==================== ccc_lock_reset_sequencer
===== config.mk =====
export PLATFORM = sky130hd
export DESIGN_NAME = ccc_lock_reset_sequencer
export DESIGN_NICKNAME = d
export VERILOG_FILES = /design/src/rtl/ccc_rst_pkg.sv /design/src/rtl/ccc_lock_sync.sv /design/src/rtl/ccc_lock_reset_sequencer.sv
export SDC_FILE = /design/constraint.sdc
export NUM_CORES = 1
export LEC_CHECK = 0
export ABC_AREA = 1
export CAP_MARGIN = 20
export CORE_AREA = 2 2 59 61
export CTS_CLUSTER_SIZE = 24
export DETAILED_ROUTE_END_ITERATION = 7
export DIE_AREA = 0 0 61 63
export DONT_BUFFER_PORTS = 1
export GPL_TIMING_DRIVEN = 0
export PLACE_DENSITY = 0.71
export SLEW_MARGIN = 20
export SYNTH_ARGS = -nofsm -noshare
export SYNTH_HDL_FRONTEND = slang
export SYNTH_SLANG_ARGS = --single-unit

===== constraint.sdc =====
create_clock -name CLK -period 1.67 [get_ports CLK]
set_input_delay 0.167 -clock CLK [delete_from_list [all_inputs] [get_ports CLK]]
set_output_delay 0.167 -clock CLK [all_outputs]
set_load 0.02 [all_outputs]

===== src/rtl/ccc_rst_pkg.sv =====
// Shared types and constants for the CCC lock/reset sequencer.
// State encoding is exported on the STATE debug port.
package ccc_rst_pkg;

  typedef enum logic [2:0] {
    WAIT_LOCK  = 3'd0,
    STABILIZE  = 3'd1,
    REL_FABRIC = 3'd2,
    RUN        = 3'd3
  } state_t;

  localparam int LOSS_CNT_W = 8;
  localparam logic [LOSS_CNT_W-1:0] LOSS_CNT_MAX = 8'd255;

  // Counter width for a terminal count of n, never below one bit.
  function automatic int cnt_w(input int n);
    return (n > 1) ? $clog2(n) : 1;
  endfunction

endpackage


===== src/rtl/ccc_lock_sync.sv =====
// Multi-flop synchronizer for a single asynchronous status bit.
// Chain resets to 0 so the synchronized status reads inactive out of reset.
module ccc_lock_sync #(
  parameter int STAGES = 2
) (
  input  logic clk,
  input  logic rst,
  input  logic d,
  output logic q
);

  logic [STAGES-1:0] chain;

  always_ff @(posedge clk or posedge rst) begin
    if (rst) begin
      chain <= '0;
    end else begin
      chain <= {chain[STAGES-2:0], d};
    end
  end

  assign q = chain[STAGES-1];

endmodule


===== src/rtl/ccc_lock_reset_sequencer.sv =====
// Staged, lock-qualified reset release for fabric and MAC logic
// downstream of the CCC, with filtered lock-loss detection and counting.
module ccc_lock_reset_sequencer
  import ccc_rst_pkg::*;
#(
  parameter int SYNC_STAGES        = 2,
  parameter int LOCK_STABLE_CYCLES = 1024,
  parameter int RELEASE_GAP_CYCLES = 16,
  parameter int LOCK_FILTER_CYCLES = 4
) (
  input  logic                  CLK,
  input  logic                  RESET,
  input  logic                  LOCK,
  input  logic                  SOFT_RST_REQ,
  output logic                  FABRIC_RESET,
  output logic                  MAC_RESET,
  output logic                  READY,
  output logic [LOSS_CNT_W-1:0] LOCK_LOSS_CNT,
  output logic [2:0]            STATE
);

  localparam int SW = cnt_w(LOCK_STABLE_CYCLES);
  localparam int GW = cnt_w(RELEASE_GAP_CYCLES);
  localparam int FW = cnt_w(LOCK_FILTER_CYCLES);

  localparam logic [SW-1:0] STABLE_LAST =
    SW'(LOCK_STABLE_CYCLES - 1);
  localparam logic [GW-1:0] GAP_LAST =
    GW'(RELEASE_GAP_CYCLES - 1);
  localparam logic [FW-1:0] FILT_LAST =
    FW'(LOCK_FILTER_CYCLES - 1);

  logic lock_s;

  state_t state;
  state_t state_n;

  logic [SW-1:0] stable_cnt;
  logic [SW-1:0] stable_n;
  logic [GW-1:0] gap_cnt;
  logic [GW-1:0] gap_n;
  logic [FW-1:0] filt_cnt;
  logic [FW-1:0] filt_n;

  logic loss;
  logic fabric_n;
  logic mac_n;
  logic ready_n;
  logic [LOSS_CNT_W-1:0] loss_cnt_n;

  ccc_lock_sync #(
    .STAGES (SYNC_STAGES)
  ) u_lock_sync (
    .clk (CLK),
    .rst (RESET),
    .d   (LOCK),
    .q   (lock_s)
  );

  always_ff @(posedge CLK or posedge RESET) begin
    if (RESET) begin
      state         <= WAIT_LOCK;
      stable_cnt    <= '0;
      gap_cnt       <= '0;
      filt_cnt      <= '0;
      FABRIC_RESET  <= 1'b1;
      MAC_RESET     <= 1'b1;
      READY         <= 1'b0;
      LOCK_LOSS_CNT <= '0;
    end else begin
      state         <= state_n;
      stable_cnt    <= stable_n;
      gap_cnt       <= gap_n;
      filt_cnt      <= filt_n;
      FABRIC_RESET  <= fabric_n;
      MAC_RESET     <= mac_n;
      READY         <= ready_n;
      LOCK_LOSS_CNT <= loss_cnt_n;
    end
  end

  // Counters default to zero so every state entry starts them clean.
  always_comb begin
    state_n  = state;
    stable_n = '0;
    gap_n    = '0;
    filt_n   = '0;
    loss     = 1'b0;
    unique case (state)
      WAIT_LOCK: begin
        if (lock_s) state_n = STABILIZE;
      end
      STABILIZE: begin
        if (!lock_s) begin
          state_n = WAIT_LOCK;
        end else if (stable_cnt == STABLE_LAST) begin
          state_n = REL_FABRIC;
        end else begin
          stable_n = stable_cnt + 1'b1;
        end
      end
      REL_FABRIC, RUN: begin
        if (!lock_s && filt_cnt == FILT_LAST) begin
          loss    = 1'b1;
          state_n = WAIT_LOCK;
        end else if (SOFT_RST_REQ) begin
          state_n = STABILIZE;
        end else begin
          // Filter spans REL_FABRIC->RUN so a low run is never split.
          filt_n = lock_s ? '0 : filt_cnt + 1'b1;
          if (state == REL_FABRIC) begin
            if (gap_cnt == GAP_LAST) begin
              state_n = RUN;
            end else begin
              gap_n = gap_cnt + 1'b1;
            end
          end
        end
      end
      default: begin
        state_n = WAIT_LOCK;
      end
    endcase
  end

  always_comb begin
    fabric_n   = (state_n == WAIT_LOCK) ||
                 (state_n == STABILIZE);
    mac_n      = (state_n != RUN);
    ready_n    = (state_n == RUN);
    loss_cnt_n = LOCK_LOSS_CNT;
    if (loss && LOCK_LOSS_CNT != LOSS_CNT_MAX) begin
      loss_cnt_n = LOCK_LOSS_CNT + 1'b1;
    end
  end

  assign STATE = state;

endmodule

==================== ceespu_int_ctrl
## src/rtl/ceespu_int_ctrl.sv

```systemverilog
// ---------------------------------------------------------------------------
// ceespu_int_ctrl
//   Interrupt controller in front of the decode stage. It latches
//   rising-edge requests from four sources, masks them, arbitrates, and
//   presents one request at a time to decode (O_int / O_int_vector). The
//   presented request is held stable until decode acknowledges it. After an
//   acknowledge, new requests are held off for HOLDOFF cycles and then
//   arbitration runs again.
//
//   Handshake: O_int stays high with O_int_vector frozen until I_int_ack is
//   sampled high in the same cycle. I_int_ack is a one-cycle pulse and is
//   ignored whenever O_int is low.
//
// Parameters
//   NUM_SRC  number of sources; must be 4 to match the 2-bit vector
//   HOLDOFF  cycles spent in HOLD after an ack (0..15)
//   RR_EN    1 = round-robin arbitration, 0 = fixed priority (source 0 wins)
//
// Ports
//   I_clk         clock; all state updates on the rising edge
//   I_rst_n       asynchronous active-low reset
//   I_irq         interrupt lines, rising-edge sensitive, synchronous
//   I_mask_we     mask register write strobe
//   I_mask_wdata  new mask value (1 = source enabled)
//   I_int_ack     acknowledge pulse from decode
//   O_int         interrupt request to decode
//   O_int_vector  index of the presented source
//   O_pending     pending latch contents, before masking
//   O_mask        current mask register
// ---------------------------------------------------------------------------
`timescale 1ns/1ps
module ceespu_int_ctrl #(
    parameter int NUM_SRC = 4,
    parameter int HOLDOFF = 2,
    parameter bit RR_EN   = 1'b1
) (
    input  logic               I_clk,
    input  logic               I_rst_n,
    input  logic [NUM_SRC-1:0] I_irq,
    input  logic               I_mask_we,
    input  logic [NUM_SRC-1:0] I_mask_wdata,
    input  logic               I_int_ack,
    output logic               O_int,
    output logic [1:0]         O_int_vector,
    output logic [NUM_SRC-1:0] O_pending,
    output logic [NUM_SRC-1:0] O_mask
);

    typedef enum logic [1:0] {
        ST_IDLE = 2'd0,
        ST_REQ  = 2'd1,
        ST_HOLD = 2'd2
    } state_t;

    // State register is left visible by name (state_q) for hierarchical probes.
    state_t               state_q, state_d;
    logic [NUM_SRC-1:0]   irq_q;
    logic [NUM_SRC-1:0]   pending_q, pending_d;
    logic [NUM_SRC-1:0]   mask_q, mask_d;
    logic [1:0]           vec_q, vec_d;
    logic [1:0]           rr_ptr_q, rr_ptr_d;
    logic [3:0]           cnt_q, cnt_d;

    logic [NUM_SRC-1:0]   irq_edge;
    logic [NUM_SRC-1:0]   cand;
    logic [NUM_SRC-1:0]   clr;
    logic                 win_valid;
    logic [1:0]           win_idx;
    logic [1:0]           rr_idx;

    // irq_q resets to 0, so a line already high at reset release is seen as
    // an edge on the first clock.
    assign irq_edge = I_irq & ~irq_q;
    assign cand     = pending_q & mask_q;

    // Arbitration. Both loops scan from the lowest-priority position down to
    // the highest so that the last hit (the highest-priority one) wins.
    always_comb begin
        win_valid = |cand;
        win_idx   = 2'd0;
        rr_idx    = 2'd0;
        if (RR_EN) begin
            for (int i = NUM_SRC - 1; i >= 0; i--) begin
                rr_idx = rr_ptr_q + 2'(i);
                if (cand[rr_idx]) begin
                    win_idx = rr_idx;
                end
            end
        end else begin
            for (int i = NUM_SRC - 1; i >= 0; i--) begin
                if (cand[i]) begin
                    win_idx = 2'(i);
                end
            end
        end
    end

    // Next-state logic for the IDLE / REQ / HOLD sequencer.
    always_comb begin
        state_d  = state_q;
        vec_d    = vec_q;
        rr_ptr_d = rr_ptr_q;
        cnt_d    = cnt_q;
        clr      = '0;
        case (state_q)
            ST_IDLE: begin
                if (win_valid) begin
                    vec_d   = win_idx;
                    state_d = ST_REQ;
                end
            end
            ST_REQ: begin
                // The presented request is never withdrawn or re-arbitrated;
                // only an ack moves the sequencer on.
                if (I_int_ack) begin
                    clr[vec_q] = 1'b1;
                    rr_ptr_d   = vec_q + 2'd1;
                    if (HOLDOFF == 0) begin
                        state_d = ST_IDLE;
                    end else begin
                        cnt_d   = 4'(HOLDOFF);
                        state_d = ST_HOLD;
                    end
                end
            end
            ST_HOLD: begin
                // Leave HOLD on the cycle the counter is at 1, so the next
                // request rises HOLDOFF+1 edges after the ack.
                if (cnt_q <= 4'd1) begin
                    cnt_d   = 4'd0;
                    state_d = ST_IDLE;
                end else begin
                    cnt_d = cnt_q - 4'd1;
                end
            end
            default: begin
                state_d = ST_IDLE;
            end
        endcase
    end

    // A new edge on the source being acknowledged keeps its pending bit set.
    assign pending_d = (pending_q & ~clr) | irq_edge;
    assign mask_d    = I_mask_we ? I_mask_wdata : mask_q;

    always_ff @(posedge I_clk or negedge I_rst_n) begin
        if (!I_rst_n) begin
            state_q   <= ST_IDLE;
            irq_q     <= '0;
            pending_q <= '0;
            mask_q    <= '1;
            vec_q     <= 2'd0;
            rr_ptr_q  <= 2'd0;
            cnt_q     <= 4'd0;
        end else begin
            state_q   <= state_d;
            irq_q     <= I_irq;
            pending_q <= pending_d;
            mask_q    <= mask_d;
            vec_q     <= vec_d;
            rr_ptr_q  <= rr_ptr_d;
            cnt_q     <= cnt_d;
        end
    end

    assign O_int        = (state_q == ST_REQ);
    assign O_int_vector = vec_q;
    assign O_pending    = pending_q;
    assign O_mask       = mask_q;

endmodule

```

## config.mk

```make
export PLATFORM = sky130hd
export DESIGN_NAME = ceespu_int_ctrl
export DESIGN_NICKNAME = d
export VERILOG_FILES = /design/src/rtl/ceespu_int_ctrl.sv
export SDC_FILE = /design/constraint.sdc
export NUM_CORES = 1
export LEC_CHECK = 0
export CELL_PAD_IN_SITES_DETAIL_PLACEMENT = 0
export CELL_PAD_IN_SITES_GLOBAL_PLACEMENT = 2
export CORE_MARGIN = 1
export CORE_UTILIZATION = 32
export CTS_BUF_LIST = sky130_fd_sc_hd__clkbuf_8
export CTS_CLUSTER_DIAMETER = 80
export DETAILED_ROUTE_END_ITERATION = 12
export HOLD_SLACK_MARGIN = 0.03
export PLACE_DENSITY_LB_ADDON = 0.1
export RECOVER_POWER = 25
export SKIP_LAST_GASP = 1
export SYNTH_ARGS = -nofsm -noshare
export SYNTH_HDL_FRONTEND = slang
export SYNTH_SLANG_ARGS = --single-unit
```

## constraint.sdc

```tcl
create_clock -name I_clk -period 1.8 [get_ports I_clk]
set_input_delay 0.36 -clock I_clk [delete_from_list [all_inputs] [get_ports I_clk]]
set_output_delay 0.36 -clock I_clk [all_outputs]
set_load 0.03 [all_outputs]
```

==================== interrupt_sequencer
--- src/rtl/interrupt_sequencer.sv ---
// ---------------------------------------------------------------------------
// interrupt_sequencer
//
// Runs the 6502 reset, NMI, IRQ and (optionally) BRK entry sequences on the
// shared address/data datapath.  It sits beside the instruction decoder,
// samples pending events at each instruction boundary, and while a sequence
// is running it owns the bus (busy = 1).  A sequence is three stack cycles,
// two vector reads, and one PC load cycle.
//
// Optional feature:
//   INT_SEQ_BRK_EN  - when defined, brk_req sampled at an instruction
//                     boundary starts a BRK sequence (lowest priority), which
//                     pushes P with B = 1 and uses vector FFFE.  When
//                     undefined, brk_req is ignored and the pushed B is 0.
//
// Parameters:
//   STACK_PAGE     - high byte of every stack address (default 8'h01)
//
// Ports:
//   clk            in   system clock, rising edge
//   rst_n          in   asynchronous active-low reset
//   res            in   RES request, active-high level
//   nmi            in   NMI request, rising-edge sensitive
//   irq            in   IRQ request, active-high level (masked by I)
//   brk_req        in   BRK opcode decoded (only with INT_SEQ_BRK_EN)
//   rdy            in   1 = advance, 0 = freeze state/outputs, no effects
//   insn_boundary  in   decoder is about to enter opcode fetch
//   p_in[6:0]      in   status register {N,V,B,D,I,Z,C}
//   pc_in[15:0]    in   current program counter
//   sp_in[7:0]     in   current stack pointer
//   data_in[7:0]   in   data bus read value
//   busy           out  sequence active, decoder must idle
//   addr_out[15:0] out  bus address while busy
//   data_out[7:0]  out  bus write data
//   rw             out  1 = read, 0 = write
//   sp_dec         out  decrement SP at this edge
//   set_i          out  set the I flag at this edge
//   pc_load        out  load PC from pc_load_value at this edge
//   pc_load_value  out  vector {hi, lo}
//   int_ack[1:0]   out  pulse with pc_load: 01 RES, 10 NMI, 11 IRQ/BRK
//   dbg_state[2:0] out  current FSM state encoding (observation only)
//
// Handshake: there is no valid/ready pair here; rdy is a global advance
// enable.  When rdy is low the FSM, the vector latches and every bus output
// hold their value and the strobes sp_dec/set_i/pc_load/int_ack are forced
// low so the core sees no side effects.  Pending-event capture (res, nmi
// edges) keeps running while rdy is low so no request is lost.
// ---------------------------------------------------------------------------
module interrupt_sequencer #(
  parameter logic [7:0] STACK_PAGE = 8'h01
) (
  input  logic        clk,
  input  logic        rst_n,
  input  logic        res,
  input  logic        nmi,
  input  logic        irq,
  input  logic        brk_req,
  input  logic        rdy,
  input  logic        insn_boundary,
  input  logic [6:0]  p_in,
  input  logic [15:0] pc_in,
  input  logic [7:0]  sp_in,
  input  logic [7:0]  data_in,
  output logic        busy,
  output logic [15:0] addr_out,
  output logic [7:0]  data_out,
  output logic        rw,
  output logic        sp_dec,
  output logic        set_i,
  output logic        pc_load,
  output logic [15:0] pc_load_value,
  output logic [1:0]  int_ack,
  output logic [2:0]  dbg_state
);

  typedef enum logic [2:0] {
    S_IDLE     = 3'd0,
    S_RES_HOLD = 3'd1,
    S_PUSH_PCH = 3'd2,
    S_PUSH_PCL = 3'd3,
    S_PUSH_P   = 3'd4,
    S_VEC_LO   = 3'd5,
    S_VEC_HI   = 3'd6,
    S_LOAD_PC  = 3'd7
  } state_t;

  // Sequence kind is encoded directly as its acknowledge code so int_ack is
  // a plain copy.  BRK shares the IRQ code and is told apart by brk_q.
  localparam logic [1:0] K_RES = 2'b01;
  localparam logic [1:0] K_NMI = 2'b10;
  localparam logic [1:0] K_IRQ = 2'b11;

  state_t      state_q, state_d;
  logic [1:0]  kind_q, kind_d;
  logic        brk_q, brk_d;
  logic [7:0]  lo_q, hi_q;
  logic        nmi_q;
  logic        nmi_pend_q, nmi_pend_d;
  logic        res_pend_q, res_pend_d;

  logic        nmi_rise;
  logic        nmi_want;
  logic        irq_take;
  logic        nmi_clear;
  logic        res_done;
  logic [15:0] vec_base;
  logic [7:0]  pushed_p;
  logic [7:0]  push_byte;

  // p_in[4] (the live B bit) is never pushed: the stacked B is a property of
  // the sequence kind, not of the register.
  logic        unused_bits;
  assign unused_bits = ^{p_in[4], brk_req};

  // -------------------------------------------------------------------------
  // Event capture
  // -------------------------------------------------------------------------
  assign nmi_rise = nmi & ~nmi_q;
  // A rising edge in the very cycle the boundary is sampled still counts.
  assign nmi_want = nmi_pend_q | nmi_rise;
  assign irq_take = irq & ~p_in[2];

  // NMI is consumed when an NMI sequence (native or hijacked) enters VEC_LO;
  // any edge seen in VEC_LO or later stays pending for the next boundary.
  assign nmi_clear = (state_q == S_PUSH_P) && (state_d == S_VEC_LO) &&
                     (kind_d == K_NMI);

  assign res_done  = rdy && (state_q == S_LOAD_PC) && (kind_q == K_RES);

  always_comb begin
    nmi_pend_d = nmi_pend_q | nmi_rise;
    if (nmi_clear) begin
      nmi_pend_d = 1'b0;
    end
  end

  always_comb begin
    res_pend_d = res | (res_pend_q & ~res_done);
  end

  // -------------------------------------------------------------------------
  // FSM: state register
  // -------------------------------------------------------------------------
  always_ff @(posedge clk or negedge rst_n) begin
    if (!rst_n) begin
      state_q <= S_IDLE;
      kind_q  <= K_RES;
      brk_q   <= 1'b0;
    end else begin
      state_q <= state_d;
      kind_q  <= kind_d;
      brk_q   <= brk_d;
    end
  end

  // Pending flags and vector latches.  res_pend comes out of reset set so the
  // first cycle after rst_n rises launches the reset sequence.
  always_ff @(posedge clk or negedge rst_n) begin
    if (!rst_n) begin
      nmi_q      <= 1'b0;
      nmi_pend_q <= 1'b0;
      res_pend_q <= 1'b1;
      lo_q       <= 8'h00;
      hi_q       <= 8'h00;
    end else begin
      nmi_q      <= nmi;
      nmi_pend_q <= nmi_pend_d;
      res_pend_q <= res_pend_d;
      if (rdy && (state_q == S_VEC_LO)) begin
        lo_q <= data_in;
      end
      if (rdy && (state_q == S_VEC_HI)) begin
        hi_q <= data_in;
      end
    end
  end

  // -------------------------------------------------------------------------
  // FSM: next-state logic
  // -------------------------------------------------------------------------
  always_comb begin
    state_d = state_q;
    kind_d  = kind_q;
    brk_d   = brk_q;
    if (rdy) begin
      if (res) begin
        // RES overrides whatever is in flight and parks until released.
        state_d = S_RES_HOLD;
        kind_d  = K_RES;
        brk_d   = 1'b0;
      end else begin
        unique case (state_q)
          S_IDLE: begin
            if (res_pend_q) begin
              // Reset does not wait for an instruction boundary.
              state_d = S_PUSH_PCH;
              kind_d  = K_RES;
              brk_d   = 1'b0;
            end else if (insn_boundary) begin
              if (nmi_want) begin
                state_d = S_PUSH_PCH;
                kind_d  = K_NMI;
                brk_d   = 1'b0;
              end else if (irq_take) begin
                state_d = S_PUSH_PCH;
                kind_d  = K_IRQ;
                brk_d   = 1'b0;
              end
`ifdef INT_SEQ_BRK_EN
              else if (brk_req) begin
                state_d = S_PUSH_PCH;
                kind_d  = K_IRQ;
                brk_d   = 1'b1;
              end
`endif
            end
          end
          S_RES_HOLD: state_d = S_PUSH_PCH;
          S_PUSH_PCH: state_d = S_PUSH_PCL;
          S_PUSH_PCL: state_d = S_PUSH_P;
          S_PUSH_P: begin
            state_d = S_VEC_LO;
            // NMI hijack: an NMI that shows up before the vector fetch
            // redirects an IRQ/BRK sequence to the NMI vector.  The already
            // stacked B value is kept, as on the real part.
            if ((kind_q == K_IRQ) && nmi_want) begin
              kind_d = K_NMI;
            end
          end
          S_VEC_LO:  state_d = S_VEC_HI;
          S_VEC_HI:  state_d = S_LOAD_PC;
          S_LOAD_PC: state_d = S_IDLE;
          default:   state_d = S_IDLE;
        endcase
      end
    end
  end

  // -------------------------------------------------------------------------
  // FSM: output logic
  // -------------------------------------------------------------------------
  always_comb begin
    unique case (kind_q)
      K_RES:   vec_base = 16'hFFFC;
      K_NMI:   vec_base = 16'hFFFA;
      default: vec_base = 16'hFFFE;
    endcase
  end

  // Stacked status: bit 5 always reads 1, bit 4 marks a software BRK.
  assign pushed_p = {p_in[6], p_in[5], 1'b1, brk_q, p_in[3:0]};

  always_comb begin
    busy          = (state_q != S_IDLE);
    addr_out      = 16'h0000;
    data_out      = 8'h00;
    rw            = 1'b1;
    sp_dec        = 1'b0;
    set_i         = 1'b0;
    pc_load       = 1'b0;
    int_ack       = 2'b00;
    pc_load_value = {hi_q, lo_q};
    push_byte     = 8'h00;

    unique case (state_q)
      S_PUSH_PCH: push_byte = pc_in[15:8];
      S_PUSH_PCL: push_byte = pc_in[7:0];
      S_PUSH_P:   push_byte = pushed_p;
      default:    push_byte = 8'h00;
    endcase

    unique case (state_q)
      S_PUSH_PCH, S_PUSH_PCL, S_PUSH_P: begin
        addr_out = {STACK_PAGE, sp_in};
        sp_dec   = rdy;
        // Reset walks the stack with reads so memory is left untouched.
        if (kind_q == K_RES) begin
          rw       = 1'b1;
          data_out = 8'h00;
        end else begin
          rw       = 1'b0;
          data_out = push_byte;
        end
      end
      S_VEC_LO: begin
        addr_out = vec_base;
        set_i    = rdy;
      end
      S_VEC_HI: begin
        addr_out = vec_base + 16'd1;
      end
      S_LOAD_PC: begin
        pc_load = rdy;
        int_ack = rdy ? kind_q : 2'b00;
      end
      default: begin
        addr_out = 16'h0000;
      end
    endcase
  end

  assign dbg_state = state_q;

endmodule
--- config.mk ---
export PLATFORM = sky130hd
export DESIGN_NAME = interrupt_sequencer
export DESIGN_NICKNAME = d
export VERILOG_FILES = /design/src/rtl/interrupt_sequencer.sv
export SDC_FILE = /design/constraint.sdc
export NUM_CORES = 1
export LEC_CHECK = 0
export CAP_MARGIN = 20
export CORE_UTILIZATION = 40
export CTS_CLUSTER_DIAMETER = 200
export CTS_CLUSTER_SIZE = 40
export DETAILED_ROUTE_END_ITERATION = 6
export PLACE_DENSITY_LB_ADDON = 0.15
export SYNTH_ARGS = -nofsm -noshare
export SYNTH_HDL_FRONTEND = slang
export SYNTH_SLANG_ARGS = --single-unit
--- constraint.sdc ---
create_clock -name clk -period 3.2 [get_ports clk]
set_clock_uncertainty 0.2 [all_clocks]
set_input_delay 0.32 -clock clk [delete_from_list [all_inputs] [get_ports clk]]
set_output_delay 0.32 -clock clk [all_outputs]
set_load 0.005 [all_outputs]
==================== isr_seq
### config.mk
export PLATFORM = sky130hd
export DESIGN_NAME = isr_seq
export DESIGN_NICKNAME = d
export VERILOG_FILES = /design/src/rtl/isr_seq_pkg.sv /design/src/rtl/isr_vec_calc.sv /design/src/rtl/isr_seq.sv
export SDC_FILE = /design/constraint.sdc
export NUM_CORES = 1
export LEC_CHECK = 0
export ABC_AREA = 1
export CORE_AREA = 2 2 208 210
export CTS_CLUSTER_SIZE = 16
export DETAILED_ROUTE_END_ITERATION = 10
export DIE_AREA = 0 0 210 212
export GPL_ROUTABILITY_DRIVEN = 0
export PLACE_DENSITY = 0.76
export REMOVE_ABC_BUFFERS = 1
export SYNTH_ARGS = -nofsm -noshare
export SYNTH_HDL_FRONTEND = slang
export SYNTH_SLANG_ARGS = --single-unit
### constraint.sdc
create_clock -name clock -period 2.4 [get_ports clock]
set_clock_uncertainty 0.05 [all_clocks]
set_input_delay 0.36 -clock clock [delete_from_list [all_inputs] [get_ports clock]]
set_output_delay 0.36 -clock clock [all_outputs]
set_load 0.01 [all_outputs]
### src/rtl/isr_seq_pkg.sv
// Shared constants for the exception entry/return sequencer: control-register
// ids, SR bit positions and the sequencer state encoding.
package isr_seq_pkg;

  localparam logic [6:0] JX2_CR_SR   = 7'h40;
  localparam logic [6:0] JX2_CR_SPC  = 7'h41;
  localparam logic [6:0] JX2_CR_SSP  = 7'h42;
  localparam logic [6:0] JX2_CR_EXSR = 7'h4E;
  localparam logic [6:0] JX2_CR_TEA  = 7'h4F;
  localparam logic [6:0] JX2_CR_ZZR  = 7'h7F;

  localparam int SR_ISR_BIT = 28;
  localparam int SR_MD_BIT  = 30;

  typedef enum logic [3:0] {
    ST_IDLE   = 4'd0,
    ST_E_EXSR = 4'd1,
    ST_E_TEA  = 4'd2,
    ST_E_SPC  = 4'd3,
    ST_E_SSP  = 4'd4,
    ST_E_SR   = 4'd5,
    ST_E_BR   = 4'd6,
    ST_R_SR   = 4'd7,
    ST_R_BR   = 4'd8
  } isr_state_e;

endpackage

### src/rtl/isr_vec_calc.sv
// Trap vector computation: VBR + (class << VEC_SHIFT), with the class forced
// to 0 when a trap is taken while SR.ISR is already set.
module isr_vec_calc
  import isr_seq_pkg::*;
#(
  parameter int VEC_SHIFT  = 3,
  parameter bit ENABLE_DBL = 1'b1
) (
  input  logic [47:0] i_vbr,
  input  logic [3:0]  i_cls,
  input  logic        i_isr,
  output logic [47:0] o_vec,
  output logic        o_dbl
);

  logic [47:0] w_cls;

  assign o_dbl = ENABLE_DBL && i_isr;
  assign w_cls = o_dbl ? 48'd0 : {44'd0, i_cls};
  // The add is deliberately 48 bits wide so the vector wraps mod 2^48.
  assign o_vec = i_vbr + (w_cls << VEC_SHIFT);

endmodule

### src/rtl/isr_seq.sv
// Exception entry/return sequencer: owns the CR write port while busy and
// writes EXSR, TEA, SPC, SSP, SR one per cycle, then redirects the PC.
module isr_seq
  import isr_seq_pkg::*;
#(
  parameter int vecShift       = 3,
  parameter bit enableDblFault = 1'b1
) (
  input  logic        clock,
  input  logic        reset,
  input  logic        hold,
  input  logic        trapReq,
  input  logic [15:0] trapCode,
  input  logic [63:0] trapTea,
  input  logic        rteReq,
  input  logic [63:0] regInSr,
  input  logic [63:0] regInExsr,
  input  logic [47:0] regInSpc,
  input  logic [47:0] regInVbr,
  input  logic [47:0] curPc,
  input  logic [47:0] curSp,
  output logic [6:0]  crWrId,
  output logic [63:0] crWrVal,
  output logic        redirValid,
  output logic [47:0] redirPc,
  output logic        flushReq,
  output logic        trapAck,
  output logic        rteAck,
  output logic        busy,
  output logic        dblFault
);

  isr_state_e  r_state, w_state_nxt;
  logic [3:0]  r_cls;
  logic [63:0] r_tea, r_sr;
  logic [47:0] r_pc, r_sp, r_vbr;

  logic [6:0]  r_cr_wr_id, w_cr_wr_id;
  logic [63:0] r_cr_wr_val, w_cr_wr_val;
  logic        r_redir_valid, w_redir_valid;
  logic [47:0] r_redir_pc, w_redir_pc;
  logic        r_trap_ack, w_trap_ack;
  logic        r_rte_ack, w_rte_ack;
  logic        r_busy, r_dbl_fault, w_dbl_fault;

  logic [47:0] w_vec;
  logic        w_dbl_hit;
  logic        w_unused;

  assign w_unused = ^regInExsr[31:0];

  isr_vec_calc #(
    .VEC_SHIFT  (vecShift),
    .ENABLE_DBL (enableDblFault)
  ) u_vec_calc (
    .i_vbr (r_vbr),
    .i_cls (r_cls),
    .i_isr (r_sr[SR_ISR_BIT]),
    .o_vec (w_vec),
    .o_dbl (w_dbl_hit)
  );

  // NOTE: every signal assigned in this block gets a default first, so no
  // path leaves one unassigned and no latch is inferred.
  always_comb begin
    w_state_nxt = r_state;
    unique case (r_state)
      ST_IDLE: begin
        if (trapReq)     w_state_nxt = ST_E_EXSR;
        else if (rteReq) w_state_nxt = ST_R_SR;
      end
      ST_E_EXSR: w_state_nxt = ST_E_TEA;
      ST_E_TEA:  w_state_nxt = ST_E_SPC;
      ST_E_SPC:  w_state_nxt = ST_E_SSP;
      ST_E_SSP:  w_state_nxt = ST_E_SR;
      ST_E_SR:   w_state_nxt = ST_E_BR;
      ST_R_SR:   w_state_nxt = ST_R_BR;
      default:   w_state_nxt = ST_IDLE;
    endcase
  end

  // Outputs are decoded from the state being entered and then registered.
  // E_EXSR and R_SR are only entered from IDLE, so they read the live inputs.
  always_comb begin
    w_cr_wr_id    = JX2_CR_ZZR;
    w_cr_wr_val   = 64'd0;
    w_redir_valid = 1'b0;
    w_redir_pc    = r_redir_pc;
    w_trap_ack    = 1'b0;
    w_rte_ack     = 1'b0;
    w_dbl_fault   = r_dbl_fault;
    unique case (w_state_nxt)
      ST_E_EXSR: begin
        w_cr_wr_id  = JX2_CR_EXSR;
        w_cr_wr_val = {regInSr[31:0], 16'h0, trapCode};
      end
      ST_E_TEA: begin
        w_cr_wr_id  = JX2_CR_TEA;
        w_cr_wr_val = r_tea;
      end
      ST_E_SPC: begin
        w_cr_wr_id  = JX2_CR_SPC;
        w_cr_wr_val = {16'h0, r_pc};
      end
      ST_E_SSP: begin
        w_cr_wr_id  = JX2_CR_SSP;
        w_cr_wr_val = {16'h0, r_sp};
      end
      ST_E_SR: begin
        w_cr_wr_id  = JX2_CR_SR;
        w_cr_wr_val = r_sr | (64'd1 << SR_ISR_BIT) | (64'd1 << SR_MD_BIT);
      end
      ST_E_BR: begin
        w_redir_valid = 1'b1;
        w_redir_pc    = w_vec;
        w_trap_ack    = 1'b1;
        if (w_dbl_hit) w_dbl_fault = 1'b1;
      end
      ST_R_SR: begin
        w_cr_wr_id  = JX2_CR_SR;
        w_cr_wr_val = {regInSr[63:32], regInExsr[63:32]};
        w_dbl_fault = 1'b0;
      end
      ST_R_BR: begin
        w_redir_valid = 1'b1;
        w_redir_pc    = regInSpc;
        w_rte_ack     = 1'b1;
      end
      default: ;
    endcase
  end

  // NOTE: sequential state uses non-blocking assignments so every flop
  // samples pre-edge values regardless of statement order.
  always_ff @(posedge clock or negedge reset) begin
    if (!reset) begin
      r_state       <= ST_IDLE;
      r_cls         <= 4'd0;
      r_tea         <= 64'd0;
      r_sr          <= 64'd0;
      r_pc          <= 48'd0;
      r_sp          <= 48'd0;
      r_vbr         <= 48'd0;
      r_cr_wr_id    <= JX2_CR_ZZR;
      r_cr_wr_val   <= 64'd0;
      r_redir_valid <= 1'b0;
      r_redir_pc    <= 48'd0;
      r_trap_ack    <= 1'b0;
      r_rte_ack     <= 1'b0;
      r_busy        <= 1'b0;
      r_dbl_fault   <= 1'b0;
    end else if (!hold) begin
      r_state       <= w_state_nxt;
      r_cr_wr_id    <= w_cr_wr_id;
      r_cr_wr_val   <= w_cr_wr_val;
      r_redir_valid <= w_redir_valid;
      r_redir_pc    <= w_redir_pc;
      r_trap_ack    <= w_trap_ack;
      r_rte_ack     <= w_rte_ack;
      r_busy        <= (w_state_nxt != ST_IDLE);
      r_dbl_fault   <= w_dbl_fault;
      if (r_state == ST_IDLE && trapReq) begin
        r_cls <= trapCode[15:12];
        r_tea <= trapTea;
        r_sr  <= regInSr;
        r_pc  <= curPc;
        r_sp  <= curSp;
        r_vbr <= regInVbr;
      end
    end
  end

  assign crWrId   = r_cr_wr_id;
  assign crWrVal  = r_cr_wr_val;
  assign redirPc  = r_redir_pc;
  assign busy     = r_busy;
  // Younger stages must be flushed for exactly the span the port is owned.
  assign flushReq = r_busy;
  assign dblFault = r_dbl_fault;
  // A stalled redirect/ack is masked and re-presented once hold drops.
  assign redirValid = r_redir_valid & ~hold;
  assign trapAck    = r_trap_ack & ~hold;
  assign rteAck     = r_rte_ack & ~hold;

endmodule

interrupt_sequencer, cell classes on the final placement:
(4 px per um)
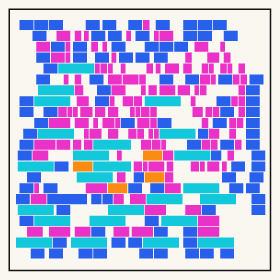
colour	class	cells	share of their area
blue	other buffers and delay cells	100	40%
magenta	combinational and other logic	129	34%
orange	clock drivers and dummy loads	4	2.2%
cyan	flops	24	24%
core area: 3744 um^2
row count: 22
Final Instance Area: 2599 um^2
sequential fraction of total cell area: 0.2321
post-layout util: 0.6942

==> metrics.cfg, interrupt_sequencer <==
[final_timing]
final_max_slew_viol_count = 0
hold_viol_final = 0

[logic_synthesis]
flop_cell = dfrtp_1
ys_sh_mux = 0.1902
fp_nets = 216
top_area_cell = dfrtp_1
yosys-stat-cells = 169
synth-xor-area-share = 0.005525
yosysSeqAreaShare = 0.3804

[clock_tree]
cts_setup_buffers = 0
clk_path_buf_depth = 2
cts_hold_buf = 0
cts_resized = 0

[worst_setup_path]
critPathTopFamily = simple AND/OR/NAND/NOR gates
r2r_end = hi_q[1]
slowest_stage = dfrtp_1

[power]
comb_power_share = 0.529
powerClk_uw = 205

[global_route]
grt-ovfl-total = 0
grt_pass1_vias = 1433

[placement]
placedCellCount = 300

[run_status]
status = completed

[die]
chipArea_um2 = 4219

interrupt_sequencer: synthesized netlist by cell type, drive strengths merged (2+ instances only):
| cell type | n |
|---|---|
| dfrtp | 22 |
| nor2 | 20 |
| mux2 | 17 |
| a21oi | 15 |
| o21ai | 14 |
| buf | 11 |
| nand2 | 10 |
| mux2i | 8 |
| inv | 7 |
| clkbuf | 5 |
| nor2b | 5 |
| o211ai | 4 |
| a31oi | 2 |
| and2 | 2 |
| dfstp | 2 |
| nand2b | 2 |
| nor3 | 2 |
| o21bai | 2 |
| o2bb2ai | 2 |
| o311ai | 2 |
interrupt_sequencer: logic make-up (layout without fill, tap and decap cells):
logic type / Yosys count / count (layout)
AOI/OAI and AO/OA: 50 / 50
muxes: 25 / 25
DFF: 24 / 24
xor gates and xnor gates: 1 / 1
and+or+nand+nor: 46 / 46
buffers and inverters: 23 / 111
interrupt_sequencer: worst register-to-register path, cell delays in order (launching register included):
cell and delay, ps:
dfrtp_1 730, inv_4 140, or3_4 510, mux2_4 330
interrupt_sequencer: layout make-up:
class,instances,area share
clock buffers,4,0.02118
inverters,7,0.01107
multi-input cells,122,0.3255
flip-flops and latches,24,0.2321
repair buffers,100,0.3871
well taps,48,0.02311
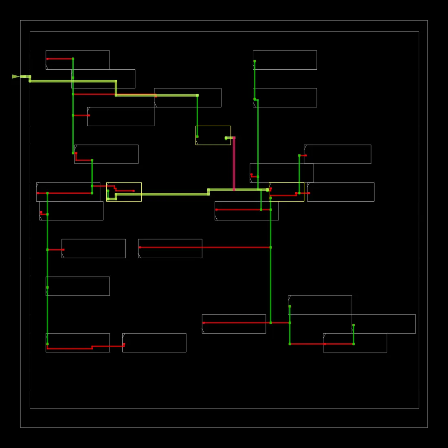
ceespu_int_ctrl: clock routing
Seq cells: 22
skew final: 3.050 ps

==> metrics.cfg, ceespu_int_ctrl <==
[power]
power_density_nw_per_um2 = 1453
seq_cell_power_uw = 796
intPower_mw = 1.174

[final_timing]
finalSetupViolations = 0
period_used_share = 0.9711
max_slew_margin = 0.2070

[final_layout]
antennaDiodeCount = 0
fillers = 325
largest_cell_class = sequential cells
num-multi-input-gates = 66

[die]
chipArea_um2 = 3453

[placement]
port-buffer-count = 22

[worst_setup_path]
rrSetupSlack_ps = 340

[logic_synthesis]
ys_sh_mux = 0.04369

[run_status]
status = completed

[clock_tree]
cts_resized = 5

## ceespu_int_ctrl: placed cells by master, fill, tap and decap left out
cell type	count
nand2_1	19
dfrtp_1	18
clkdlybuf4s50_1	13
o21ai_0	11
inv_1	9
ha_1	6
dlygate4sd2_1	5
dfstp_2	4
nor2_1	4
mux2_2	4
dlygate4sd3_1	4
nor3_1	3
clkbuf_8	3
and2b_2	2
nand4_1	2
a21o_1	2
and3b_2	1
a211oi_1	1
or2_0	1
a41o_1	1
nor3_2	1
a32o_2	1
o31ai_1	1
a32o_1	1
a221oi_2	1
xnor2_1	1
nand2b_1	1
nand3_1	1
o221ai_1	1
buf_4	1
clkbuf_1	1
## ceespu_int_ctrl: worst reg2reg max path, delay by kind of cell (launching register included)
family	cells	cell delay, ps
simple gates	1	50
fa+ha+maj	1	160
flops	1	420
compound gates	2	610
buf+inv	1	80
## ceespu_int_ctrl: flip-flops by register name, summed over array words and instances, names as in the netlist
register / count
O_pending: 4
cnt_q: 4
state_q: 2
rr_ptr_q: 2
O_mask: 4
irq_q: 4
O_int_vector: 2
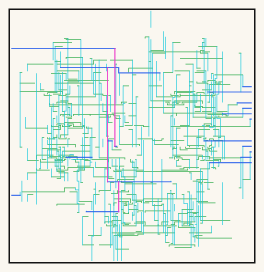
ccc_lock_reset_sequencer: signal wires by layer
(4 px per um)
colour	layer	wire length
cyan	metal 2	1370 um
blue	metal 3	138 um
green	metal 1	1050 um
magenta	metal 4	60.5 um

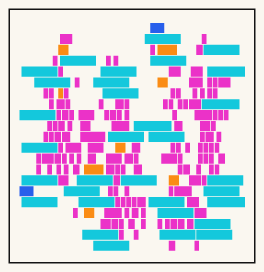
ccc_lock_reset_sequencer: cell classes on the final placement
(4 px per um)
colour	class	cells	share of their area
cyan	flops	32	50%
blue	other buffers and delay cells	2	1.2%
orange	clock drivers and dummy loads	8	4.2%
magenta	combinational and other logic	141	45%
post-layout util: 0.5207
core area: 3232 um^2
sequential fraction of total cell area: 0.4788

==> metrics.cfg, ccc_lock_reset_sequencer <==
[logic_synthesis]
topCellsByArea = dfrtp_1 49%, nand2_1 11%, nor2_1 4.9%
logic_family = simple AND/OR/NAND/NOR gates
edf_count = 0
yosys-stat-cells = 173
synthSimpleGateAreaFrac = 0.3067
synthAdderAreaFrac = 0.03263

[worst_setup_path]
reg2reg_depth = 8
cp.buffers_inverters = 1
worst-path-stages = 8
reg2reg_from = LOCK_LOSS_CNT[0]

[final_timing]
fin_ws_ps = 211.3

[placement]
port-buffer-count = 0

[min_path]
hold_path_end = gap_cnt[1]

[final_layout]
final-comb-area_um2 = 648.1
largest_registers = stable_cnt x10, LOCK_LOSS_CNT x8, gap_cnt x4
final_cell_mix = 46 x nand2_1, 28 x dfrtp_1, 20 x nor2_1, 18 x inv_1, 6 x nand3_1

[drt]
vias_per_cell = 4.886

[run_status]
status = completed

[die]
fp_util = 0.4746

[ccc_lock_reset_sequencer: metrics by stage]
stage          cells  hold WS [ps]  power, mW  instance area (um^2)
3_5_place_dp     219         180.5     0.8397                  1592
2_1_floorplan    173         198.4     0.8306                  1534
5_1_grt          229         72.83      1.388                  1683
3_3_place_gp     219         198.5     0.8381                  1592
4_1_cts          229         51.29      1.344                  1680
6_report         229         62.47      1.328                  1683
[ccc_lock_reset_sequencer: logic make-up after synthesis]
kind of cell,count (synthesis)
xor+xnor,9
simple gates,97
compound gates,8
buf+inv,22
flops,32
fa+ha+maj,4
other cells,1
[ccc_lock_reset_sequencer: area by class of cell]
| class | instances | share of cell area |
|---|---|---|
| inverter | 22 | 0.04907 |
| sequential | 32 | 0.4788 |
| timing repair buffer | 2 | 0.01190 |
| tap | 46 | 0.03420 |
| multi-input combinational | 119 | 0.3851 |
| clock buffer | 8 | 0.04089 |
[ccc_lock_reset_sequencer: where the power goes]
group          switching, mW  internal [mW]
logic                 0.0271        0.00949
clock network          0.254          0.247
registers            0.00927          0.780
total                  0.290           1.04
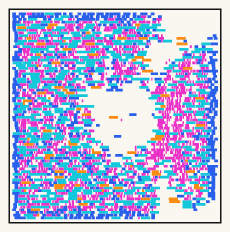
isr_seq: cell classes on the final placement
(1 px per um)
colour	class	cells	share of their area
orange	clock drivers and dummy loads	78	5.8%
magenta	combinational and other logic	1780	33%
cyan	flops	400	38%
blue	other buffers and delay cells	575	23%

==> metrics.cfg, isr_seq <==
[logic_synthesis]
top_area_cell = dfrtp_1
async_flop_share = 1.000
synthSimpleGateAreaFrac = 0.2295
synth.ff_latch_count = 400
syn_inst = 2301
netlist_area_um2 = 19260
synthAdderAreaFrac = 0.003638
flop_cell = dfrtp_1
netlist.area_leader.share = 0.5145

[worst_setup_path]
worstSetupEndpointType = flip-flop
crit_chain = nor2_1, ha_2, fa_2, a21oi_2, nor2_1, nand2_1, xor2_1, nand2_1, a21oi_1
startpoint = r_sr[28]
worst-path-stages = 9
critPathTopFamily = simple AND/OR/NAND/NOR gates
cp_max_fo = 5

[final_layout]
final-nonclk-buf-share = 0.2191
buffers = 575
numSequentialCells = 400
syn_to_final_growth_pct = 39.15
clkbuf_count = 61
drive_gt1_frac = 0.1062
post-route-util = 0.6305

[die]
ios = 530
nWellTaps = 546
core_um2 = 42510

[power]
vdd_drop_max_mv = 1.027

[global_route]
gr-usage-met1 = 0.3585
antenna_found_initial = 32
gr-usage-all-layers = 0.2979

[drt]
vias_per_cell = 5.366
drc = 0
wl_met2_um = 31900

[clock_tree]
clk_pin_slew_ps = 60
insertion_delay_ps = 580
clock-root-buffer = clkbuf_16
htree_levels = 2

[run]
log.warning_count = 57
cap_violations = 0

[placement]
port-buffer-count = 496

[final_timing]
rsz0062_at_grt = false

[run_status]
status = completed

==> isr_seq: power breakdown <==
group          leakage (nW)  internal [mW]  switching, mW
clock                 0.761           4.21           2.86
sequential             4.69           9.91           1.95
combinational          7.42           6.08           7.13
total                  12.9           20.2           11.9
==> isr_seq: cell usage after synthesis, drive strengths merged (5+ instances only) <==
master  count
inv       208
clkbuf     51
o22ai      35
nand4      58
o21ai     103
o31ai       5
nand3      79
xor2        6
mux2      107
nand2     654
dfrtp     396
nor2      289
nor3        8
buf        70
o211ai      7
a21oi     202
==> isr_seq: repair_timing <==
action	CTS	global route
gates resized	0	5
setup endpoints to repair	0	14
hold buffers	1	0
hold endpoints to repair	53	0
setup buffers	0	2
==> isr_seq: sequential cells by signal, summed over array words and instances (netlist names) <==
signal,flops
busy,1
crWrId,4
crWrVal,64
dblFault,1
r_cls,4
r_pc,48
r_redir_valid,1
r_rte_ack,1
r_sp,48
r_sr,63
r_state,4
r_tea,64
r_trap_ack,1
r_vbr,48
redirPc,48
==> isr_seq: through the flow <==
step | hold slack (ps) | setup TNS (ps)
floorplan | 14.41 | -630350
global placement | 342.1 | 0
detailed placement | 345.7 | 0
CTS | 56.70 | 0
global route | 113.1 | 0
finish | 91.30 | 0

==================== tone_synth
===== src/rtl/tone_pkg.sv =====
// rtl/tone_pkg.sv - shared constants and types for the tone synthesizer
package tone_pkg;

  localparam int DIV_W = 22;
  localparam int VOL_W = 3;

  localparam logic [VOL_W-1:0] VOL_RESET = 3'd3;
  localparam logic [VOL_W-1:0] VOL_MAX   = 3'd7;
  localparam logic [15:0]      VOL_STEP  = 16'h1000;

  // Half-period divisors at 100 MHz, rounded note frequency in Hz
  localparam logic [DIV_W-1:0] NOTE_C4 = 22'd190840;
  localparam logic [DIV_W-1:0] NOTE_D4 = 22'd170068;
  localparam logic [DIV_W-1:0] NOTE_E4 = 22'd151515;
  localparam logic [DIV_W-1:0] NOTE_F4 = 22'd143266;
  localparam logic [DIV_W-1:0] NOTE_G4 = 22'd127551;
  localparam logic [DIV_W-1:0] NOTE_A4 = 22'd113636;
  localparam logic [DIV_W-1:0] NOTE_B4 = 22'd101214;

  typedef enum logic [1:0] {
    VOL_HOLD = 2'd0,
    VOL_INC  = 2'd1,
    VOL_DEC  = 2'd2
  } vol_cmd_e;

  // Decode the two volume pulses; both or neither means hold
  function automatic vol_cmd_e vol_decode(input logic up, input logic dn);
    if (up && !dn) return VOL_INC;
    if (dn && !up) return VOL_DEC;
    return VOL_HOLD;
  endfunction

endpackage


===== src/rtl/tone_osc.sv =====
// rtl/tone_osc.sv - square-wave phase generator with clean restart on divisor change
module tone_osc #(
  parameter int W = tone_pkg::DIV_W
) (
  input  logic         clk_100mhz,
  input  logic         rst_n,
  input  logic [W-1:0] div,
  output logic         phase
);

  localparam logic [W-1:0] ONE = W'(1);

  logic [W-1:0] div_q;
  logic [W-1:0] cnt;

  // Count 0..div-1 and toggle phase on wrap; a new divisor or silence restarts from phase 0
  always_ff @(posedge clk_100mhz or negedge rst_n) begin
    if (!rst_n) begin
      div_q <= '0;
      cnt   <= '0;
      phase <= 1'b0;
    end else begin
      div_q <= div;
      if ((div != div_q) || (div == '0)) begin
        cnt   <= '0;
        phase <= 1'b0;
      end else if (cnt == (div - ONE)) begin
        cnt   <= '0;
        phase <= ~phase;
      end else begin
        cnt <= cnt + ONE;
      end
    end
  end

endmodule


===== src/rtl/tone_synth.sv =====
// rtl/tone_synth.sv - stereo square-wave tone source with volume, mute and frame-aligned output
module tone_synth #(
  parameter int          DIV_W     = tone_pkg::DIV_W,
  parameter logic [15:0] VOL_STEP  = tone_pkg::VOL_STEP,
  parameter logic [2:0]  VOL_RESET = tone_pkg::VOL_RESET
) (
  input  logic                clk_100mhz,
  input  logic                rst_n,
  input  logic                audio_lrck,
  input  logic [DIV_W-1:0]    note_div_l,
  input  logic [DIV_W-1:0]    note_div_r,
  input  logic                vol_up,
  input  logic                vol_dn,
  input  logic                mute,
  output logic signed [15:0]  audio_left,
  output logic signed [15:0]  audio_right,
  output logic [2:0]          vol_level,
  output logic                sample_stb
);

  import tone_pkg::*;

  logic     phase_l;
  logic     phase_r;
  logic     lrck_s1;
  logic     lrck_s2;
  logic     lrck_s3;
  logic     lrck_rise;
  vol_cmd_e vol_cmd;
  logic [15:0] amp;
  logic [15:0] samp_l;
  logic [15:0] samp_r;

  tone_osc #(.W(DIV_W)) u_osc_l (
    .clk_100mhz (clk_100mhz),
    .rst_n      (rst_n),
    .div        (note_div_l),
    .phase      (phase_l)
  );

  tone_osc #(.W(DIV_W)) u_osc_r (
    .clk_100mhz (clk_100mhz),
    .rst_n      (rst_n),
    .div        (note_div_r),
    .phase      (phase_r)
  );

  assign vol_cmd = vol_decode(vol_up, vol_dn);

  // Saturating volume counter driven by the decoded pulse command
  always_ff @(posedge clk_100mhz or negedge rst_n) begin
    if (!rst_n) begin
      vol_level <= VOL_RESET;
    end else begin
      case (vol_cmd)
        VOL_INC: if (vol_level != VOL_MAX) vol_level <= vol_level + 3'd1;
        VOL_DEC: if (vol_level != 3'd0)    vol_level <= vol_level - 3'd1;
        default: vol_level <= vol_level;
      endcase
    end
  end

  // Two-flop synchronizer plus one history flop for lrck rising-edge detection
  always_ff @(posedge clk_100mhz or negedge rst_n) begin
    if (!rst_n) begin
      lrck_s1 <= 1'b0;
      lrck_s2 <= 1'b0;
      lrck_s3 <= 1'b0;
    end else begin
      lrck_s1 <= audio_lrck;
      lrck_s2 <= lrck_s1;
      lrck_s3 <= lrck_s2;
    end
  end

  assign lrck_rise = lrck_s2 & ~lrck_s3;

  // Map registered phase and volume to signed samples; silence wins over everything
  always_comb begin
    amp    = 16'(vol_level) * VOL_STEP;
    samp_l = 16'd0;
    samp_r = 16'd0;
    if (!(mute || (note_div_l == '0) || (vol_level == 3'd0))) begin
      samp_l = phase_l ? amp : (~amp + 16'd1);
    end
    if (!(mute || (note_div_r == '0) || (vol_level == 3'd0))) begin
      samp_r = phase_r ? amp : (~amp + 16'd1);
    end
  end

  // Capture both channels together only on a frame-clock rise so a serial word is never torn
  always_ff @(posedge clk_100mhz or negedge rst_n) begin
    if (!rst_n) begin
      audio_left  <= '0;
      audio_right <= '0;
      sample_stb  <= 1'b0;
    end else begin
      sample_stb <= lrck_rise;
      if (lrck_rise) begin
        audio_left  <= samp_l;
        audio_right <= samp_r;
      end
    end
  end

endmodule

===== config.mk =====
export PLATFORM = sky130hd
export DESIGN_NAME = tone_synth
export DESIGN_NICKNAME = d
export VERILOG_FILES = /design/src/rtl/tone_pkg.sv /design/src/rtl/tone_osc.sv /design/src/rtl/tone_synth.sv
export SDC_FILE = /design/constraint.sdc
export NUM_CORES = 1
export LEC_CHECK = 0
export ABC_AREA = 1
export CORE_UTILIZATION = 55
export CTS_CLUSTER_SIZE = 40
export DETAILED_ROUTE_END_ITERATION = 16
export HOLD_SLACK_MARGIN = 0.1
export PLACE_DENSITY = 0.84
export SLEW_MARGIN = 20
export SYNTH_ARGS = -nofsm -noshare
export SYNTH_HDL_FRONTEND = slang
export SYNTH_SLANG_ARGS = --single-unit

===== constraint.sdc =====
create_clock -name clk_100mhz -period 2.7 [get_ports clk_100mhz]
set_clock_uncertainty 0.15 [all_clocks]
set_input_delay 0.27 -clock clk_100mhz [delete_from_list [all_inputs] [get_ports clk_100mhz]]
set_output_delay 0.27 -clock clk_100mhz [all_outputs]
set_load 0.005 [all_outputs]

==================== pending_priority_encoder
<file path="src/rtl/pending_priority_encoder_pkg.sv">
// Shared definitions for the pending priority encoder: selection mode encodings
// and an integer ceil-log2 helper for deriving the index width.
package pending_priority_encoder_pkg;

    localparam logic MODE_FIXED = 1'b0;
    localparam logic MODE_RR    = 1'b1;

    function automatic int unsigned clog2(input int unsigned value);
        int unsigned result;
        int unsigned v;
        result = 0;
        v      = (value > 0) ? value - 1 : 0;
        while (v > 0) begin
            result = result + 1;
            v      = v >> 1;
        end
        return result;
    endfunction

endpackage

</file>
<file path="src/rtl/pending_priority_encoder_pick.sv">
// Combinational picker: descending search over vec_i, starting at N-1 (fixed) or just
// below start_i with wrap-around (round-robin, start_i itself searched last).
module pending_priority_encoder_pick
    import pending_priority_encoder_pkg::*;
#(
    parameter int unsigned N    = 8,
    parameter int unsigned IDXW = clog2(N)
) (
    input  logic [N-1:0]    vec_i,
    input  logic [IDXW-1:0] start_i,
    input  logic            rr_i,
    output logic [IDXW-1:0] idx_o,
    output logic            any_o
);

    assign any_o = |vec_i;

    always_comb begin
        int unsigned     first;
        int unsigned     cand;
        logic [IDXW-1:0] cand_idx;
        logic            found;

        first = N - 1;
        if (rr_i && (start_i != '0)) begin
            first = 32'(start_i) - 1;
        end

        idx_o    = '0;
        found    = 1'b0;
        cand     = 0;
        cand_idx = '0;
        for (int unsigned k = 0; k < N; k++) begin
            // Adding N before subtracting keeps the wrap arithmetic non-negative.
            cand     = (first + N - k) % N;
            cand_idx = IDXW'(cand);
            if (!found && vec_i[cand_idx]) begin
                found = 1'b1;
                idx_o = cand_idx;
            end
        end
    end

endmodule

</file>
<file path="src/rtl/pending_priority_encoder.sv">
// Sticky pending-event capture with one-index-per-cycle drain through a registered
// valid/ready output stage; fixed or round-robin selection.
module pending_priority_encoder
    import pending_priority_encoder_pkg::*;
#(
    parameter int unsigned N    = 8,
    parameter int unsigned IDXW = clog2(N)
) (
    input  logic            clk,
    input  logic            rst_n,
    input  logic [N-1:0]    req_i,
    input  logic            mode_i,
    input  logic            out_ready,
    output logic            out_valid,
    output logic [IDXW-1:0] out_idx,
    output logic [N-1:0]    pending_o,
    output logic            none,
    output logic            overflow
);

    logic [N-1:0]    pending_q, pending_d;
    logic            out_valid_q, out_valid_d;
    logic [IDXW-1:0] out_idx_q, out_idx_d;
    logic [IDXW-1:0] ptr_q, ptr_d;
    logic            overflow_q, overflow_d;

    logic [IDXW-1:0] sel_idx;
    logic            sel_any;
    logic            rr_sel;
    logic            load;
    logic [N-1:0]    gnt;

    assign rr_sel = (mode_i == MODE_RR);

    pending_priority_encoder_pick #(
        .N    (N),
        .IDXW (IDXW)
    ) u_pick (
        .vec_i   (pending_q),
        .start_i (ptr_q),
        .rr_i    (rr_sel),
        .idx_o   (sel_idx),
        .any_o   (sel_any)
    );

    always_comb begin
        load = sel_any & (~out_valid_q | out_ready);

        gnt = '0;
        if (load) begin
            gnt[sel_idx] = 1'b1;
        end

        // A request on the bit being granted this cycle re-arms it rather than overflowing.
        pending_d  = (pending_q & ~gnt) | req_i;
        overflow_d = |(req_i & pending_q & ~gnt);
        ptr_d      = load ? sel_idx : ptr_q;

        out_valid_d = out_valid_q;
        out_idx_d   = out_idx_q;
        if (load) begin
            out_valid_d = 1'b1;
            out_idx_d   = sel_idx;
        end else if (out_ready) begin
            out_valid_d = 1'b0;
        end
    end

    always_ff @(posedge clk or negedge rst_n) begin
        if (!rst_n) begin
            pending_q   <= '0;
            out_valid_q <= 1'b0;
            out_idx_q   <= '0;
            ptr_q       <= '0;
            overflow_q  <= 1'b0;
        end else begin
            pending_q   <= pending_d;
            out_valid_q <= out_valid_d;
            out_idx_q   <= out_idx_d;
            ptr_q       <= ptr_d;
            overflow_q  <= overflow_d;
        end
    end

    assign out_valid = out_valid_q;
    assign out_idx   = out_idx_q;
    assign pending_o = pending_q;
    assign overflow  = overflow_q;
    assign none      = ~|pending_q & ~out_valid_q;

    // A stalled output must hold its index until the consumer takes it.
    stall_holds_a : assert property (@(posedge clk) disable iff (!rst_n)
        (out_valid && !out_ready) |=> (out_valid && $stable(out_idx)));

    grant_onehot_a : assert property (@(posedge clk) disable iff (!rst_n) $onehot0(gnt));

endmodule
</file>
<file path="config.mk">
export PLATFORM = sky130hd
export DESIGN_NAME = pending_priority_encoder
export DESIGN_NICKNAME = d
export VERILOG_FILES = /design/src/rtl/pending_priority_encoder_pkg.sv /design/src/rtl/pending_priority_encoder_pick.sv /design/src/rtl/pending_priority_encoder.sv
export SDC_FILE = /design/constraint.sdc
export NUM_CORES = 1
export LEC_CHECK = 0
export ABC_CLOCK_PERIOD_IN_PS = 4300
export CELL_PAD_IN_SITES_DETAIL_PLACEMENT = 0
export CELL_PAD_IN_SITES_GLOBAL_PLACEMENT = 1
export CORE_AREA = 5 5 85 71
export CTS_BUF_LIST = sky130_fd_sc_hd__clkbuf_16
export CTS_CLUSTER_DIAMETER = 40
export DETAILED_ROUTE_END_ITERATION = 12
export DIE_AREA = 0 0 90 76
export PLACE_DENSITY = 0.79
export SLEW_MARGIN = 5
export SYNTH_ARGS = -nofsm -noshare
export SYNTH_HDL_FRONTEND = slang
export SYNTH_SLANG_ARGS = --single-unit
</file>
<file path="constraint.sdc">
create_clock -name clk -period 4.3 [get_ports clk]
set_clock_uncertainty 0.15 [all_clocks]
set_input_delay 0.86 -clock clk [delete_from_list [all_inputs] [get_ports clk]]
set_output_delay 0.86 -clock clk [all_outputs]
set_load 0.005 [all_outputs]
</file>
tone_synth, signal wires by layer:
(2 px per um)
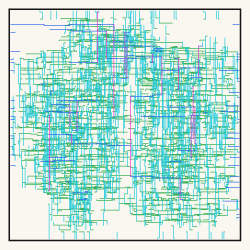
colour	layer	wire length
cyan	metal 2	7700 um
green	metal 1	6350 um
blue	metal 3	607 um
magenta	metal 4	358 um

==> metrics.cfg, tone_synth <==
[logic_synthesis]
netlist.area_leader.share = 0.3676
yosys-stat-cells = 912
ys_sh_mux = 0
synthAdderAreaFrac = 0.01892
synthSimpleGateAreaFrac = 0.3278

[power]
p_clk_frac = 0.328
vdd_drop_max_mv = 0.3197

[global_route]
gr-usage-met1 = 0.2838
grt_start_max_net_pins = 48
antenna_found_initial = 0

[worst_setup_path]
crit_type = in -> reg
crit_required_ps = 2790
slowest_stage = clkdlybuf4s50_1

[final_layout]
post-route-util = 0.6742

[run_status]
status = completed

[clock_tree]
clk_pin_slew_ps = 70
insertion_delay_ps = 360

[final_timing]
worst_pin_slew_ps = 586.1

[drt]
wl_per_cell_um = 12.67
vias = 5978

[min_path]
hold_path_end = lrck_s2

-- tone_synth: power by group through the flow --
stage,Sequential [mW],Combinational [mW],Clock [mW]
final,1.77,0.786,1.25
after global routing,1.78,0.873,1.33
after CTS,1.77,0.791,1.27
after detailed placement,1.80,0.779,0
after global placement,1.80,0.749,0
after floorplan,1.79,0.397,0
-- tone_synth: area by class of cell --
| class | instances | share of cell area |
|---|---|---|
| clock buffers | 10 | 0.02781 |
| clock inverters | 6 | 0.006231 |
| well taps | 168 | 0.02553 |
| inverters | 117 | 0.05334 |
| flip-flops and latches | 105 | 0.3195 |
| repair buffers | 95 | 0.1067 |
| multi-input cells | 684 | 0.4609 |
-- tone_synth: flip-flops by register name (all words and copies together), names as in the netlist, 3 cells and up --
name and count:
audio_left 4, vol_level 3, u_osc_l.div_q 22, u_osc_r.div_q 22, audio_right 4, u_osc_r.cnt 22
u_osc_l.cnt 22
-- tone_synth: through the flow --
step           TNS (ps)  cell area [um^2]  cells
2_1_floorplan         0              7098    935
3_3_place_gp          0              7943   1168
3_5_place_dp     -2.980              7943   1168
4_1_cts               0              8233   1185
5_1_grt               0              8233   1185
6_report              0              8233   1185
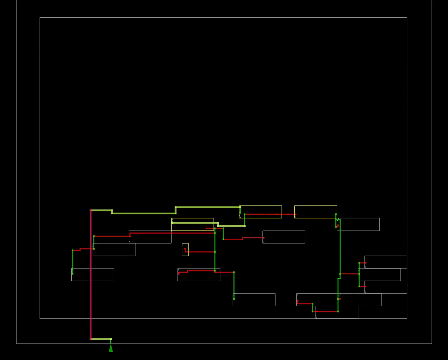
pending_priority_encoder: clock routing
clk sinks: 13
final-layout clock buffer total: 3

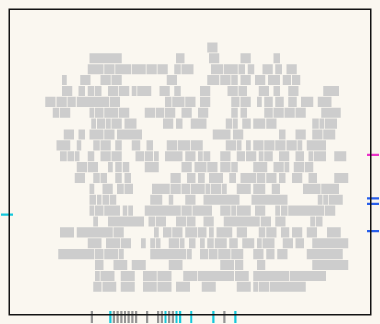
pending_priority_encoder: pin placement
(4 px per um) Pins as bars across the die edge, other pins in grey.
colour	port	pins	direction	edge
magenta	mode_i	1	input	right
blue	out_idx	3	output	right
cyan	req_i	8	input	7 bottom, 1 left
all pins by edge	21 bottom, 4 right, 1 left

==> metrics.cfg, pending_priority_encoder <==
[logic_synthesis]
compound_area_frac = 0.3008
synth.ff_latch_count = 13
async_flop_share = 1.000
yosysMostFrequentCell = nand2_1
ys_sh_mux = 0.1081
common_cells = 27 x nand2_1, 21 x nand3_1, 13 x dfrtp_1, 13 x o21ai_0, 11 x nor2_1
synth_chip_area_um2 = 1805
top_area_cell = dfrtp_1
fp_nets = 250
topCellsByArea = dfrtp_1 18%, nand3_1 5.8%, nand2_1 5.6%

[final_layout]
seqCellArea_um2 = 325.3
num-multi-input-gates = 206
drive_gt1_frac = 0.2786

[placement]
port-buffer-count = 25

[final_timing]
final_max_slew_viol_count = 0
finalSetupViolations = 0
hold_viol_final = 0
worst_pin_slew_ps = 643.9

[drt]
vias = 2202
wirelength_um = 6719

[global_route]
grt_pass1_vias = 2182
grt-ovfl-total = 0

[worst_setup_path]
crit_required_ps = 4260
startpoint = mode_i
reg2reg_from = ptr_q[1]
crit_type = in -> reg
rrSetupSlack_ps = 370
worstSetupEndpointType = flip-flop

[die]
fp_util = 0.3475

[clock_tree]
clock-root-buffer = clkbuf_16
cts_tree = built

[run]
log.warning_count = 27

[run_status]
status = completed

[pending_priority_encoder: worst max-delay path, stage by stage]
cell and delay (ps):
dlygate4sd2_1 270, nand2_1 110, nor2_2 130, inv_1 80, ha_1 210, a21o_1 190
and2_4 170, o211a_4 230, buf_4 140, or3_4 380, o22a_1 170, a32o_1 260
nand2b_4 160, a2111o_1 380, a32oi_1 150, nand4_1 110
[pending_priority_encoder: power by group]
part           switching (mW)  internal [mW]
logic                    1.02           1.08
registers              0.0688          0.157
clock network          0.0523          0.123
[pending_priority_encoder: stage by stage]
step           hold slack [ps]  power, mW
2_1_floorplan            366.5      1.351
3_3_place_gp             367.0      2.277
3_5_place_dp             393.3      2.272
4_1_cts                  400.3      2.471
5_1_grt                  466.0      2.698
6_report                 388.5      2.495
[pending_priority_encoder: layer usage]
metal	GRT usage	up-vias	share of wire
met5	0	-	0
met4	0.03720	0	0.012
met3	0.04541	8	0.070
met2	0.2968	73	0.43
met1	0.2815	1036	0.48
li1	-	1085	-
[pending_priority_encoder: sequential cells by signal (all words and copies together), names as in the netlist]
register / cells
out_valid: 1
overflow: 1
pending_o: 8
ptr_q: 3

==> notes/layouts.md <==
Pictures saved along the way, in no particular order.

Placement density heat map.
Plate I
(3 px per um) The die is cut into 11 by 11 equal tiles; black is low, pale yellow is high, 0 to 100% covered.
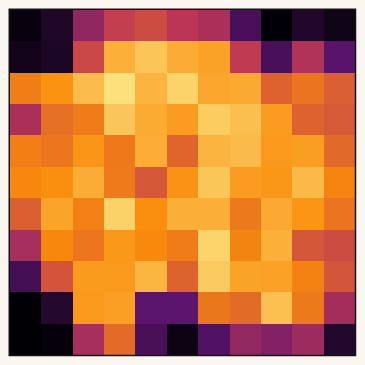
Plate II
(4 px per um) The die is cut into 9 by 8 equal tiles; black is low, pale yellow is high, 0 to 100% covered.
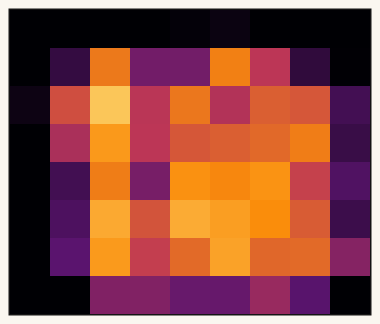
- largest die: Plate I
tone_synth: Plate I
pending_priority_encoder: Plate II


==================== uart_loader_flat
uart_loader_flat, cell classes on the final placement:
(2 px per um)
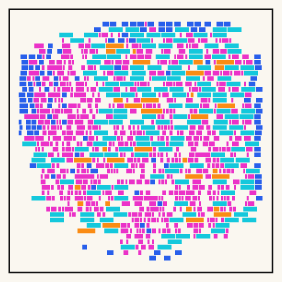

===== src/rtl/uart_loader_pkg.sv =====
// Shared types and constants for the UART instruction-memory loader.
package uart_loader_pkg;

    typedef enum logic [2:0] {
        ST_IDLE,
        ST_SYNC,
        ST_LEN0,
        ST_LEN1,
        ST_DATA,
        ST_CSUM,
        ST_DONE,
        ST_ERR
    } ld_state_t;

    typedef enum logic [1:0] {
        RX_IDLE,
        RX_START,
        RX_DATA,
        RX_STOP
    } rx_state_t;

    localparam logic [1:0] ERR_NONE  = 2'b00;
    localparam logic [1:0] ERR_FRAME = 2'b01;
    localparam logic [1:0] ERR_CSUM  = 2'b10;
    localparam logic [1:0] ERR_LEN   = 2'b11;

    localparam logic [7:0] SYNC_BYTE = 8'hA5;

endpackage


===== src/rtl/uart_loader_if.sv =====
// Instruction-memory write port driven by the loader.
interface uart_loader_if #(
    parameter int ADDR_W = 14
);
    logic              imem_we;
    logic [ADDR_W-1:0] imem_addr;
    logic [31:0]       imem_wdata;

    modport master (output imem_we, imem_addr, imem_wdata);
    modport slave  (input  imem_we, imem_addr, imem_wdata);
endinterface


===== src/rtl/uart_rx_core.sv =====
// 8N1 serial byte receiver: rx synchronizer, oversample tick generator and bit FSM.
module uart_rx_core
    import uart_loader_pkg::*;
#(
    parameter int OVS = 16
) (
    input  logic        clk,
    input  logic        rst,
    input  logic        rx,
    input  logic [15:0] baud_div,
    output logic [7:0]  data,
    output logic        byte_valid,
    output logic        frame_err
);
    localparam int TW = $clog2(OVS) + 1;

    logic        rx_s1, rx_s2, rx_prev;
    logic [15:0] div_cnt;
    logic [15:0] div_m1;
    logic        tick;

    rx_state_t   state_q, state_d;
    logic [TW-1:0] tcnt_q, tcnt_d;
    logic [2:0]  bit_q, bit_d;
    logic [7:0]  shreg_q, shreg_d;
    logic        bv_d, fe_d;

    // Divide-by-0 and divide-by-1 both collapse to a tick on every cycle.
    assign div_m1 = (baud_div < 16'd2) ? 16'd0 : baud_div - 16'd1;
    assign tick   = (div_cnt >= div_m1);
    assign data   = shreg_q;

    always_ff @(posedge clk) begin
        if (rst) begin
            rx_s1      <= 1'b1;
            rx_s2      <= 1'b1;
            rx_prev    <= 1'b1;
            div_cnt    <= 16'd0;
            state_q    <= RX_IDLE;
            tcnt_q     <= '0;
            bit_q      <= 3'd0;
            shreg_q    <= 8'd0;
            byte_valid <= 1'b0;
            frame_err  <= 1'b0;
        end else begin
            rx_s1      <= rx;
            rx_s2      <= rx_s1;
            rx_prev    <= rx_s2;
            div_cnt    <= tick ? 16'd0 : div_cnt + 16'd1;
            state_q    <= state_d;
            tcnt_q     <= tcnt_d;
            bit_q      <= bit_d;
            shreg_q    <= shreg_d;
            byte_valid <= bv_d;
            frame_err  <= fe_d;
        end
    end

    always_comb begin
        state_d = state_q;
        tcnt_d  = tcnt_q;
        bit_d   = bit_q;
        shreg_d = shreg_q;
        bv_d    = 1'b0;
        fe_d    = 1'b0;
        unique case (state_q)
            RX_IDLE: begin
                if (rx_prev && !rx_s2) begin
                    state_d = RX_START;
                    tcnt_d  = '0;
                end
            end
            RX_START: begin
                // Mid-start recheck; a line back high means it was a glitch.
                if (tick) begin
                    if (tcnt_q == TW'(OVS/2 - 1)) begin
                        tcnt_d  = '0;
                        bit_d   = 3'd0;
                        state_d = rx_s2 ? RX_IDLE : RX_DATA;
                    end else begin
                        tcnt_d = tcnt_q + 1'b1;
                    end
                end
            end
            RX_DATA: begin
                if (tick) begin
                    if (tcnt_q == TW'(OVS - 1)) begin
                        tcnt_d  = '0;
                        shreg_d = {rx_s2, shreg_q[7:1]};
                        bit_d   = bit_q + 3'd1;
                        if (bit_q == 3'd7) state_d = RX_STOP;
                    end else begin
                        tcnt_d = tcnt_q + 1'b1;
                    end
                end
            end
            RX_STOP: begin
                if (tick) begin
                    if (tcnt_q == TW'(OVS - 1)) begin
                        state_d = RX_IDLE;
                        bv_d    = rx_s2;
                        fe_d    = !rx_s2;
                    end else begin
                        tcnt_d = tcnt_q + 1'b1;
                    end
                end
            end
            default: state_d = RX_IDLE;
        endcase
    end
endmodule


===== src/rtl/uart_loader.sv =====
// Receives a framed program image over UART and writes it word by word into instruction memory.
module uart_loader
    import uart_loader_pkg::*;
#(
    parameter int ADDR_W = 14,
    parameter int OVS    = 16
) (
    input  logic                 clk,
    input  logic                 rst,
    input  logic                 rx,
    input  logic [15:0]          baud_div,
    input  logic                 start,
    uart_loader_if.master        imem,
    output logic                 busy,
    output logic                 done,
    output logic [1:0]           error
);
    localparam logic [16:0] MAX_WORDS = 17'd1 << ADDR_W;

    logic [7:0] rx_byte;
    logic       byte_valid, frame_err;

    ld_state_t         state_q, state_d;
    logic [15:0]       n_words_q, n_words_d;
    logic [16:0]       word_idx_q, word_idx_d;
    logic [1:0]        byte_idx_q, byte_idx_d;
    logic [23:0]       word_buf_q, word_buf_d;
    logic [7:0]        csum_q, csum_d;
    logic [1:0]        err_q, err_d;
    logic              we_q, we_d;
    logic [ADDR_W-1:0] addr_q, addr_d;
    logic [31:0]       wdata_q, wdata_d;
    logic [16:0]       n_new;

    uart_rx_core #(.OVS(OVS)) u_rx (
        .clk        (clk),
        .rst        (rst),
        .rx         (rx),
        .baud_div   (baud_div),
        .data       (rx_byte),
        .byte_valid (byte_valid),
        .frame_err  (frame_err)
    );

    assign busy            = state_q inside {ST_SYNC, ST_LEN0, ST_LEN1, ST_DATA, ST_CSUM};
    assign done            = (state_q == ST_DONE);
    assign error           = err_q;
    assign imem.imem_we    = we_q;
    assign imem.imem_addr  = addr_q;
    assign imem.imem_wdata = wdata_q;
    assign n_new           = {1'b0, rx_byte, n_words_q[7:0]};

    always_ff @(posedge clk) begin
        if (rst) begin
            state_q    <= ST_IDLE;
            n_words_q  <= 16'd0;
            word_idx_q <= 17'd0;
            byte_idx_q <= 2'd0;
            word_buf_q <= 24'd0;
            csum_q     <= 8'd0;
            err_q      <= ERR_NONE;
            we_q       <= 1'b0;
            addr_q     <= '0;
            wdata_q    <= 32'd0;
        end else begin
            state_q    <= state_d;
            n_words_q  <= n_words_d;
            word_idx_q <= word_idx_d;
            byte_idx_q <= byte_idx_d;
            word_buf_q <= word_buf_d;
            csum_q     <= csum_d;
            err_q      <= err_d;
            we_q       <= we_d;
            addr_q     <= addr_d;
            wdata_q    <= wdata_d;
        end
    end

    always_comb begin
        state_d    = state_q;
        n_words_d  = n_words_q;
        word_idx_d = word_idx_q;
        byte_idx_d = byte_idx_q;
        word_buf_d = word_buf_q;
        csum_d     = csum_q;
        err_d      = err_q;
        we_d       = 1'b0;
        addr_d     = addr_q;
        wdata_d    = wdata_q;
        if (busy && frame_err) begin
            state_d = ST_ERR;
            err_d   = ERR_FRAME;
        end else begin
            unique case (state_q)
                ST_IDLE, ST_DONE, ST_ERR: begin
                    if (start) begin
                        state_d    = ST_SYNC;
                        err_d      = ERR_NONE;
                        n_words_d  = 16'd0;
                        word_idx_d = 17'd0;
                        byte_idx_d = 2'd0;
                        csum_d     = 8'd0;
                    end
                end
                ST_SYNC: if (byte_valid && rx_byte == SYNC_BYTE) state_d = ST_LEN0;
                ST_LEN0: begin
                    if (byte_valid) begin
                        n_words_d[7:0] = rx_byte;
                        state_d        = ST_LEN1;
                    end
                end
                ST_LEN1: begin
                    if (byte_valid) begin
                        n_words_d[15:8] = rx_byte;
                        if (n_new == 17'd0) begin
                            state_d = ST_CSUM;
                        end else if (n_new > MAX_WORDS) begin
                            state_d = ST_ERR;
                            err_d   = ERR_LEN;
                        end else begin
                            state_d = ST_DATA;
                        end
                    end
                end
                ST_DATA: begin
                    // Leave only after the last strobe has gone out, so imem_we stays within DATA.
                    if (word_idx_q == {1'b0, n_words_q}) begin
                        state_d = ST_CSUM;
                    end else if (byte_valid) begin
                        csum_d     = csum_q ^ rx_byte;
                        byte_idx_d = byte_idx_q + 2'd1;
                        if (byte_idx_q == 2'd3) begin
                            we_d       = 1'b1;
                            addr_d     = word_idx_q[ADDR_W-1:0];
                            wdata_d    = {rx_byte, word_buf_q};
                            word_idx_d = word_idx_q + 17'd1;
                        end else begin
                            word_buf_d = {rx_byte, word_buf_q[23:8]};
                        end
                    end
                end
                ST_CSUM: begin
                    if (byte_valid) begin
                        if (rx_byte == csum_q) begin
                            state_d = ST_DONE;
                        end else begin
                            state_d = ST_ERR;
                            err_d   = ERR_CSUM;
                        end
                    end
                end
                default: state_d = ST_IDLE;
            endcase
        end
    end
endmodule


===== src/flat_wrapper.sv =====
// flat-port wrapper written by rule: the top's interface ports become plain ports
module uart_loader_flat import uart_loader_pkg::*;
#(
    parameter int ADDR_W = 14,
    parameter int OVS    = 16
)
  (clk, rst, rx, baud_div, start, busy, done, error, imem_imem_we, imem_imem_addr, imem_imem_wdata);
  uart_loader_if #(.ADDR_W(ADDR_W)) imem_i ();
  input  logic clk;
  input  logic rst;
  input  logic rx;
  input  logic [15:0] baud_div;
  input  logic start;
  output logic busy;
  output logic done;
  output logic [1:0] error;
  output wire logic [$bits(imem_i.imem_we)-1:0] imem_imem_we;
  output wire logic [$bits(imem_i.imem_addr)-1:0] imem_imem_addr;
  output wire logic [$bits(imem_i.imem_wdata)-1:0] imem_imem_wdata;
  assign imem_imem_we = imem_i.imem_we;
  assign imem_imem_addr = imem_i.imem_addr;
  assign imem_imem_wdata = imem_i.imem_wdata;
  uart_loader #(.ADDR_W(ADDR_W), .OVS(OVS)) u_core (.clk(clk), .rst(rst), .rx(rx), .baud_div(baud_div), .start(start), .imem(imem_i), .busy(busy), .done(done), .error(error));
endmodule

===== config.mk =====
export PLATFORM = sky130hd
export DESIGN_NAME = uart_loader_flat
export DESIGN_NICKNAME = d
export VERILOG_FILES = /design/src/rtl/uart_loader_pkg.sv /design/src/rtl/uart_loader_if.sv /design/src/rtl/uart_rx_core.sv /design/src/rtl/uart_loader.sv /design/src/flat_wrapper.sv
export SDC_FILE = /design/constraint.sdc
export NUM_CORES = 1
export LEC_CHECK = 0
export CAP_MARGIN = 20
export CORE_MARGIN = 4
export CORE_UTILIZATION = 50
export CTS_CLUSTER_SIZE = 14
export DETAILED_ROUTE_END_ITERATION = 8
export PLACE_DENSITY = 0.75
export SLEW_MARGIN = 5
export SYNTH_ARGS = -nofsm -noshare
export SYNTH_HDL_FRONTEND = slang
export SYNTH_SLANG_ARGS = --single-unit

===== constraint.sdc =====
create_clock -name clk -period 4.2 [get_ports clk]
set_input_delay 1.26 -clock clk [delete_from_list [all_inputs] [get_ports clk]]
set_output_delay 1.26 -clock clk [all_outputs]
set_load 0.03 [all_outputs]

==================== pwm_multi_aligned
File: src/rtl/pwm_pkg.sv
// Shared types and helpers for the multi-channel aligned PWM block.
package pwm_pkg;

   typedef enum logic {ALIGN_EDGE, ALIGN_CENTER} pwm_align_e;

   typedef enum logic [1:0] {LOW_BOTH, HI_P, HI_N} dt_state_e;

   function automatic int duty_full(input int r);
      return 1 << r;
   endfunction

endpackage

File: src/rtl/pwm_deadtime.sv
// Complementary output pair with dead-time insertion for one PWM channel.
// Used by pwm_multi_aligned only when PWM_DEADTIME_EN is defined.
module pwm_deadtime
   import pwm_pkg::*;
#(
   parameter int DEAD_CYC = 4
) (
   input  logic clk,
   input  logic rst_n,
   input  logic en,
   input  logic raw,
   output logic p,
   output logic n
);

   localparam int CW = $clog2(DEAD_CYC + 1);

   dt_state_e       st;
   logic [CW-1:0]   cnt;
   logic            tgt;

   // A target that flips before the count expires restarts the gap,
   // which is what swallows pulses shorter than the dead time.
   always_ff @(posedge clk or negedge rst_n) begin
      if (!rst_n) begin
         st  <= LOW_BOTH;
         cnt <= '0;
         tgt <= 1'b0;
         p   <= 1'b0;
         n   <= 1'b0;
      end else if (!en) begin
         st  <= LOW_BOTH;
         cnt <= '0;
         tgt <= 1'b0;
         p   <= 1'b0;
         n   <= 1'b0;
      end else begin
         unique case (st)
            LOW_BOTH: begin
               if (raw != tgt) begin
                  tgt <= raw;
                  cnt <= '0;
               end else if (cnt == CW'(DEAD_CYC - 1)) begin
                  st <= raw ? HI_P : HI_N;
                  p  <= raw;
                  n  <= !raw;
               end else begin
                  cnt <= cnt + 1'b1;
               end
            end
            HI_P: begin
               if (!raw) begin
                  st  <= LOW_BOTH;
                  p   <= 1'b0;
                  tgt <= 1'b0;
                  cnt <= '0;
               end
            end
            HI_N: begin
               if (raw) begin
                  st  <= LOW_BOTH;
                  n   <= 1'b0;
                  tgt <= 1'b1;
                  cnt <= '0;
               end
            end
            default: st <= LOW_BOTH;
         endcase
      end
   end

endmodule

File: src/rtl/pwm_multi_aligned.sv
// N-channel PWM, shared prescaler/counter, double-buffered duty, edge/center.
// Define PWM_DEADTIME_EN for complementary outputs with dead-time.
module pwm_multi_aligned
   import pwm_pkg::*;
#(
   parameter int N_CH     = 4,
   parameter int R        = 8,
   parameter int DEAD_CYC = 4
) (
   input  logic                    clk,
   input  logic                    rst_n,
   input  logic                    en,
   input  logic [31:0]             dvsr,
   input  logic                    align,
   input  logic                    duty_wr,
   input  logic [$clog2(N_CH)-1:0] duty_ch,
   input  logic [R:0]              duty_data,
   output logic [N_CH-1:0]         pwm_out,
   output logic                    period_start
`ifdef PWM_DEADTIME_EN
   ,
   output logic [N_CH-1:0]         pwm_out_n
`endif
);

   localparam int         CH_W    = $clog2(N_CH);
   localparam logic [R:0] FULL    = (R+1)'(duty_full(R));
   localparam logic [R-1:0] CNT_MAX = '1;

   logic [31:0]     q;
   logic [R-1:0]    cnt;
   logic            down;
   logic            en_q;
   logic            bnd_d;
   pwm_align_e      align_q;
   logic [R:0]      shadow [N_CH];
   logic [R:0]      act [N_CH];
   logic [R:0]      wr_val;
   logic [N_CH-1:0] pwm_raw;
   logic [N_CH-1:0] pwm_next;
   logic            tick;
   logic            wrap;
   logic            start;
   logic            load;

   assign tick   = (q == '0);
   assign start  = en && !en_q;
   assign load   = start || (en && en_q && wrap);
   assign wr_val = (duty_data > FULL) ? FULL : duty_data;

   always_comb begin
      wrap = 1'b0;
      if (tick) begin
         if (align_q == ALIGN_EDGE)
            wrap = (cnt == CNT_MAX);
         else
            wrap = down && (cnt == R'(1));
      end
   end

   always_comb begin
      pwm_next = '0;
      for (int i = 0; i < N_CH; i++)
         pwm_next[i] = ({1'b0, cnt} < act[i]);
   end

   // bnd_d delays the boundary one clk so period_start lines up
   // with the first registered compare of the new period.
   always_ff @(posedge clk or negedge rst_n) begin
      if (!rst_n) begin
         q            <= '0;
         cnt          <= '0;
         down         <= 1'b0;
         en_q         <= 1'b0;
         bnd_d        <= 1'b0;
         align_q      <= ALIGN_EDGE;
         period_start <= 1'b0;
         pwm_raw      <= '0;
      end else begin
         en_q <= en;
         if (!en) begin
            q            <= '0;
            cnt          <= '0;
            down         <= 1'b0;
            bnd_d        <= 1'b0;
            period_start <= 1'b0;
            pwm_raw      <= '0;
         end else begin
            q            <= (q == dvsr) ? '0 : q + 1;
            bnd_d        <= load;
            period_start <= bnd_d;
            pwm_raw      <= en_q ? pwm_next : '0;
            if (load) begin
               cnt     <= '0;
               down    <= 1'b0;
               align_q <= pwm_align_e'(align);
            end else if (tick) begin
               if (align_q == ALIGN_EDGE) begin
                  cnt <= cnt + 1'b1;
               end else if (!down) begin
                  if (cnt == CNT_MAX) begin
                     down <= 1'b1;
                     cnt  <= cnt - 1'b1;
                  end else begin
                     cnt <= cnt + 1'b1;
                  end
               end else begin
                  cnt <= cnt - 1'b1;
               end
            end
         end
      end
   end

   always_ff @(posedge clk or negedge rst_n) begin
      if (!rst_n) begin
         for (int i = 0; i < N_CH; i++) begin
            shadow[i] <= '0;
            act[i]    <= '0;
         end
      end else begin
         for (int i = 0; i < N_CH; i++) begin
            if (duty_wr && duty_ch == CH_W'(i))
               shadow[i] <= wr_val;
            if (load)
               act[i] <= shadow[i];
         end
      end
   end

`ifdef PWM_DEADTIME_EN
   for (genvar g = 0; g < N_CH; g++) begin : g_dt
      pwm_deadtime #(.DEAD_CYC(DEAD_CYC)) u_dt (
         .clk   (clk),
         .rst_n (rst_n),
         .en    (en),
         .raw   (pwm_raw[g]),
         .p     (pwm_out[g]),
         .n     (pwm_out_n[g])
      );
   end
`else
   assign pwm_out = pwm_raw;
`endif

endmodule
File: config.mk
export PLATFORM = sky130hd
export DESIGN_NAME = pwm_multi_aligned
export DESIGN_NICKNAME = d
export VERILOG_FILES = /design/src/rtl/pwm_pkg.sv /design/src/rtl/pwm_deadtime.sv /design/src/rtl/pwm_multi_aligned.sv
export SDC_FILE = /design/constraint.sdc
export NUM_CORES = 1
export LEC_CHECK = 0
export CAP_MARGIN = 20
export CORE_MARGIN = 3
export CORE_UTILIZATION = 25
export CTS_BUF_LIST = sky130_fd_sc_hd__clkbuf_4 sky130_fd_sc_hd__clkbuf_8
export DETAILED_ROUTE_END_ITERATION = 16
export HOLD_SLACK_MARGIN = 0.05
export PLACE_DENSITY = 0.43
export SKIP_LAST_GASP = 1
export SYNTH_ARGS = -nofsm -noshare
export SYNTH_HDL_FRONTEND = slang
export SYNTH_SLANG_ARGS = --single-unit
export TNS_END_PERCENT = 50
File: constraint.sdc
create_clock -name clk -period 4.7 [get_ports clk]
set_input_delay 0.94 -clock clk [delete_from_list [all_inputs] [get_ports clk]]
set_output_delay 0.94 -clock clk [all_outputs]
set_load 0.005 [all_outputs]
==================== stopwatch_ctrl
<file path="src/rtl/stopwatch_ctrl_pkg.sv">
// Shared types and constants for the stopwatch counting engine.
package stopwatch_ctrl_pkg;

   localparam int BCD_BIT_WIDTH = 4;
   localparam logic [BCD_BIT_WIDTH-1:0] BCD_MAX = 4'd9;

   typedef enum logic [1:0] {
      SW_IDLE  = 2'd0,
      SW_RUN   = 2'd1,
      SW_PAUSE = 2'd2
   } sw_state_e;

   // Next value of a mod-10 digit; an out-of-range value recovers to zero.
   function automatic logic [BCD_BIT_WIDTH-1:0] bcd_next(input logic [BCD_BIT_WIDTH-1:0] v);
      return (v >= BCD_MAX) ? '0 : v + 1'b1;
   endfunction

endpackage

</file>
<file path="src/rtl/stopwatch_ctrl_bcd_digit.sv">
// bcd_digit: one mod-10 counter cell of the stopwatch carry chain.
// carry is combinational so a whole chain resolves in the same tick cycle.
module bcd_digit
   import stopwatch_ctrl_pkg::*;
(
   input  logic                     clk,
   input  logic                     rst_n,
   input  logic                     clr,
   input  logic                     inc,
   output logic [BCD_BIT_WIDTH-1:0] q,
   output logic                     carry
);

   assign carry = inc && (q == BCD_MAX);

   // Digit register: clear has priority over increment.
   always_ff @(posedge clk or negedge rst_n) begin
      if (!rst_n)
         q <= '0;
      else if (clr)
         q <= '0;
      else if (inc)
         q <= bcd_next(q);
   end

endmodule

</file>
<file path="src/rtl/stopwatch_ctrl.sv">
// stopwatch_ctrl: 00.00-99.99 s BCD stopwatch engine.
// Optional lap snapshot feature is built when STOPWATCH_LAP_EN is defined.
//
// state    | meaning
// ---------+--------------------------------------------------
// SW_IDLE  | count and prescaler at zero, waiting for start
// SW_RUN   | prescaler running, count advances every tick
// SW_PAUSE | count and prescaler residue held
module stopwatch_ctrl
   import stopwatch_ctrl_pkg::*;
#(
   parameter int TICK_DIV = 400000
) (
   input  logic       clk,
   input  logic       rst_n,
   input  logic       pb_start,
   input  logic       pb_clear,
   input  logic       pb_lap,
   output logic [3:0] dig3,
   output logic [3:0] dig2,
   output logic [3:0] dig1,
   output logic [3:0] dig0,
   output logic       running,
   output logic       lap_active,
   output logic       overflow
);

   localparam int PW = (TICK_DIV > 2) ? $clog2(TICK_DIV) : 1;
   localparam logic [PW-1:0] TICK_LAST = PW'(TICK_DIV - 1);

   sw_state_e state_q, state_d;
   logic [PW-1:0] presc_q;
   logic          tick;
   logic          clr_cnt;
   logic          lap_ok;
   logic [3:0]    q0, q1, q2, q3;
   logic          c0, c1, c2, c3;
   logic [15:0]   live;
   logic [15:0]   disp;

   // State register.
   always_ff @(posedge clk or negedge rst_n) begin
      if (!rst_n)
         state_q <= SW_IDLE;
      else
         state_q <= state_d;
   end

   // Next state; clr_cnt flags every transition into IDLE.
   // In RUN a clear pulse is ignored, so start still wins there.
   always_comb begin
      state_d = state_q;
      clr_cnt = 1'b0;
      unique case (state_q)
         SW_IDLE: begin
            if (pb_clear)
               clr_cnt = 1'b1;
            else if (pb_start)
               state_d = SW_RUN;
         end
         SW_RUN: begin
            if (pb_start)
               state_d = SW_PAUSE;
         end
         SW_PAUSE: begin
            if (pb_clear) begin
               state_d = SW_IDLE;
               clr_cnt = 1'b1;
            end else if (pb_start) begin
               state_d = SW_RUN;
            end
         end
         default: begin
            state_d = SW_IDLE;
            clr_cnt = 1'b1;
         end
      endcase
   end

   // Lap is the lowest-priority pulse and only acts while running.
   assign lap_ok  = (state_q == SW_RUN) && pb_lap && !pb_start && !pb_clear;
   assign tick    = (state_q == SW_RUN) && (presc_q == TICK_LAST);
   assign running = (state_q == SW_RUN);

   // Prescaler: advances only in RUN, so its residue survives a pause.
   always_ff @(posedge clk or negedge rst_n) begin
      if (!rst_n)
         presc_q <= '0;
      else if (clr_cnt)
         presc_q <= '0;
      else if (state_q == SW_RUN)
         presc_q <= tick ? '0 : presc_q + 1'b1;
   end

   bcd_digit u_dig0 (.clk(clk), .rst_n(rst_n), .clr(clr_cnt), .inc(tick), .q(q0), .carry(c0));
   bcd_digit u_dig1 (.clk(clk), .rst_n(rst_n), .clr(clr_cnt), .inc(c0),   .q(q1), .carry(c1));
   bcd_digit u_dig2 (.clk(clk), .rst_n(rst_n), .clr(clr_cnt), .inc(c1),   .q(q2), .carry(c2));
   bcd_digit u_dig3 (.clk(clk), .rst_n(rst_n), .clr(clr_cnt), .inc(c2),   .q(q3), .carry(c3));

   assign live = {q3, q2, q1, q0};

   // Sticky wrap flag: carry out of the top digit means 99.99 rolled to 00.00.
   always_ff @(posedge clk or negedge rst_n) begin
      if (!rst_n)
         overflow <= 1'b0;
      else if (clr_cnt)
         overflow <= 1'b0;
      else if (c3)
         overflow <= 1'b1;
   end

`ifdef STOPWATCH_LAP_EN
   logic        lap_q;
   logic [15:0] snap_q;

   // Lap latch: first pulse freezes the display on the pre-edge count, second releases.
   always_ff @(posedge clk or negedge rst_n) begin
      if (!rst_n) begin
         lap_q  <= 1'b0;
         snap_q <= '0;
      end else if (clr_cnt) begin
         lap_q  <= 1'b0;
      end else if (lap_ok) begin
         if (lap_q) begin
            lap_q  <= 1'b0;
         end else begin
            lap_q  <= 1'b1;
            snap_q <= live;
         end
      end
   end

   assign lap_active = lap_q;
   assign disp       = lap_q ? snap_q : live;
`else
   logic unused_lap;
   assign unused_lap = lap_ok;
   assign lap_active = 1'b0;
   assign disp       = live;
`endif

   // Display selects between two registers only; no input reaches it combinationally.
   assign {dig3, dig2, dig1, dig0} = disp;

endmodule

</file>
<file path="config.mk">
export PLATFORM = sky130hd
export DESIGN_NAME = stopwatch_ctrl
export DESIGN_NICKNAME = d
export VERILOG_FILES = /design/src/rtl/stopwatch_ctrl_pkg.sv /design/src/rtl/stopwatch_ctrl_bcd_digit.sv /design/src/rtl/stopwatch_ctrl.sv
export SDC_FILE = /design/constraint.sdc
export NUM_CORES = 1
export LEC_CHECK = 0
export ABC_AREA = 1
export CAP_MARGIN = 20
export CORE_UTILIZATION = 51
export DETAILED_ROUTE_END_ITERATION = 7
export PLACE_DENSITY = 0.76
export SYNTH_ARGS = -nofsm -noshare
export SYNTH_HDL_FRONTEND = slang
export SYNTH_SLANG_ARGS = --single-unit
</file>
<file path="constraint.sdc">
create_clock -name clk -period 1.5 [get_ports clk]
set_input_delay 0.3 -clock clk [delete_from_list [all_inputs] [get_ports clk]]
set_output_delay 0.3 -clock clk [all_outputs]
set_load 0.02 [all_outputs]
</file>
pwm_multi_aligned, cell classes on the final placement:
(1.5 px per um)
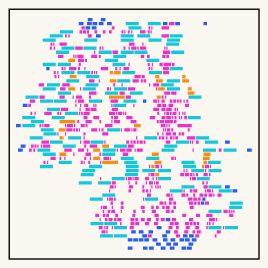
colour	class	cells	share of their area
magenta	combinational and other logic	463	45%
blue	other buffers and delay cells	56	7.6%
cyan	flops	121	42%
orange	clock drivers and dummy loads	32	5.9%
Final Instance Area: 7642 um^2
row count: 57
core area: 24680 um^2
post-layout util: 0.3097
sequential fraction of total cell area: 0.3962

==> metrics.cfg, pwm_multi_aligned <==
[worst_setup_path]
cp.buffers_inverters = 2

[die]
die_h_um = 165.5

[logic_synthesis]
flop_cell = dfrtp_1
synthSimpleGateAreaFrac = 0.1613
fp_nets = 689
compound_area_frac = 0.07965
ys_sh_mux = 0.08869

[final_layout]
buffers = 56
antennaDiodeCount = 0

[placement]
place_ws_ps = 1557
gp_congestion = 0.7927

[global_route]
antenna_found_initial = 0
grt_start_max_net_pins = 61

[drt]
ant_nets = 0
drt_iter0_markers = 193
drc = 0
wirelength_um = 15220

[power]
p_clk_frac = 0.386
comb_power_share = 0.148

[run_status]
status = completed

[clock_tree]
clock-root-buffer = clkbuf_8

[final_timing]
period_used_share = 0.6295
finalSetupViolations = 0

[pwm_multi_aligned: Yosys cell counts, types with 3 or more instances]
library cell,count,area (um^2)
xnor2_1,11,96.34
ha_1,33,412.9
mux2_2,23,259.0
mux2_4,19,285.3
buf_6,3,33.78
nor3_1,5,25.02
nand3_1,14,70.07
nor4_1,15,93.84
clkbuf_1,19,71.32
nor2_1,50,187.7
a2111oi_0,3,26.28
xor2_1,52,455.4
nand2_1,54,202.7
and2_1,7,43.79
a31oi_1,5,31.28
and3_1,6,37.54
nand2b_1,13,81.33
and4_1,8,70.07
a21o_1,3,22.52
nand4_1,14,87.58
dfrtp_1,121,3028
o21ai_0,42,210.2
a21oi_1,12,60.06
o2bb2ai_1,3,26.28
inv_1,42,157.7
[pwm_multi_aligned: metal layers]
| metal | routed length, um | global-route usage |
|---|---|---|
| met5 | 0 | 0 |
| met4 | 146 | 0.02987 |
| met3 | 481 | 0.03243 |
| met2 | 7394 | 0.1938 |
| met1 | 7192 | 0.1580 |
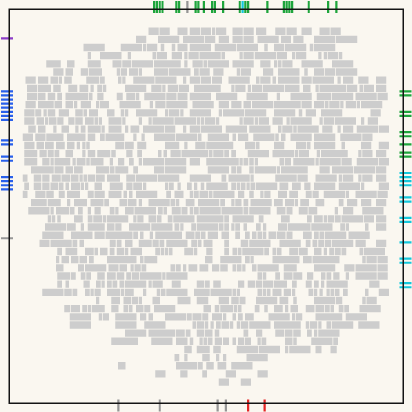
uart_loader_flat: pin placement
(3 px per um) Pins as bars across the die edge, other pins in grey.
colour	port	pins	direction	edge
cyan	imem_imem_addr	14	output	13 right, 1 top
blue	baud_div	16	input	left
red	error	2	output	bottom
green	imem_imem_wdata	32	output	23 top, 9 right
purple	clk	1	input	left
all pins by edge	25 top, 22 right, 18 left, 6 bottom

## Picture notes: 'cell classes on the final placement' of uart_loader_flat
colour	class	cells	share of their area
blue	other buffers and delay cells	121	12%
cyan	flops	158	35%
magenta	combinational and other logic	651	47%
orange	clock drivers and dummy loads	32	6.5%
post-layout util: 0.6352
row count: 44
core area: 14640 um^2
Final Instance Area: 9301 um^2

==> metrics.cfg, uart_loader_flat <==
[logic_synthesis]
syn_avg_cell_area_um2 = 8.823
logic_family = simple AND/OR/NAND/NOR gates
flop_cell = dfxtp_1
yosysSeqAreaShare = 0.4193
synthSimpleGateAreaFrac = 0.2121
async_flop_share = 0
synth_warnings = 0

[placement]
hpwl_um = 11370

[global_route]
gr-usage-all-layers = 0.1992
use_met3 = 0.04431
grt_util_met2 = 0.3377

[worst_setup_path]
reg2reg_from = u_core.state_q[1]
critPathTopFamily = simple AND/OR/NAND/NOR gates
worstSetupEndpointType = flip-flop
crit_chain = clkdlybuf4s50_1, nor3_4, buf_4, nand2_1, nor3_2, xor2_1, nand2_1, ha_1, nand4_1, or2_4, a221o_1, and2_4, or4_4, a21oi_2

[drt]
wl_met2_um = 8253
dr_wl_met3_um = 616
dr.pass1.iters = 5
drc = 0
wirelength_um = 16720

[final_layout]
comb_share = 0.4506
final-nonclk-buf-share = 0.1156
syn_to_final_growth_pct = 23.30
nets = 995
clkbuf_count = 21
inverters = 15
seq_share = 0.3401
numSequentialCells = 158

[clock_tree]
insertion_delay_ps = 430
htree_levels = 4
cts_made_buffers = 17
clk_pin_slew_ps = 60
clk_path_buf_depth = 2

[final_timing]
fin_ws_ps = 194.9
period_minus_slack_ps = 4005
max_slew_margin = 0.4549
finalSetupViolations = 0

[die]
nWellTaps = 184
dieWidth_um = 130.8
die_h_um = 130.8

[run]
log.warning_count = 27
cap_violations = 0

[run_status]
status = completed

[power]
p_total_mw = 3.510

-- uart_loader_flat: worst paths after layout --
check | endpoint | slack [ps]
worst min register to register | u_core.u_rx.rx_s2 | 420
worst max register to register | u_core.imem.imem_wdata[22] | 1170
worst min-delay path | u_core.u_rx.rx_s2 | 420
worst max-delay path | u_core.u_rx.tcnt_q[0] | 190
-- uart_loader_flat: timing repair --
action | CTS | global route
cloned | 0 | 0
buffers inserted | 5 | 4
gates resized | 9 | 27
hold buffers | 0 | 0
endpoints found under the setup margin | 15 | 32
pin swaps | 7 | 19
-- uart_loader_flat: flip-flops by register name, indices dropped and copies added (netlist names), 2 cells and up, named ones only --
signal	count
u_core.imem.imem_wdata	32
u_core.word_buf_q	24
u_core.word_idx_q	17
u_core.n_words_q	16
u_core.u_rx.div_cnt	16
u_core.imem.imem_addr	14
u_core.csum_q	8
u_core.u_rx.data	8
u_core.u_rx.tcnt_q	5
u_core.state_q	3
u_core.u_rx.bit_q	3
u_core.byte_idx_q	2
u_core.error	2
-- uart_loader_flat: report_power, final --
part           total, mW  internal [mW]  switching [mW]
combinational      0.462          0.165           0.297
clock               1.49          0.881           0.611
sequential          1.56           1.52          0.0381
total               3.51           2.56           0.946
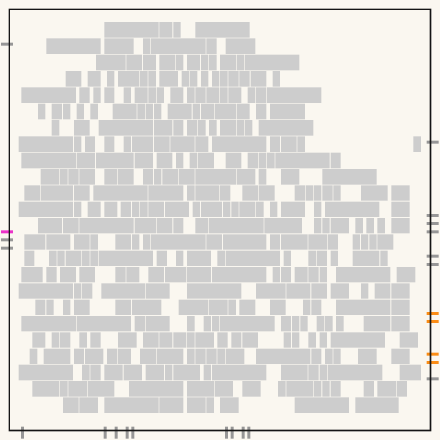
stopwatch_ctrl: pin placement
(6 px per um) Pins as bars across the die edge, other pins in grey.
colour	port	pins	direction	edge
magenta	pb_clear	1	input	left
orange	dig1	4	output	right
all pins by edge	11 right, 9 bottom, 4 left
port buffer count: 21
die height: 69.95 um
chip width: 69.95 um

==> metrics.cfg, stopwatch_ctrl <==
[run_status]
violations = negative setup slack
status = finished with violations

[worst_setup_path]
critPathTopFamily = simple AND/OR/NAND/NOR gates
reg2reg_depth = 9
critical_path.endpoint = u_dig3.q[0]
rrSetupSlack_ps = -60
cp-start-kind = flip-flop
cp.buffers_inverters = 0

[logic_synthesis]
top_area_cell = dfrtp_1
syn_inst = 288
netlist.area_leader.share = 0.4038
ys_sh_mux = 0.004251
synth.ff_latch_count = 38
synthSimpleGateAreaFrac = 0.3050

[final_layout]
largest_cell_class = logic gates
antennaDiodeCount = 0
syn_to_final_growth_pct = 31.88
num-multi-input-gates = 203
inverters = 43
comb_share = 0.4210

[clock_tree]
cts_made_buffers = 5
cts_tree = built
clk_path_buf_depth = 2

[die]
ios = 24

[global_route]
grt_pass1_vias = 2127
grt_pass1_wl_um = 8990

[final_timing]
period_minus_slack_ps = 1558
finalSetupViolations = 16
fin_ws_ps = -58.42

[power]
power_frac_seq = 0.453

[placement]
hpwl_um = 3667

==> stopwatch_ctrl: power by group through the flow <==
stage | registers (mW) | clock network [mW] | logic (mW)
floorplan | 1.21 | 0 | 0.283
global placement | 1.17 | 0 | 0.595
detailed placement | 1.17 | 0 | 0.612
CTS | 1.15 | 0.766 | 0.593
global route | 1.16 | 0.806 | 0.716
finish | 1.15 | 0.742 | 0.643
==> stopwatch_ctrl: repair_timing <==
item                                    4_1_cts  5_1_grt
pin swaps                                     7       20
endpoints found under the setup margin       37       34
gates resized                                30       23
hold endpoints to repair                     38        0
setup buffers                                 1       10
hold buffers                                  1        0
==> stopwatch_ctrl: sequential cells by signal, summed over array words and instances, names as in the netlist <==
signal and flops:
overflow 1, presc_q 19, state_q 2, u_dig0.q 4, u_dig1.q 4, u_dig2.q 4
u_dig3.q 4
==> stopwatch_ctrl: through the flow <==
step | area [um^2] | hold WS [ps] | std cells
after floorplan | 2355 | 4.409 | 288
final | 3105 | 488.6 | 406
after CTS | 2955 | 501.6 | 396
after global routing | 3105 | 506.6 | 406
after detailed placement | 2834 | 282.3 | 386
after global placement | 2834 | 286.0 | 386

==> notes/layouts.md <==
Pictures saved along the way, in no particular order.

Placement density heat map.
(a)
(3 px per um) The die is cut into 13 by 13 equal tiles; black is low, pale yellow is high, 0 to 100% covered.
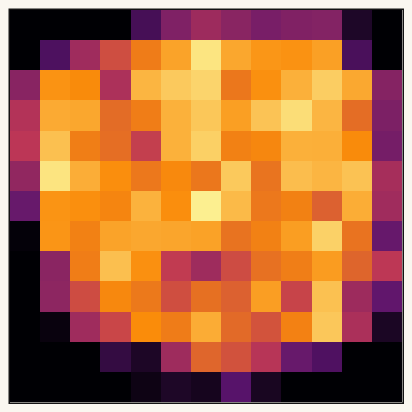
(b)
(2 px per um) The die is cut into 17 by 17 equal tiles; black is low, pale yellow is high, 0 to 100% covered.
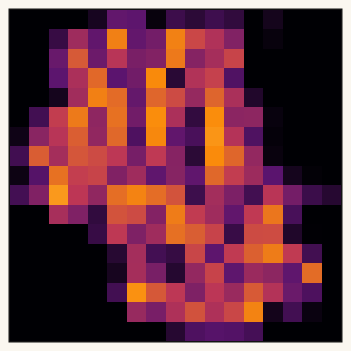
(c)
(6 px per um) The die is cut into 7 by 7 equal tiles; black is low, pale yellow is high, 0 to 100% covered.
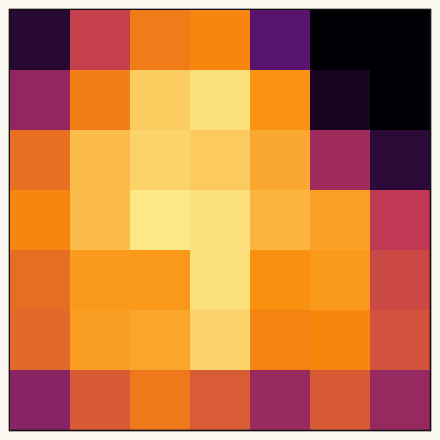
| picture | from |
|---|---|
| (a) | uart_loader_flat |
| (b) | pwm_multi_aligned |
| (c) | stopwatch_ctrl |

Key to (c):
densest ninth of the die	middle
tiles over 75% full	41%
mean over tiles	62%


==================== i2s_tx
File: config.mk
export PLATFORM = sky130hd
export DESIGN_NAME = i2s_tx
export DESIGN_NICKNAME = d
export VERILOG_FILES = /design/src/rtl/i2s_tx.sv
export SDC_FILE = /design/constraint.sdc
export NUM_CORES = 1
export LEC_CHECK = 0
export ABC_AREA = 1
export CAP_MARGIN = 10
export CORE_UTILIZATION = 45
export DETAILED_ROUTE_END_ITERATION = 12
export HOLD_SLACK_MARGIN = 0.12
export PLACE_DENSITY = 0.69
export SYNTH_ARGS = -nofsm -noshare
export SYNTH_HDL_FRONTEND = slang
export SYNTH_SLANG_ARGS = --single-unit
File: constraint.sdc
create_clock -name clk -period 1.8 [get_ports clk]
set_clock_uncertainty 0.1 [all_clocks]
set_input_delay 0.27 -clock clk [delete_from_list [all_inputs] [get_ports clk]]
set_output_delay 0.27 -clock clk [all_outputs]
set_load 0.1 [all_outputs]
File: src/rtl/i2s_tx.sv
// -----------------------------------------------------------------------------
// i2s_tx - I2S serializer at the end of the effect chain.
//
// Takes one stereo sample per frame from the processed stream (data_i/vld_i),
// keeps a single pending sample, and shifts it out MSB first to an I2S DAC.
// The bit clock (sclk) and word select (lrck) are derived from clk.
//
// Optional build macro:
//   I2S_TX_LJ_EN  defined   -> left-justified format (MSB on the lrck edge)
//                 undefined -> standard I2S (MSB one sclk after the lrck edge)
//
// Ports:
//   clk       in   system clock
//   rst       in   synchronous, active-high reset
//   data_i    in   stereo sample {lc, rc}, two's complement
//   vld_i     in   single-cycle strobe qualifying data_i
//   sclk      out  I2S bit clock, SCLK_DIV clk cycles per half period
//   lrck      out  word select, 0 = left slot, 1 = right slot
//   sdata     out  serial data, changes only on sclk falling edges
//   underrun  out  1-cycle pulse: a frame started without a new sample
//   overrun   out  1-cycle pulse: the pending sample was overwritten unused
// -----------------------------------------------------------------------------
package sample_pkg;
    typedef struct packed {
        logic [23:0] lc;
        logic [23:0] rc;
    } sample_t;
endpackage

module i2s_tx
    import sample_pkg::*;
#(
    parameter int SCLK_DIV  = 4,
    parameter int SLOT_BITS = 32
) (
    input  logic    clk,
    input  logic    rst,
    input  sample_t data_i,
    input  logic    vld_i,
    output logic    sclk,
    output logic    lrck,
    output logic    sdata,
    output logic    underrun,
    output logic    overrun
);

    localparam int DATA_WIDTH = $bits(data_i.lc);
    localparam int FRAME_BITS = 2 * SLOT_BITS;
    localparam int CNT_W      = $clog2(FRAME_BITS);
    localparam int DIV_W      = (SCLK_DIV > 2) ? $clog2(SCLK_DIV) : 1;

    // Left word in the upper slot, right word in the lower slot, each
    // MSB-aligned to its slot and zero padded below.
    function automatic logic [FRAME_BITS-1:0] build_frame(input sample_t s);
        logic [FRAME_BITS-1:0] f;
        f = {FRAME_BITS{1'b0}};
        f[FRAME_BITS-1 -: DATA_WIDTH] = s.lc;
        f[SLOT_BITS-1  -: DATA_WIDTH] = s.rc;
        return f;
    endfunction

    logic [DIV_W-1:0]      r_div_cnt;
    logic [CNT_W-1:0]      r_bit_cnt;
    logic [FRAME_BITS-1:0] r_frame;
    sample_t               r_hold;
    logic                  r_hold_vld;
    logic                  r_sclk;
    logic                  r_lrck;
    logic                  r_sdata;
    logic                  r_underrun;
    logic                  r_overrun;

    logic                  w_div_wrap;
    logic                  w_fall;
    logic                  w_bit_last;
    logic                  w_load;
    logic [CNT_W-1:0]      w_bit_nxt;
    logic [FRAME_BITS-1:0] w_frame_nxt;
    logic                  w_sdata_nxt;

    // Divider/bit-counter decode, next frame word and next serial bit.
    always_comb begin
        w_div_wrap  = (r_div_cnt == DIV_W'(SCLK_DIV - 1));
        w_fall      = w_div_wrap & r_sclk;
        w_bit_last  = (r_bit_cnt == CNT_W'(FRAME_BITS - 1));
        w_load      = w_fall & w_bit_last;
        w_bit_nxt   = r_bit_cnt + CNT_W'(1);
        w_frame_nxt = r_frame;
        w_sdata_nxt = r_sdata;
        if (w_bit_last) begin
            w_bit_nxt = {CNT_W{1'b0}};
        end else begin
            w_bit_nxt = r_bit_cnt + CNT_W'(1);
        end
        // Without a pending sample the old frame word is simply replayed.
        if (w_load && r_hold_vld) begin
            w_frame_nxt = build_frame(r_hold);
        end else begin
            w_frame_nxt = r_frame;
        end
`ifdef I2S_TX_LJ_EN
        // Bit index follows the new count, so the MSB of a freshly loaded
        // word leaves on the same fall that drops lrck.
        w_sdata_nxt = w_frame_nxt[CNT_W'(FRAME_BITS - 1) - w_bit_nxt];
`else
        // One-bit delay: indexing with the old count gives bit (n-1) of the
        // current word, and at the wrap the last bit of the previous word
        // (the frame register still holds it until this edge).
        w_sdata_nxt = r_frame[CNT_W'(FRAME_BITS - 1) - r_bit_cnt];
`endif
    end

    // Clock divider and sclk generation.
    always_ff @(posedge clk) begin
        if (rst) begin
            r_div_cnt <= {DIV_W{1'b0}};
            r_sclk    <= 1'b0;
        end else if (w_div_wrap) begin
            r_div_cnt <= {DIV_W{1'b0}};
            r_sclk    <= ~r_sclk;
        end else begin
            r_div_cnt <= r_div_cnt + DIV_W'(1);
        end
    end

    // Bit position, word select and serial data, all advanced on sclk falls.
    always_ff @(posedge clk) begin
        if (rst) begin
            r_bit_cnt <= CNT_W'(FRAME_BITS - 1);
            r_lrck    <= 1'b0;
            r_sdata   <= 1'b0;
        end else if (w_fall) begin
            r_bit_cnt <= w_bit_nxt;
            r_lrck    <= (w_bit_nxt >= CNT_W'(SLOT_BITS));
            r_sdata   <= w_sdata_nxt;
        end else begin
            r_bit_cnt <= r_bit_cnt;
        end
    end

    // Frame word, pending-sample register and stream flags.
    always_ff @(posedge clk) begin
        if (rst) begin
            r_frame    <= {FRAME_BITS{1'b0}};
            r_hold     <= '0;
            r_hold_vld <= 1'b0;
            r_underrun <= 1'b0;
            r_overrun  <= 1'b0;
        end else begin
            r_frame    <= w_frame_nxt;
            r_underrun <= w_load & ~r_hold_vld;
            // A strobe on the load cycle refills the slot just emptied.
            r_overrun  <= vld_i & r_hold_vld & ~w_load;
            if (vld_i) begin
                r_hold     <= data_i;
                r_hold_vld <= 1'b1;
            end else if (w_load) begin
                r_hold_vld <= 1'b0;
            end else begin
                r_hold_vld <= r_hold_vld;
            end
        end
    end

    assign sclk     = r_sclk;
    assign lrck     = r_lrck;
    assign sdata    = r_sdata;
    assign underrun = r_underrun;
    assign overrun  = r_overrun;

endmodule
==================== serial_subtractor
$ cat src/rtl/serial_subtractor.sv
// serial_subtractor
//   Bit-serial 4-bit subtractor computing A - B - Bin, one bit per clock,
//   LSB first. A start sampled in IDLE or DONE captures the operands; four
//   RUN cycles later the FSM enters DONE, publishing Diff/Bout and pulsing
//   done for one cycle. Results hold until the next completion.
//
// Optional feature: define SUB_OVF_EN to add the signed-overflow output Ovf.
//
// Ports:
//   clk    in   rising-edge clock
//   rst    in   asynchronous active-high reset
//   start  in   begin a subtraction (ignored while busy)
//   A      in   [3:0] minuend
//   B      in   [3:0] subtrahend
//   Bin    in   borrow-in
//   Diff   out  [3:0] A - B - Bin (mod 16)
//   Bout   out  borrow-out (A < B + Bin, unsigned)
//   busy   out  high while bits are being processed
//   done   out  one-cycle pulse when Diff/Bout become valid
//   Ovf    out  signed overflow (SUB_OVF_EN only)
module serial_subtractor (
  input  logic       clk,
  input  logic       rst,
  input  logic       start,
  input  logic [3:0] A,
  input  logic [3:0] B,
  input  logic       Bin,
  output logic [3:0] Diff,
  output logic       Bout,
  output logic       busy,
  output logic       done
`ifdef SUB_OVF_EN
  ,
  output logic       Ovf
`endif
);

  typedef enum logic [1:0] {
    S_IDLE,
    S_RUN,
    S_DONE
  } state_t;

  state_t     r_state;
  state_t     w_next;

  logic [3:0] r_a;
  logic [3:0] r_b;
  logic [3:0] r_res;
  logic [1:0] r_cnt;
  logic       r_brw;

  logic       w_accept;
  logic       w_last;
  logic       w_d;
  logic       w_brw_next;

  // Operands are only loaded outside RUN, so a start during RUN is ignored.
  assign w_accept   = start && (r_state != S_RUN);
  assign w_last     = (r_state == S_RUN) && (r_cnt == 2'd3);
  assign w_d        = r_a[0] ^ r_b[0] ^ r_brw;
  assign w_brw_next = (~r_a[0] & r_b[0]) | (~(r_a[0] ^ r_b[0]) & r_brw);

  assign busy = (r_state == S_RUN);
  assign done = (r_state == S_DONE);

  always_ff @(posedge clk or posedge rst) begin
    if (rst) r_state <= S_IDLE;
    else     r_state <= w_next;
  end

  always_comb begin
    w_next = r_state;
    case (r_state)
      S_IDLE:  if (start) w_next = S_RUN;
      S_RUN:   if (r_cnt == 2'd3) w_next = S_DONE;
      S_DONE:  w_next = start ? S_RUN : S_IDLE;
      default: w_next = S_IDLE;
    endcase
  end

`ifdef SUB_OVF_EN
  // Sign bits are kept separately because the operand registers shift away.
  logic r_a3;
  logic r_b3;
`endif

  always_ff @(posedge clk or posedge rst) begin
    if (rst) begin
      r_a   <= '0;
      r_b   <= '0;
      r_res <= '0;
      r_cnt <= '0;
      r_brw <= 1'b0;
      Diff  <= '0;
      Bout  <= 1'b0;
`ifdef SUB_OVF_EN
      r_a3  <= 1'b0;
      r_b3  <= 1'b0;
      Ovf   <= 1'b0;
`endif
    end else if (w_accept) begin
      r_a   <= A;
      r_b   <= B;
      r_res <= '0;
      r_cnt <= '0;
      r_brw <= Bin;
`ifdef SUB_OVF_EN
      r_a3  <= A[3];
      r_b3  <= B[3];
`endif
    end else if (r_state == S_RUN) begin
      r_a   <= {1'b0, r_a[3:1]};
      r_b   <= {1'b0, r_b[3:1]};
      r_res <= {w_d, r_res[3:1]};
      r_cnt <= r_cnt + 2'd1;
      r_brw <= w_brw_next;
      // Outputs are written only on the final bit so partial sums never show.
      if (w_last) begin
        Diff <= {w_d, r_res[3:1]};
        Bout <= w_brw_next;
`ifdef SUB_OVF_EN
        Ovf  <= (r_a3 != r_b3) && (w_d != r_a3);
`endif
      end
    end
  end

endmodule

$ cat config.mk
export PLATFORM = sky130hd
export DESIGN_NAME = serial_subtractor
export DESIGN_NICKNAME = d
export VERILOG_FILES = /design/src/rtl/serial_subtractor.sv
export SDC_FILE = /design/constraint.sdc
export NUM_CORES = 1
export LEC_CHECK = 0
export ABC_AREA = 0
export CAP_MARGIN = 15
export CELL_PAD_IN_SITES_DETAIL_PLACEMENT = 2
export CELL_PAD_IN_SITES_GLOBAL_PLACEMENT = 2
export CORE_MARGIN = 1.5
export CORE_UTILIZATION = 34
export CTS_BUF_LIST = sky130_fd_sc_hd__clkbuf_4 sky130_fd_sc_hd__clkbuf_8 sky130_fd_sc_hd__clkbuf_16
export CTS_CLUSTER_DIAMETER = 80
export DETAILED_ROUTE_END_ITERATION = 10
export PLACE_DENSITY_LB_ADDON = 0.1
export SETUP_SLACK_MARGIN = 0.3
export SLEW_MARGIN = 20
export SYNTH_ARGS = -nofsm -noshare
export SYNTH_HDL_FRONTEND = slang
export SYNTH_SLANG_ARGS = --single-unit
$ cat constraint.sdc
create_clock -name clk -period 1.5 [get_ports clk]
set_clock_uncertainty 0.1 [all_clocks]
set_input_delay 0.3 -clock clk [delete_from_list [all_inputs] [get_ports clk]]
set_output_delay 0.3 -clock clk [all_outputs]
set_load 0.005 [all_outputs]
i2s_tx, clock routing:
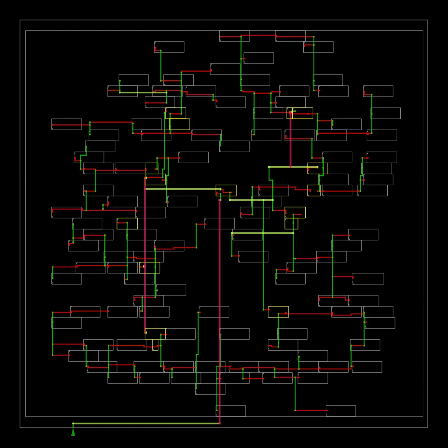
final-layout clock buffer total: 13
Seq cells: 110
worst-skew pair later-pin latency: 360 ps
Clock group: 1.39 mW

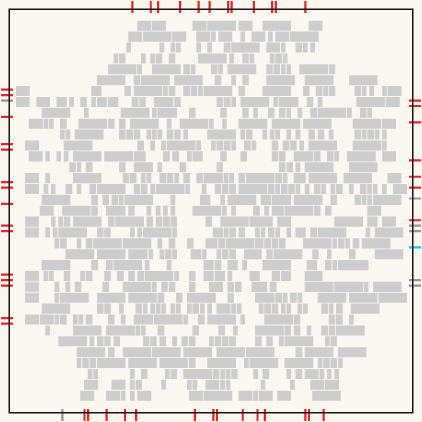
i2s_tx: pin placement
(4 px per um) Pins as bars across the die edge, other pins in grey.
colour	port	pins	direction	edge
cyan	sclk	1	output	right
red	data_i	48	input	15 left, 14 bottom, 12 top, 7 right
all pins by edge	16 left, 15 bottom, 13 right, 12 top
die height: 100.5 um
port buffer count: 55
chip width: 100.5 um

==> metrics.cfg, i2s_tx <==
[power]
p_sw_mw = 1.023
seq_cell_power_mw = 2.57
p_sw_frac = 0.2365
power_frac_seq = 0.593

[logic_synthesis]
synth_chip_area_um2 = 4367
netlist_area_um2 = 4367
ys_types = 23
syn_inst = 585
synth_warnings = 0
yosysSeqAreaShare = 0.5043

[die]
chipArea_um2 = 10100
core_um2 = 9328

[worst_setup_path]
rrSetupSlack_ps = 120
cp-start-kind = flip-flop
reg2reg_from = r_bit_cnt[0]
worst-path-stages = 7
reg2reg_depth = 7
cp.buffers_inverters = 2
critical_path.endpoint = r_frame[17]
critPathTopFamily = flip-flops

[final_timing]
finalSetupViolations = 0
hold_viol_final = 0
max_freq_mhz = 595.2
fin_ws_ps = 120.0

[clock_tree]
cts_made_buffers = 9
cts_resized = 0
clock-root-buffer = clkbuf_8
cts_tree = built
htree_levels = 3

[drt]
wirelength_um = 8715
vias_per_cell = 4.946
vias = 3759

[global_route]
grt_pass1_wl_um = 14950
use_met3 = 0.04161
grt-ovfl-total = 0

[final_layout]
largest_cell_class = sequential cells
antennaDiodeCount = 0
buffers = 72

[placement]
place_ws_ps = 99.66

[run_status]
status = completed

==> i2s_tx: Yosys cell counts <==
| library cell | count |
|---|---|
| nand2_1 | 56 |
| xor2_1 | 1 |
| nor3_4 | 1 |
| buf_6 | 5 |
| a21oi_1 | 53 |
| o21ai_1 | 6 |
| inv_1 | 56 |
| nand3_2 | 1 |
| ha_1 | 2 |
| nor2_1 | 99 |
| nor3_1 | 4 |
| inv_2 | 2 |
| nor3b_1 | 1 |
| clkbuf_1 | 24 |
| o21ai_0 | 95 |
| nand4_1 | 1 |
| buf_2 | 9 |
| o211ai_1 | 4 |
| inv_4 | 1 |
| buf_1 | 2 |
| nand3_1 | 50 |
| buf_4 | 2 |
| dfxtp_1 | 110 |
==> i2s_tx: cell families after synthesis <==
kind of cell / synth area share
flops: 0.5043
simple gates: 0.2043
fa+ha+maj: 0.005730
buf+inv: 0.1003
xor+xnor: 0.002006
compound gates: 0.1834
==> i2s_tx: per-stage QoR <==
step                      power (mW)  TNS (ps)
after floorplan                2.810         0
after global placement         2.979         0
after detailed placement       2.991         0
after CTS                      4.370         0
after global routing           4.524    -49.73
final                          4.326         0
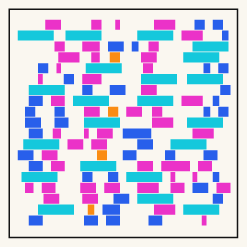
serial_subtractor: cell classes on the final placement
(4 px per um)
colour	class	cells	share of their area
magenta	combinational and other logic	46	34%
cyan	flops	21	38%
orange	clock drivers and dummy loads	4	2.0%
blue	other buffers and delay cells	39	25%

==> metrics.cfg, serial_subtractor <==
[run_status]
status = finished with violations
violations = negative setup slack

[final_layout]
largest_cell_class = sequential cells
fillers = 274
num-multi-input-gates = 39
seqCellArea_um2 = 525.5
clock_cell_area_share = 0.01959

[worst_setup_path]
crit_required_ps = 1100
cp.arrival_ps = 1160
reg2reg_from = r_state[1]

[final_timing]
finalSetupViolations = 1
fin_ws_ps = -55.16

[clock_tree]
clock-root-buffer = clkbuf_4

[drt]
dr_wl_met3_um = 86

[global_route]
busiest_layer = met2

-- serial_subtractor: cell usage after synthesis --
library cell   n  area, um^2
mux2i_1        6       60.06
ha_1           1       12.51
nand2b_1       2       12.51
nor2_1         2       7.510
nor2b_1        1       6.260
mux2_4         2       30.03
buf_4          1       7.510
o22ai_1        1       6.260
dfrtp_1       21       525.5
fa_1           1       20.02
buf_8          1       15.01
inv_1          7       26.28
buf_6          1       11.26
mux2_2        18       202.7
nand3b_1       1       7.510
and2b_1        4       30.03
-- serial_subtractor: report_power, final --
| group | total (mW) | internal [mW] | switching, mW |
|---|---|---|---|
| sequential | 0.948 | 0.817 | 0.131 |
| combinational | 1.35 | 0.870 | 0.481 |
| clock | 0.282 | 0.0994 | 0.183 |
| total | 2.58 | 1.79 | 0.795 |
-- serial_subtractor: per-stage QoR --
step,hold WS [ps],TNS [ps],std cells,power (mW),worst slack [ps]
6_report,211.7,-55.16,141,2.581,-55.16
5_1_grt,256.7,-106.3,141,2.782,-106.3
4_1_cts,210.2,-44.01,138,2.527,-44.01
3_5_place_dp,394.0,-2478,124,2.074,-283.7
3_3_place_gp,383.6,-2282,124,2.026,-248.0
2_1_floorplan,176.5,0,70,1.671,152.2


==> gallery <==
Clock routing.
image #1
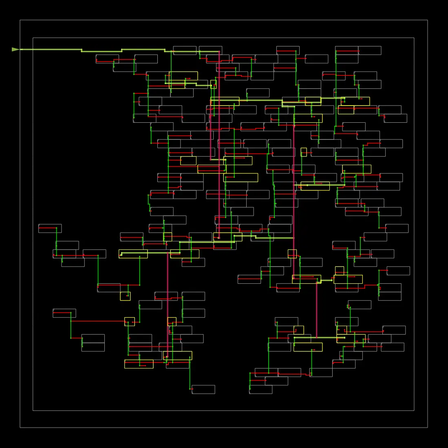
image #2
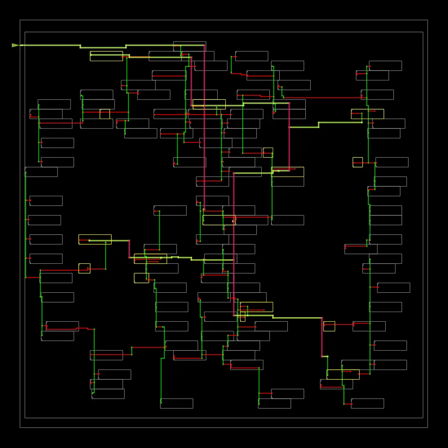
image #3
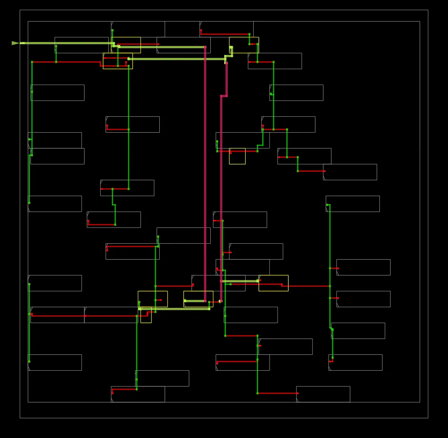
image #4
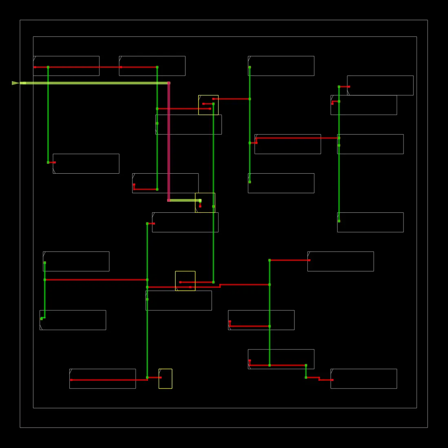
image #5
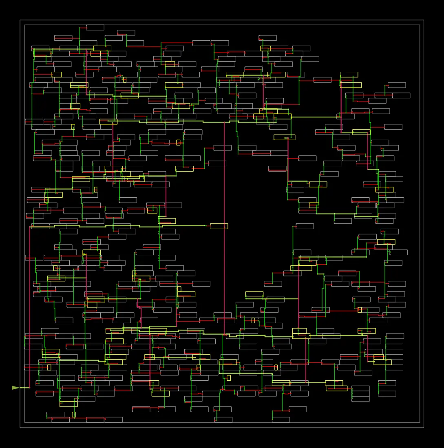
image #6
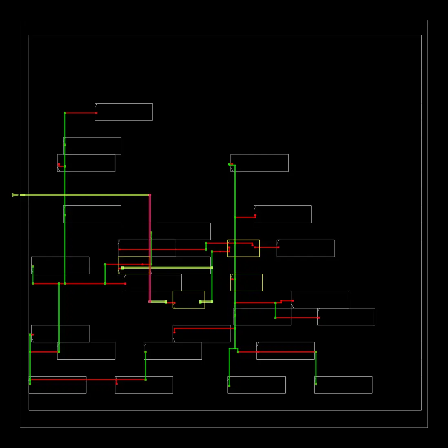
- most clock buffers: image #5
| from | picture |
|---|---|
| stopwatch_ctrl | image #3 |
| uart_loader_flat | image #1 |
| tone_synth | image #2 |
| isr_seq | image #5 |
| interrupt_sequencer | image #6 |
| serial_subtractor | image #4 |


## Gallery

Placement density heat map.
shot_01.png
(6 px per um) The die is cut into 6 by 6 equal tiles; black is low, pale yellow is high, 0 to 100% covered.
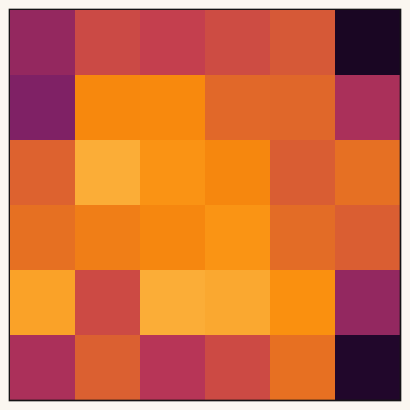
shot_02.png
(2 px per um) The die is cut into 21 by 21 equal tiles; black is low, pale yellow is high, 0 to 100% covered.
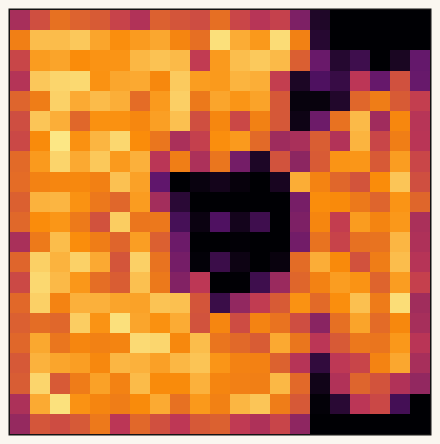
shot_03.png
(6 px per um) The die is cut into 6 by 6 equal tiles; black is low, pale yellow is high, 0 to 100% covered.
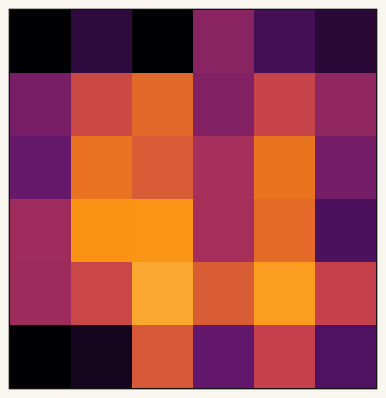
shot_04.png
(6 px per um) The die is cut into 12 by 12 equal tiles; black is low, pale yellow is high, 0 to 100% covered.
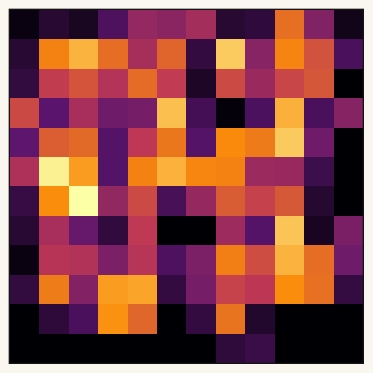
shot_05.png
(6 px per um) The die is cut into 11 by 11 equal tiles; black is low, pale yellow is high, 0 to 100% covered.
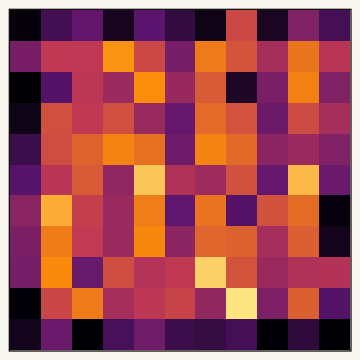
shot_06.png
(4 px per um) The die is cut into 10 by 10 equal tiles; black is low, pale yellow is high, 0 to 100% covered.
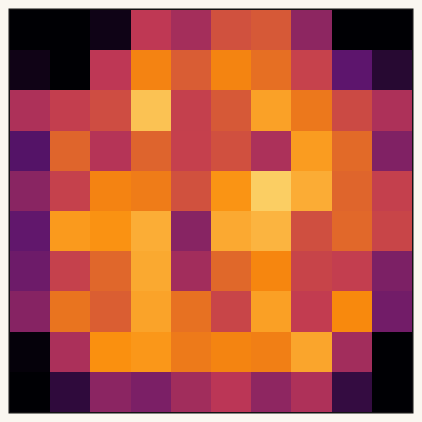
- ceespu_int_ctrl = shot_04.png
- isr_seq = shot_02.png
- ccc_lock_reset_sequencer = shot_03.png
- serial_subtractor = shot_05.png
- i2s_tx = shot_06.png
- interrupt_sequencer = shot_01.png
- lowest utilization: shot_04.png

Key to shot_05.png:
fullest tile	94%
mean over tiles	43%
densest ninth of the die	middle
nearly empty tiles	5.8%
tiles over 75% full	5.8%

Power and IR drop assume default switching activity.
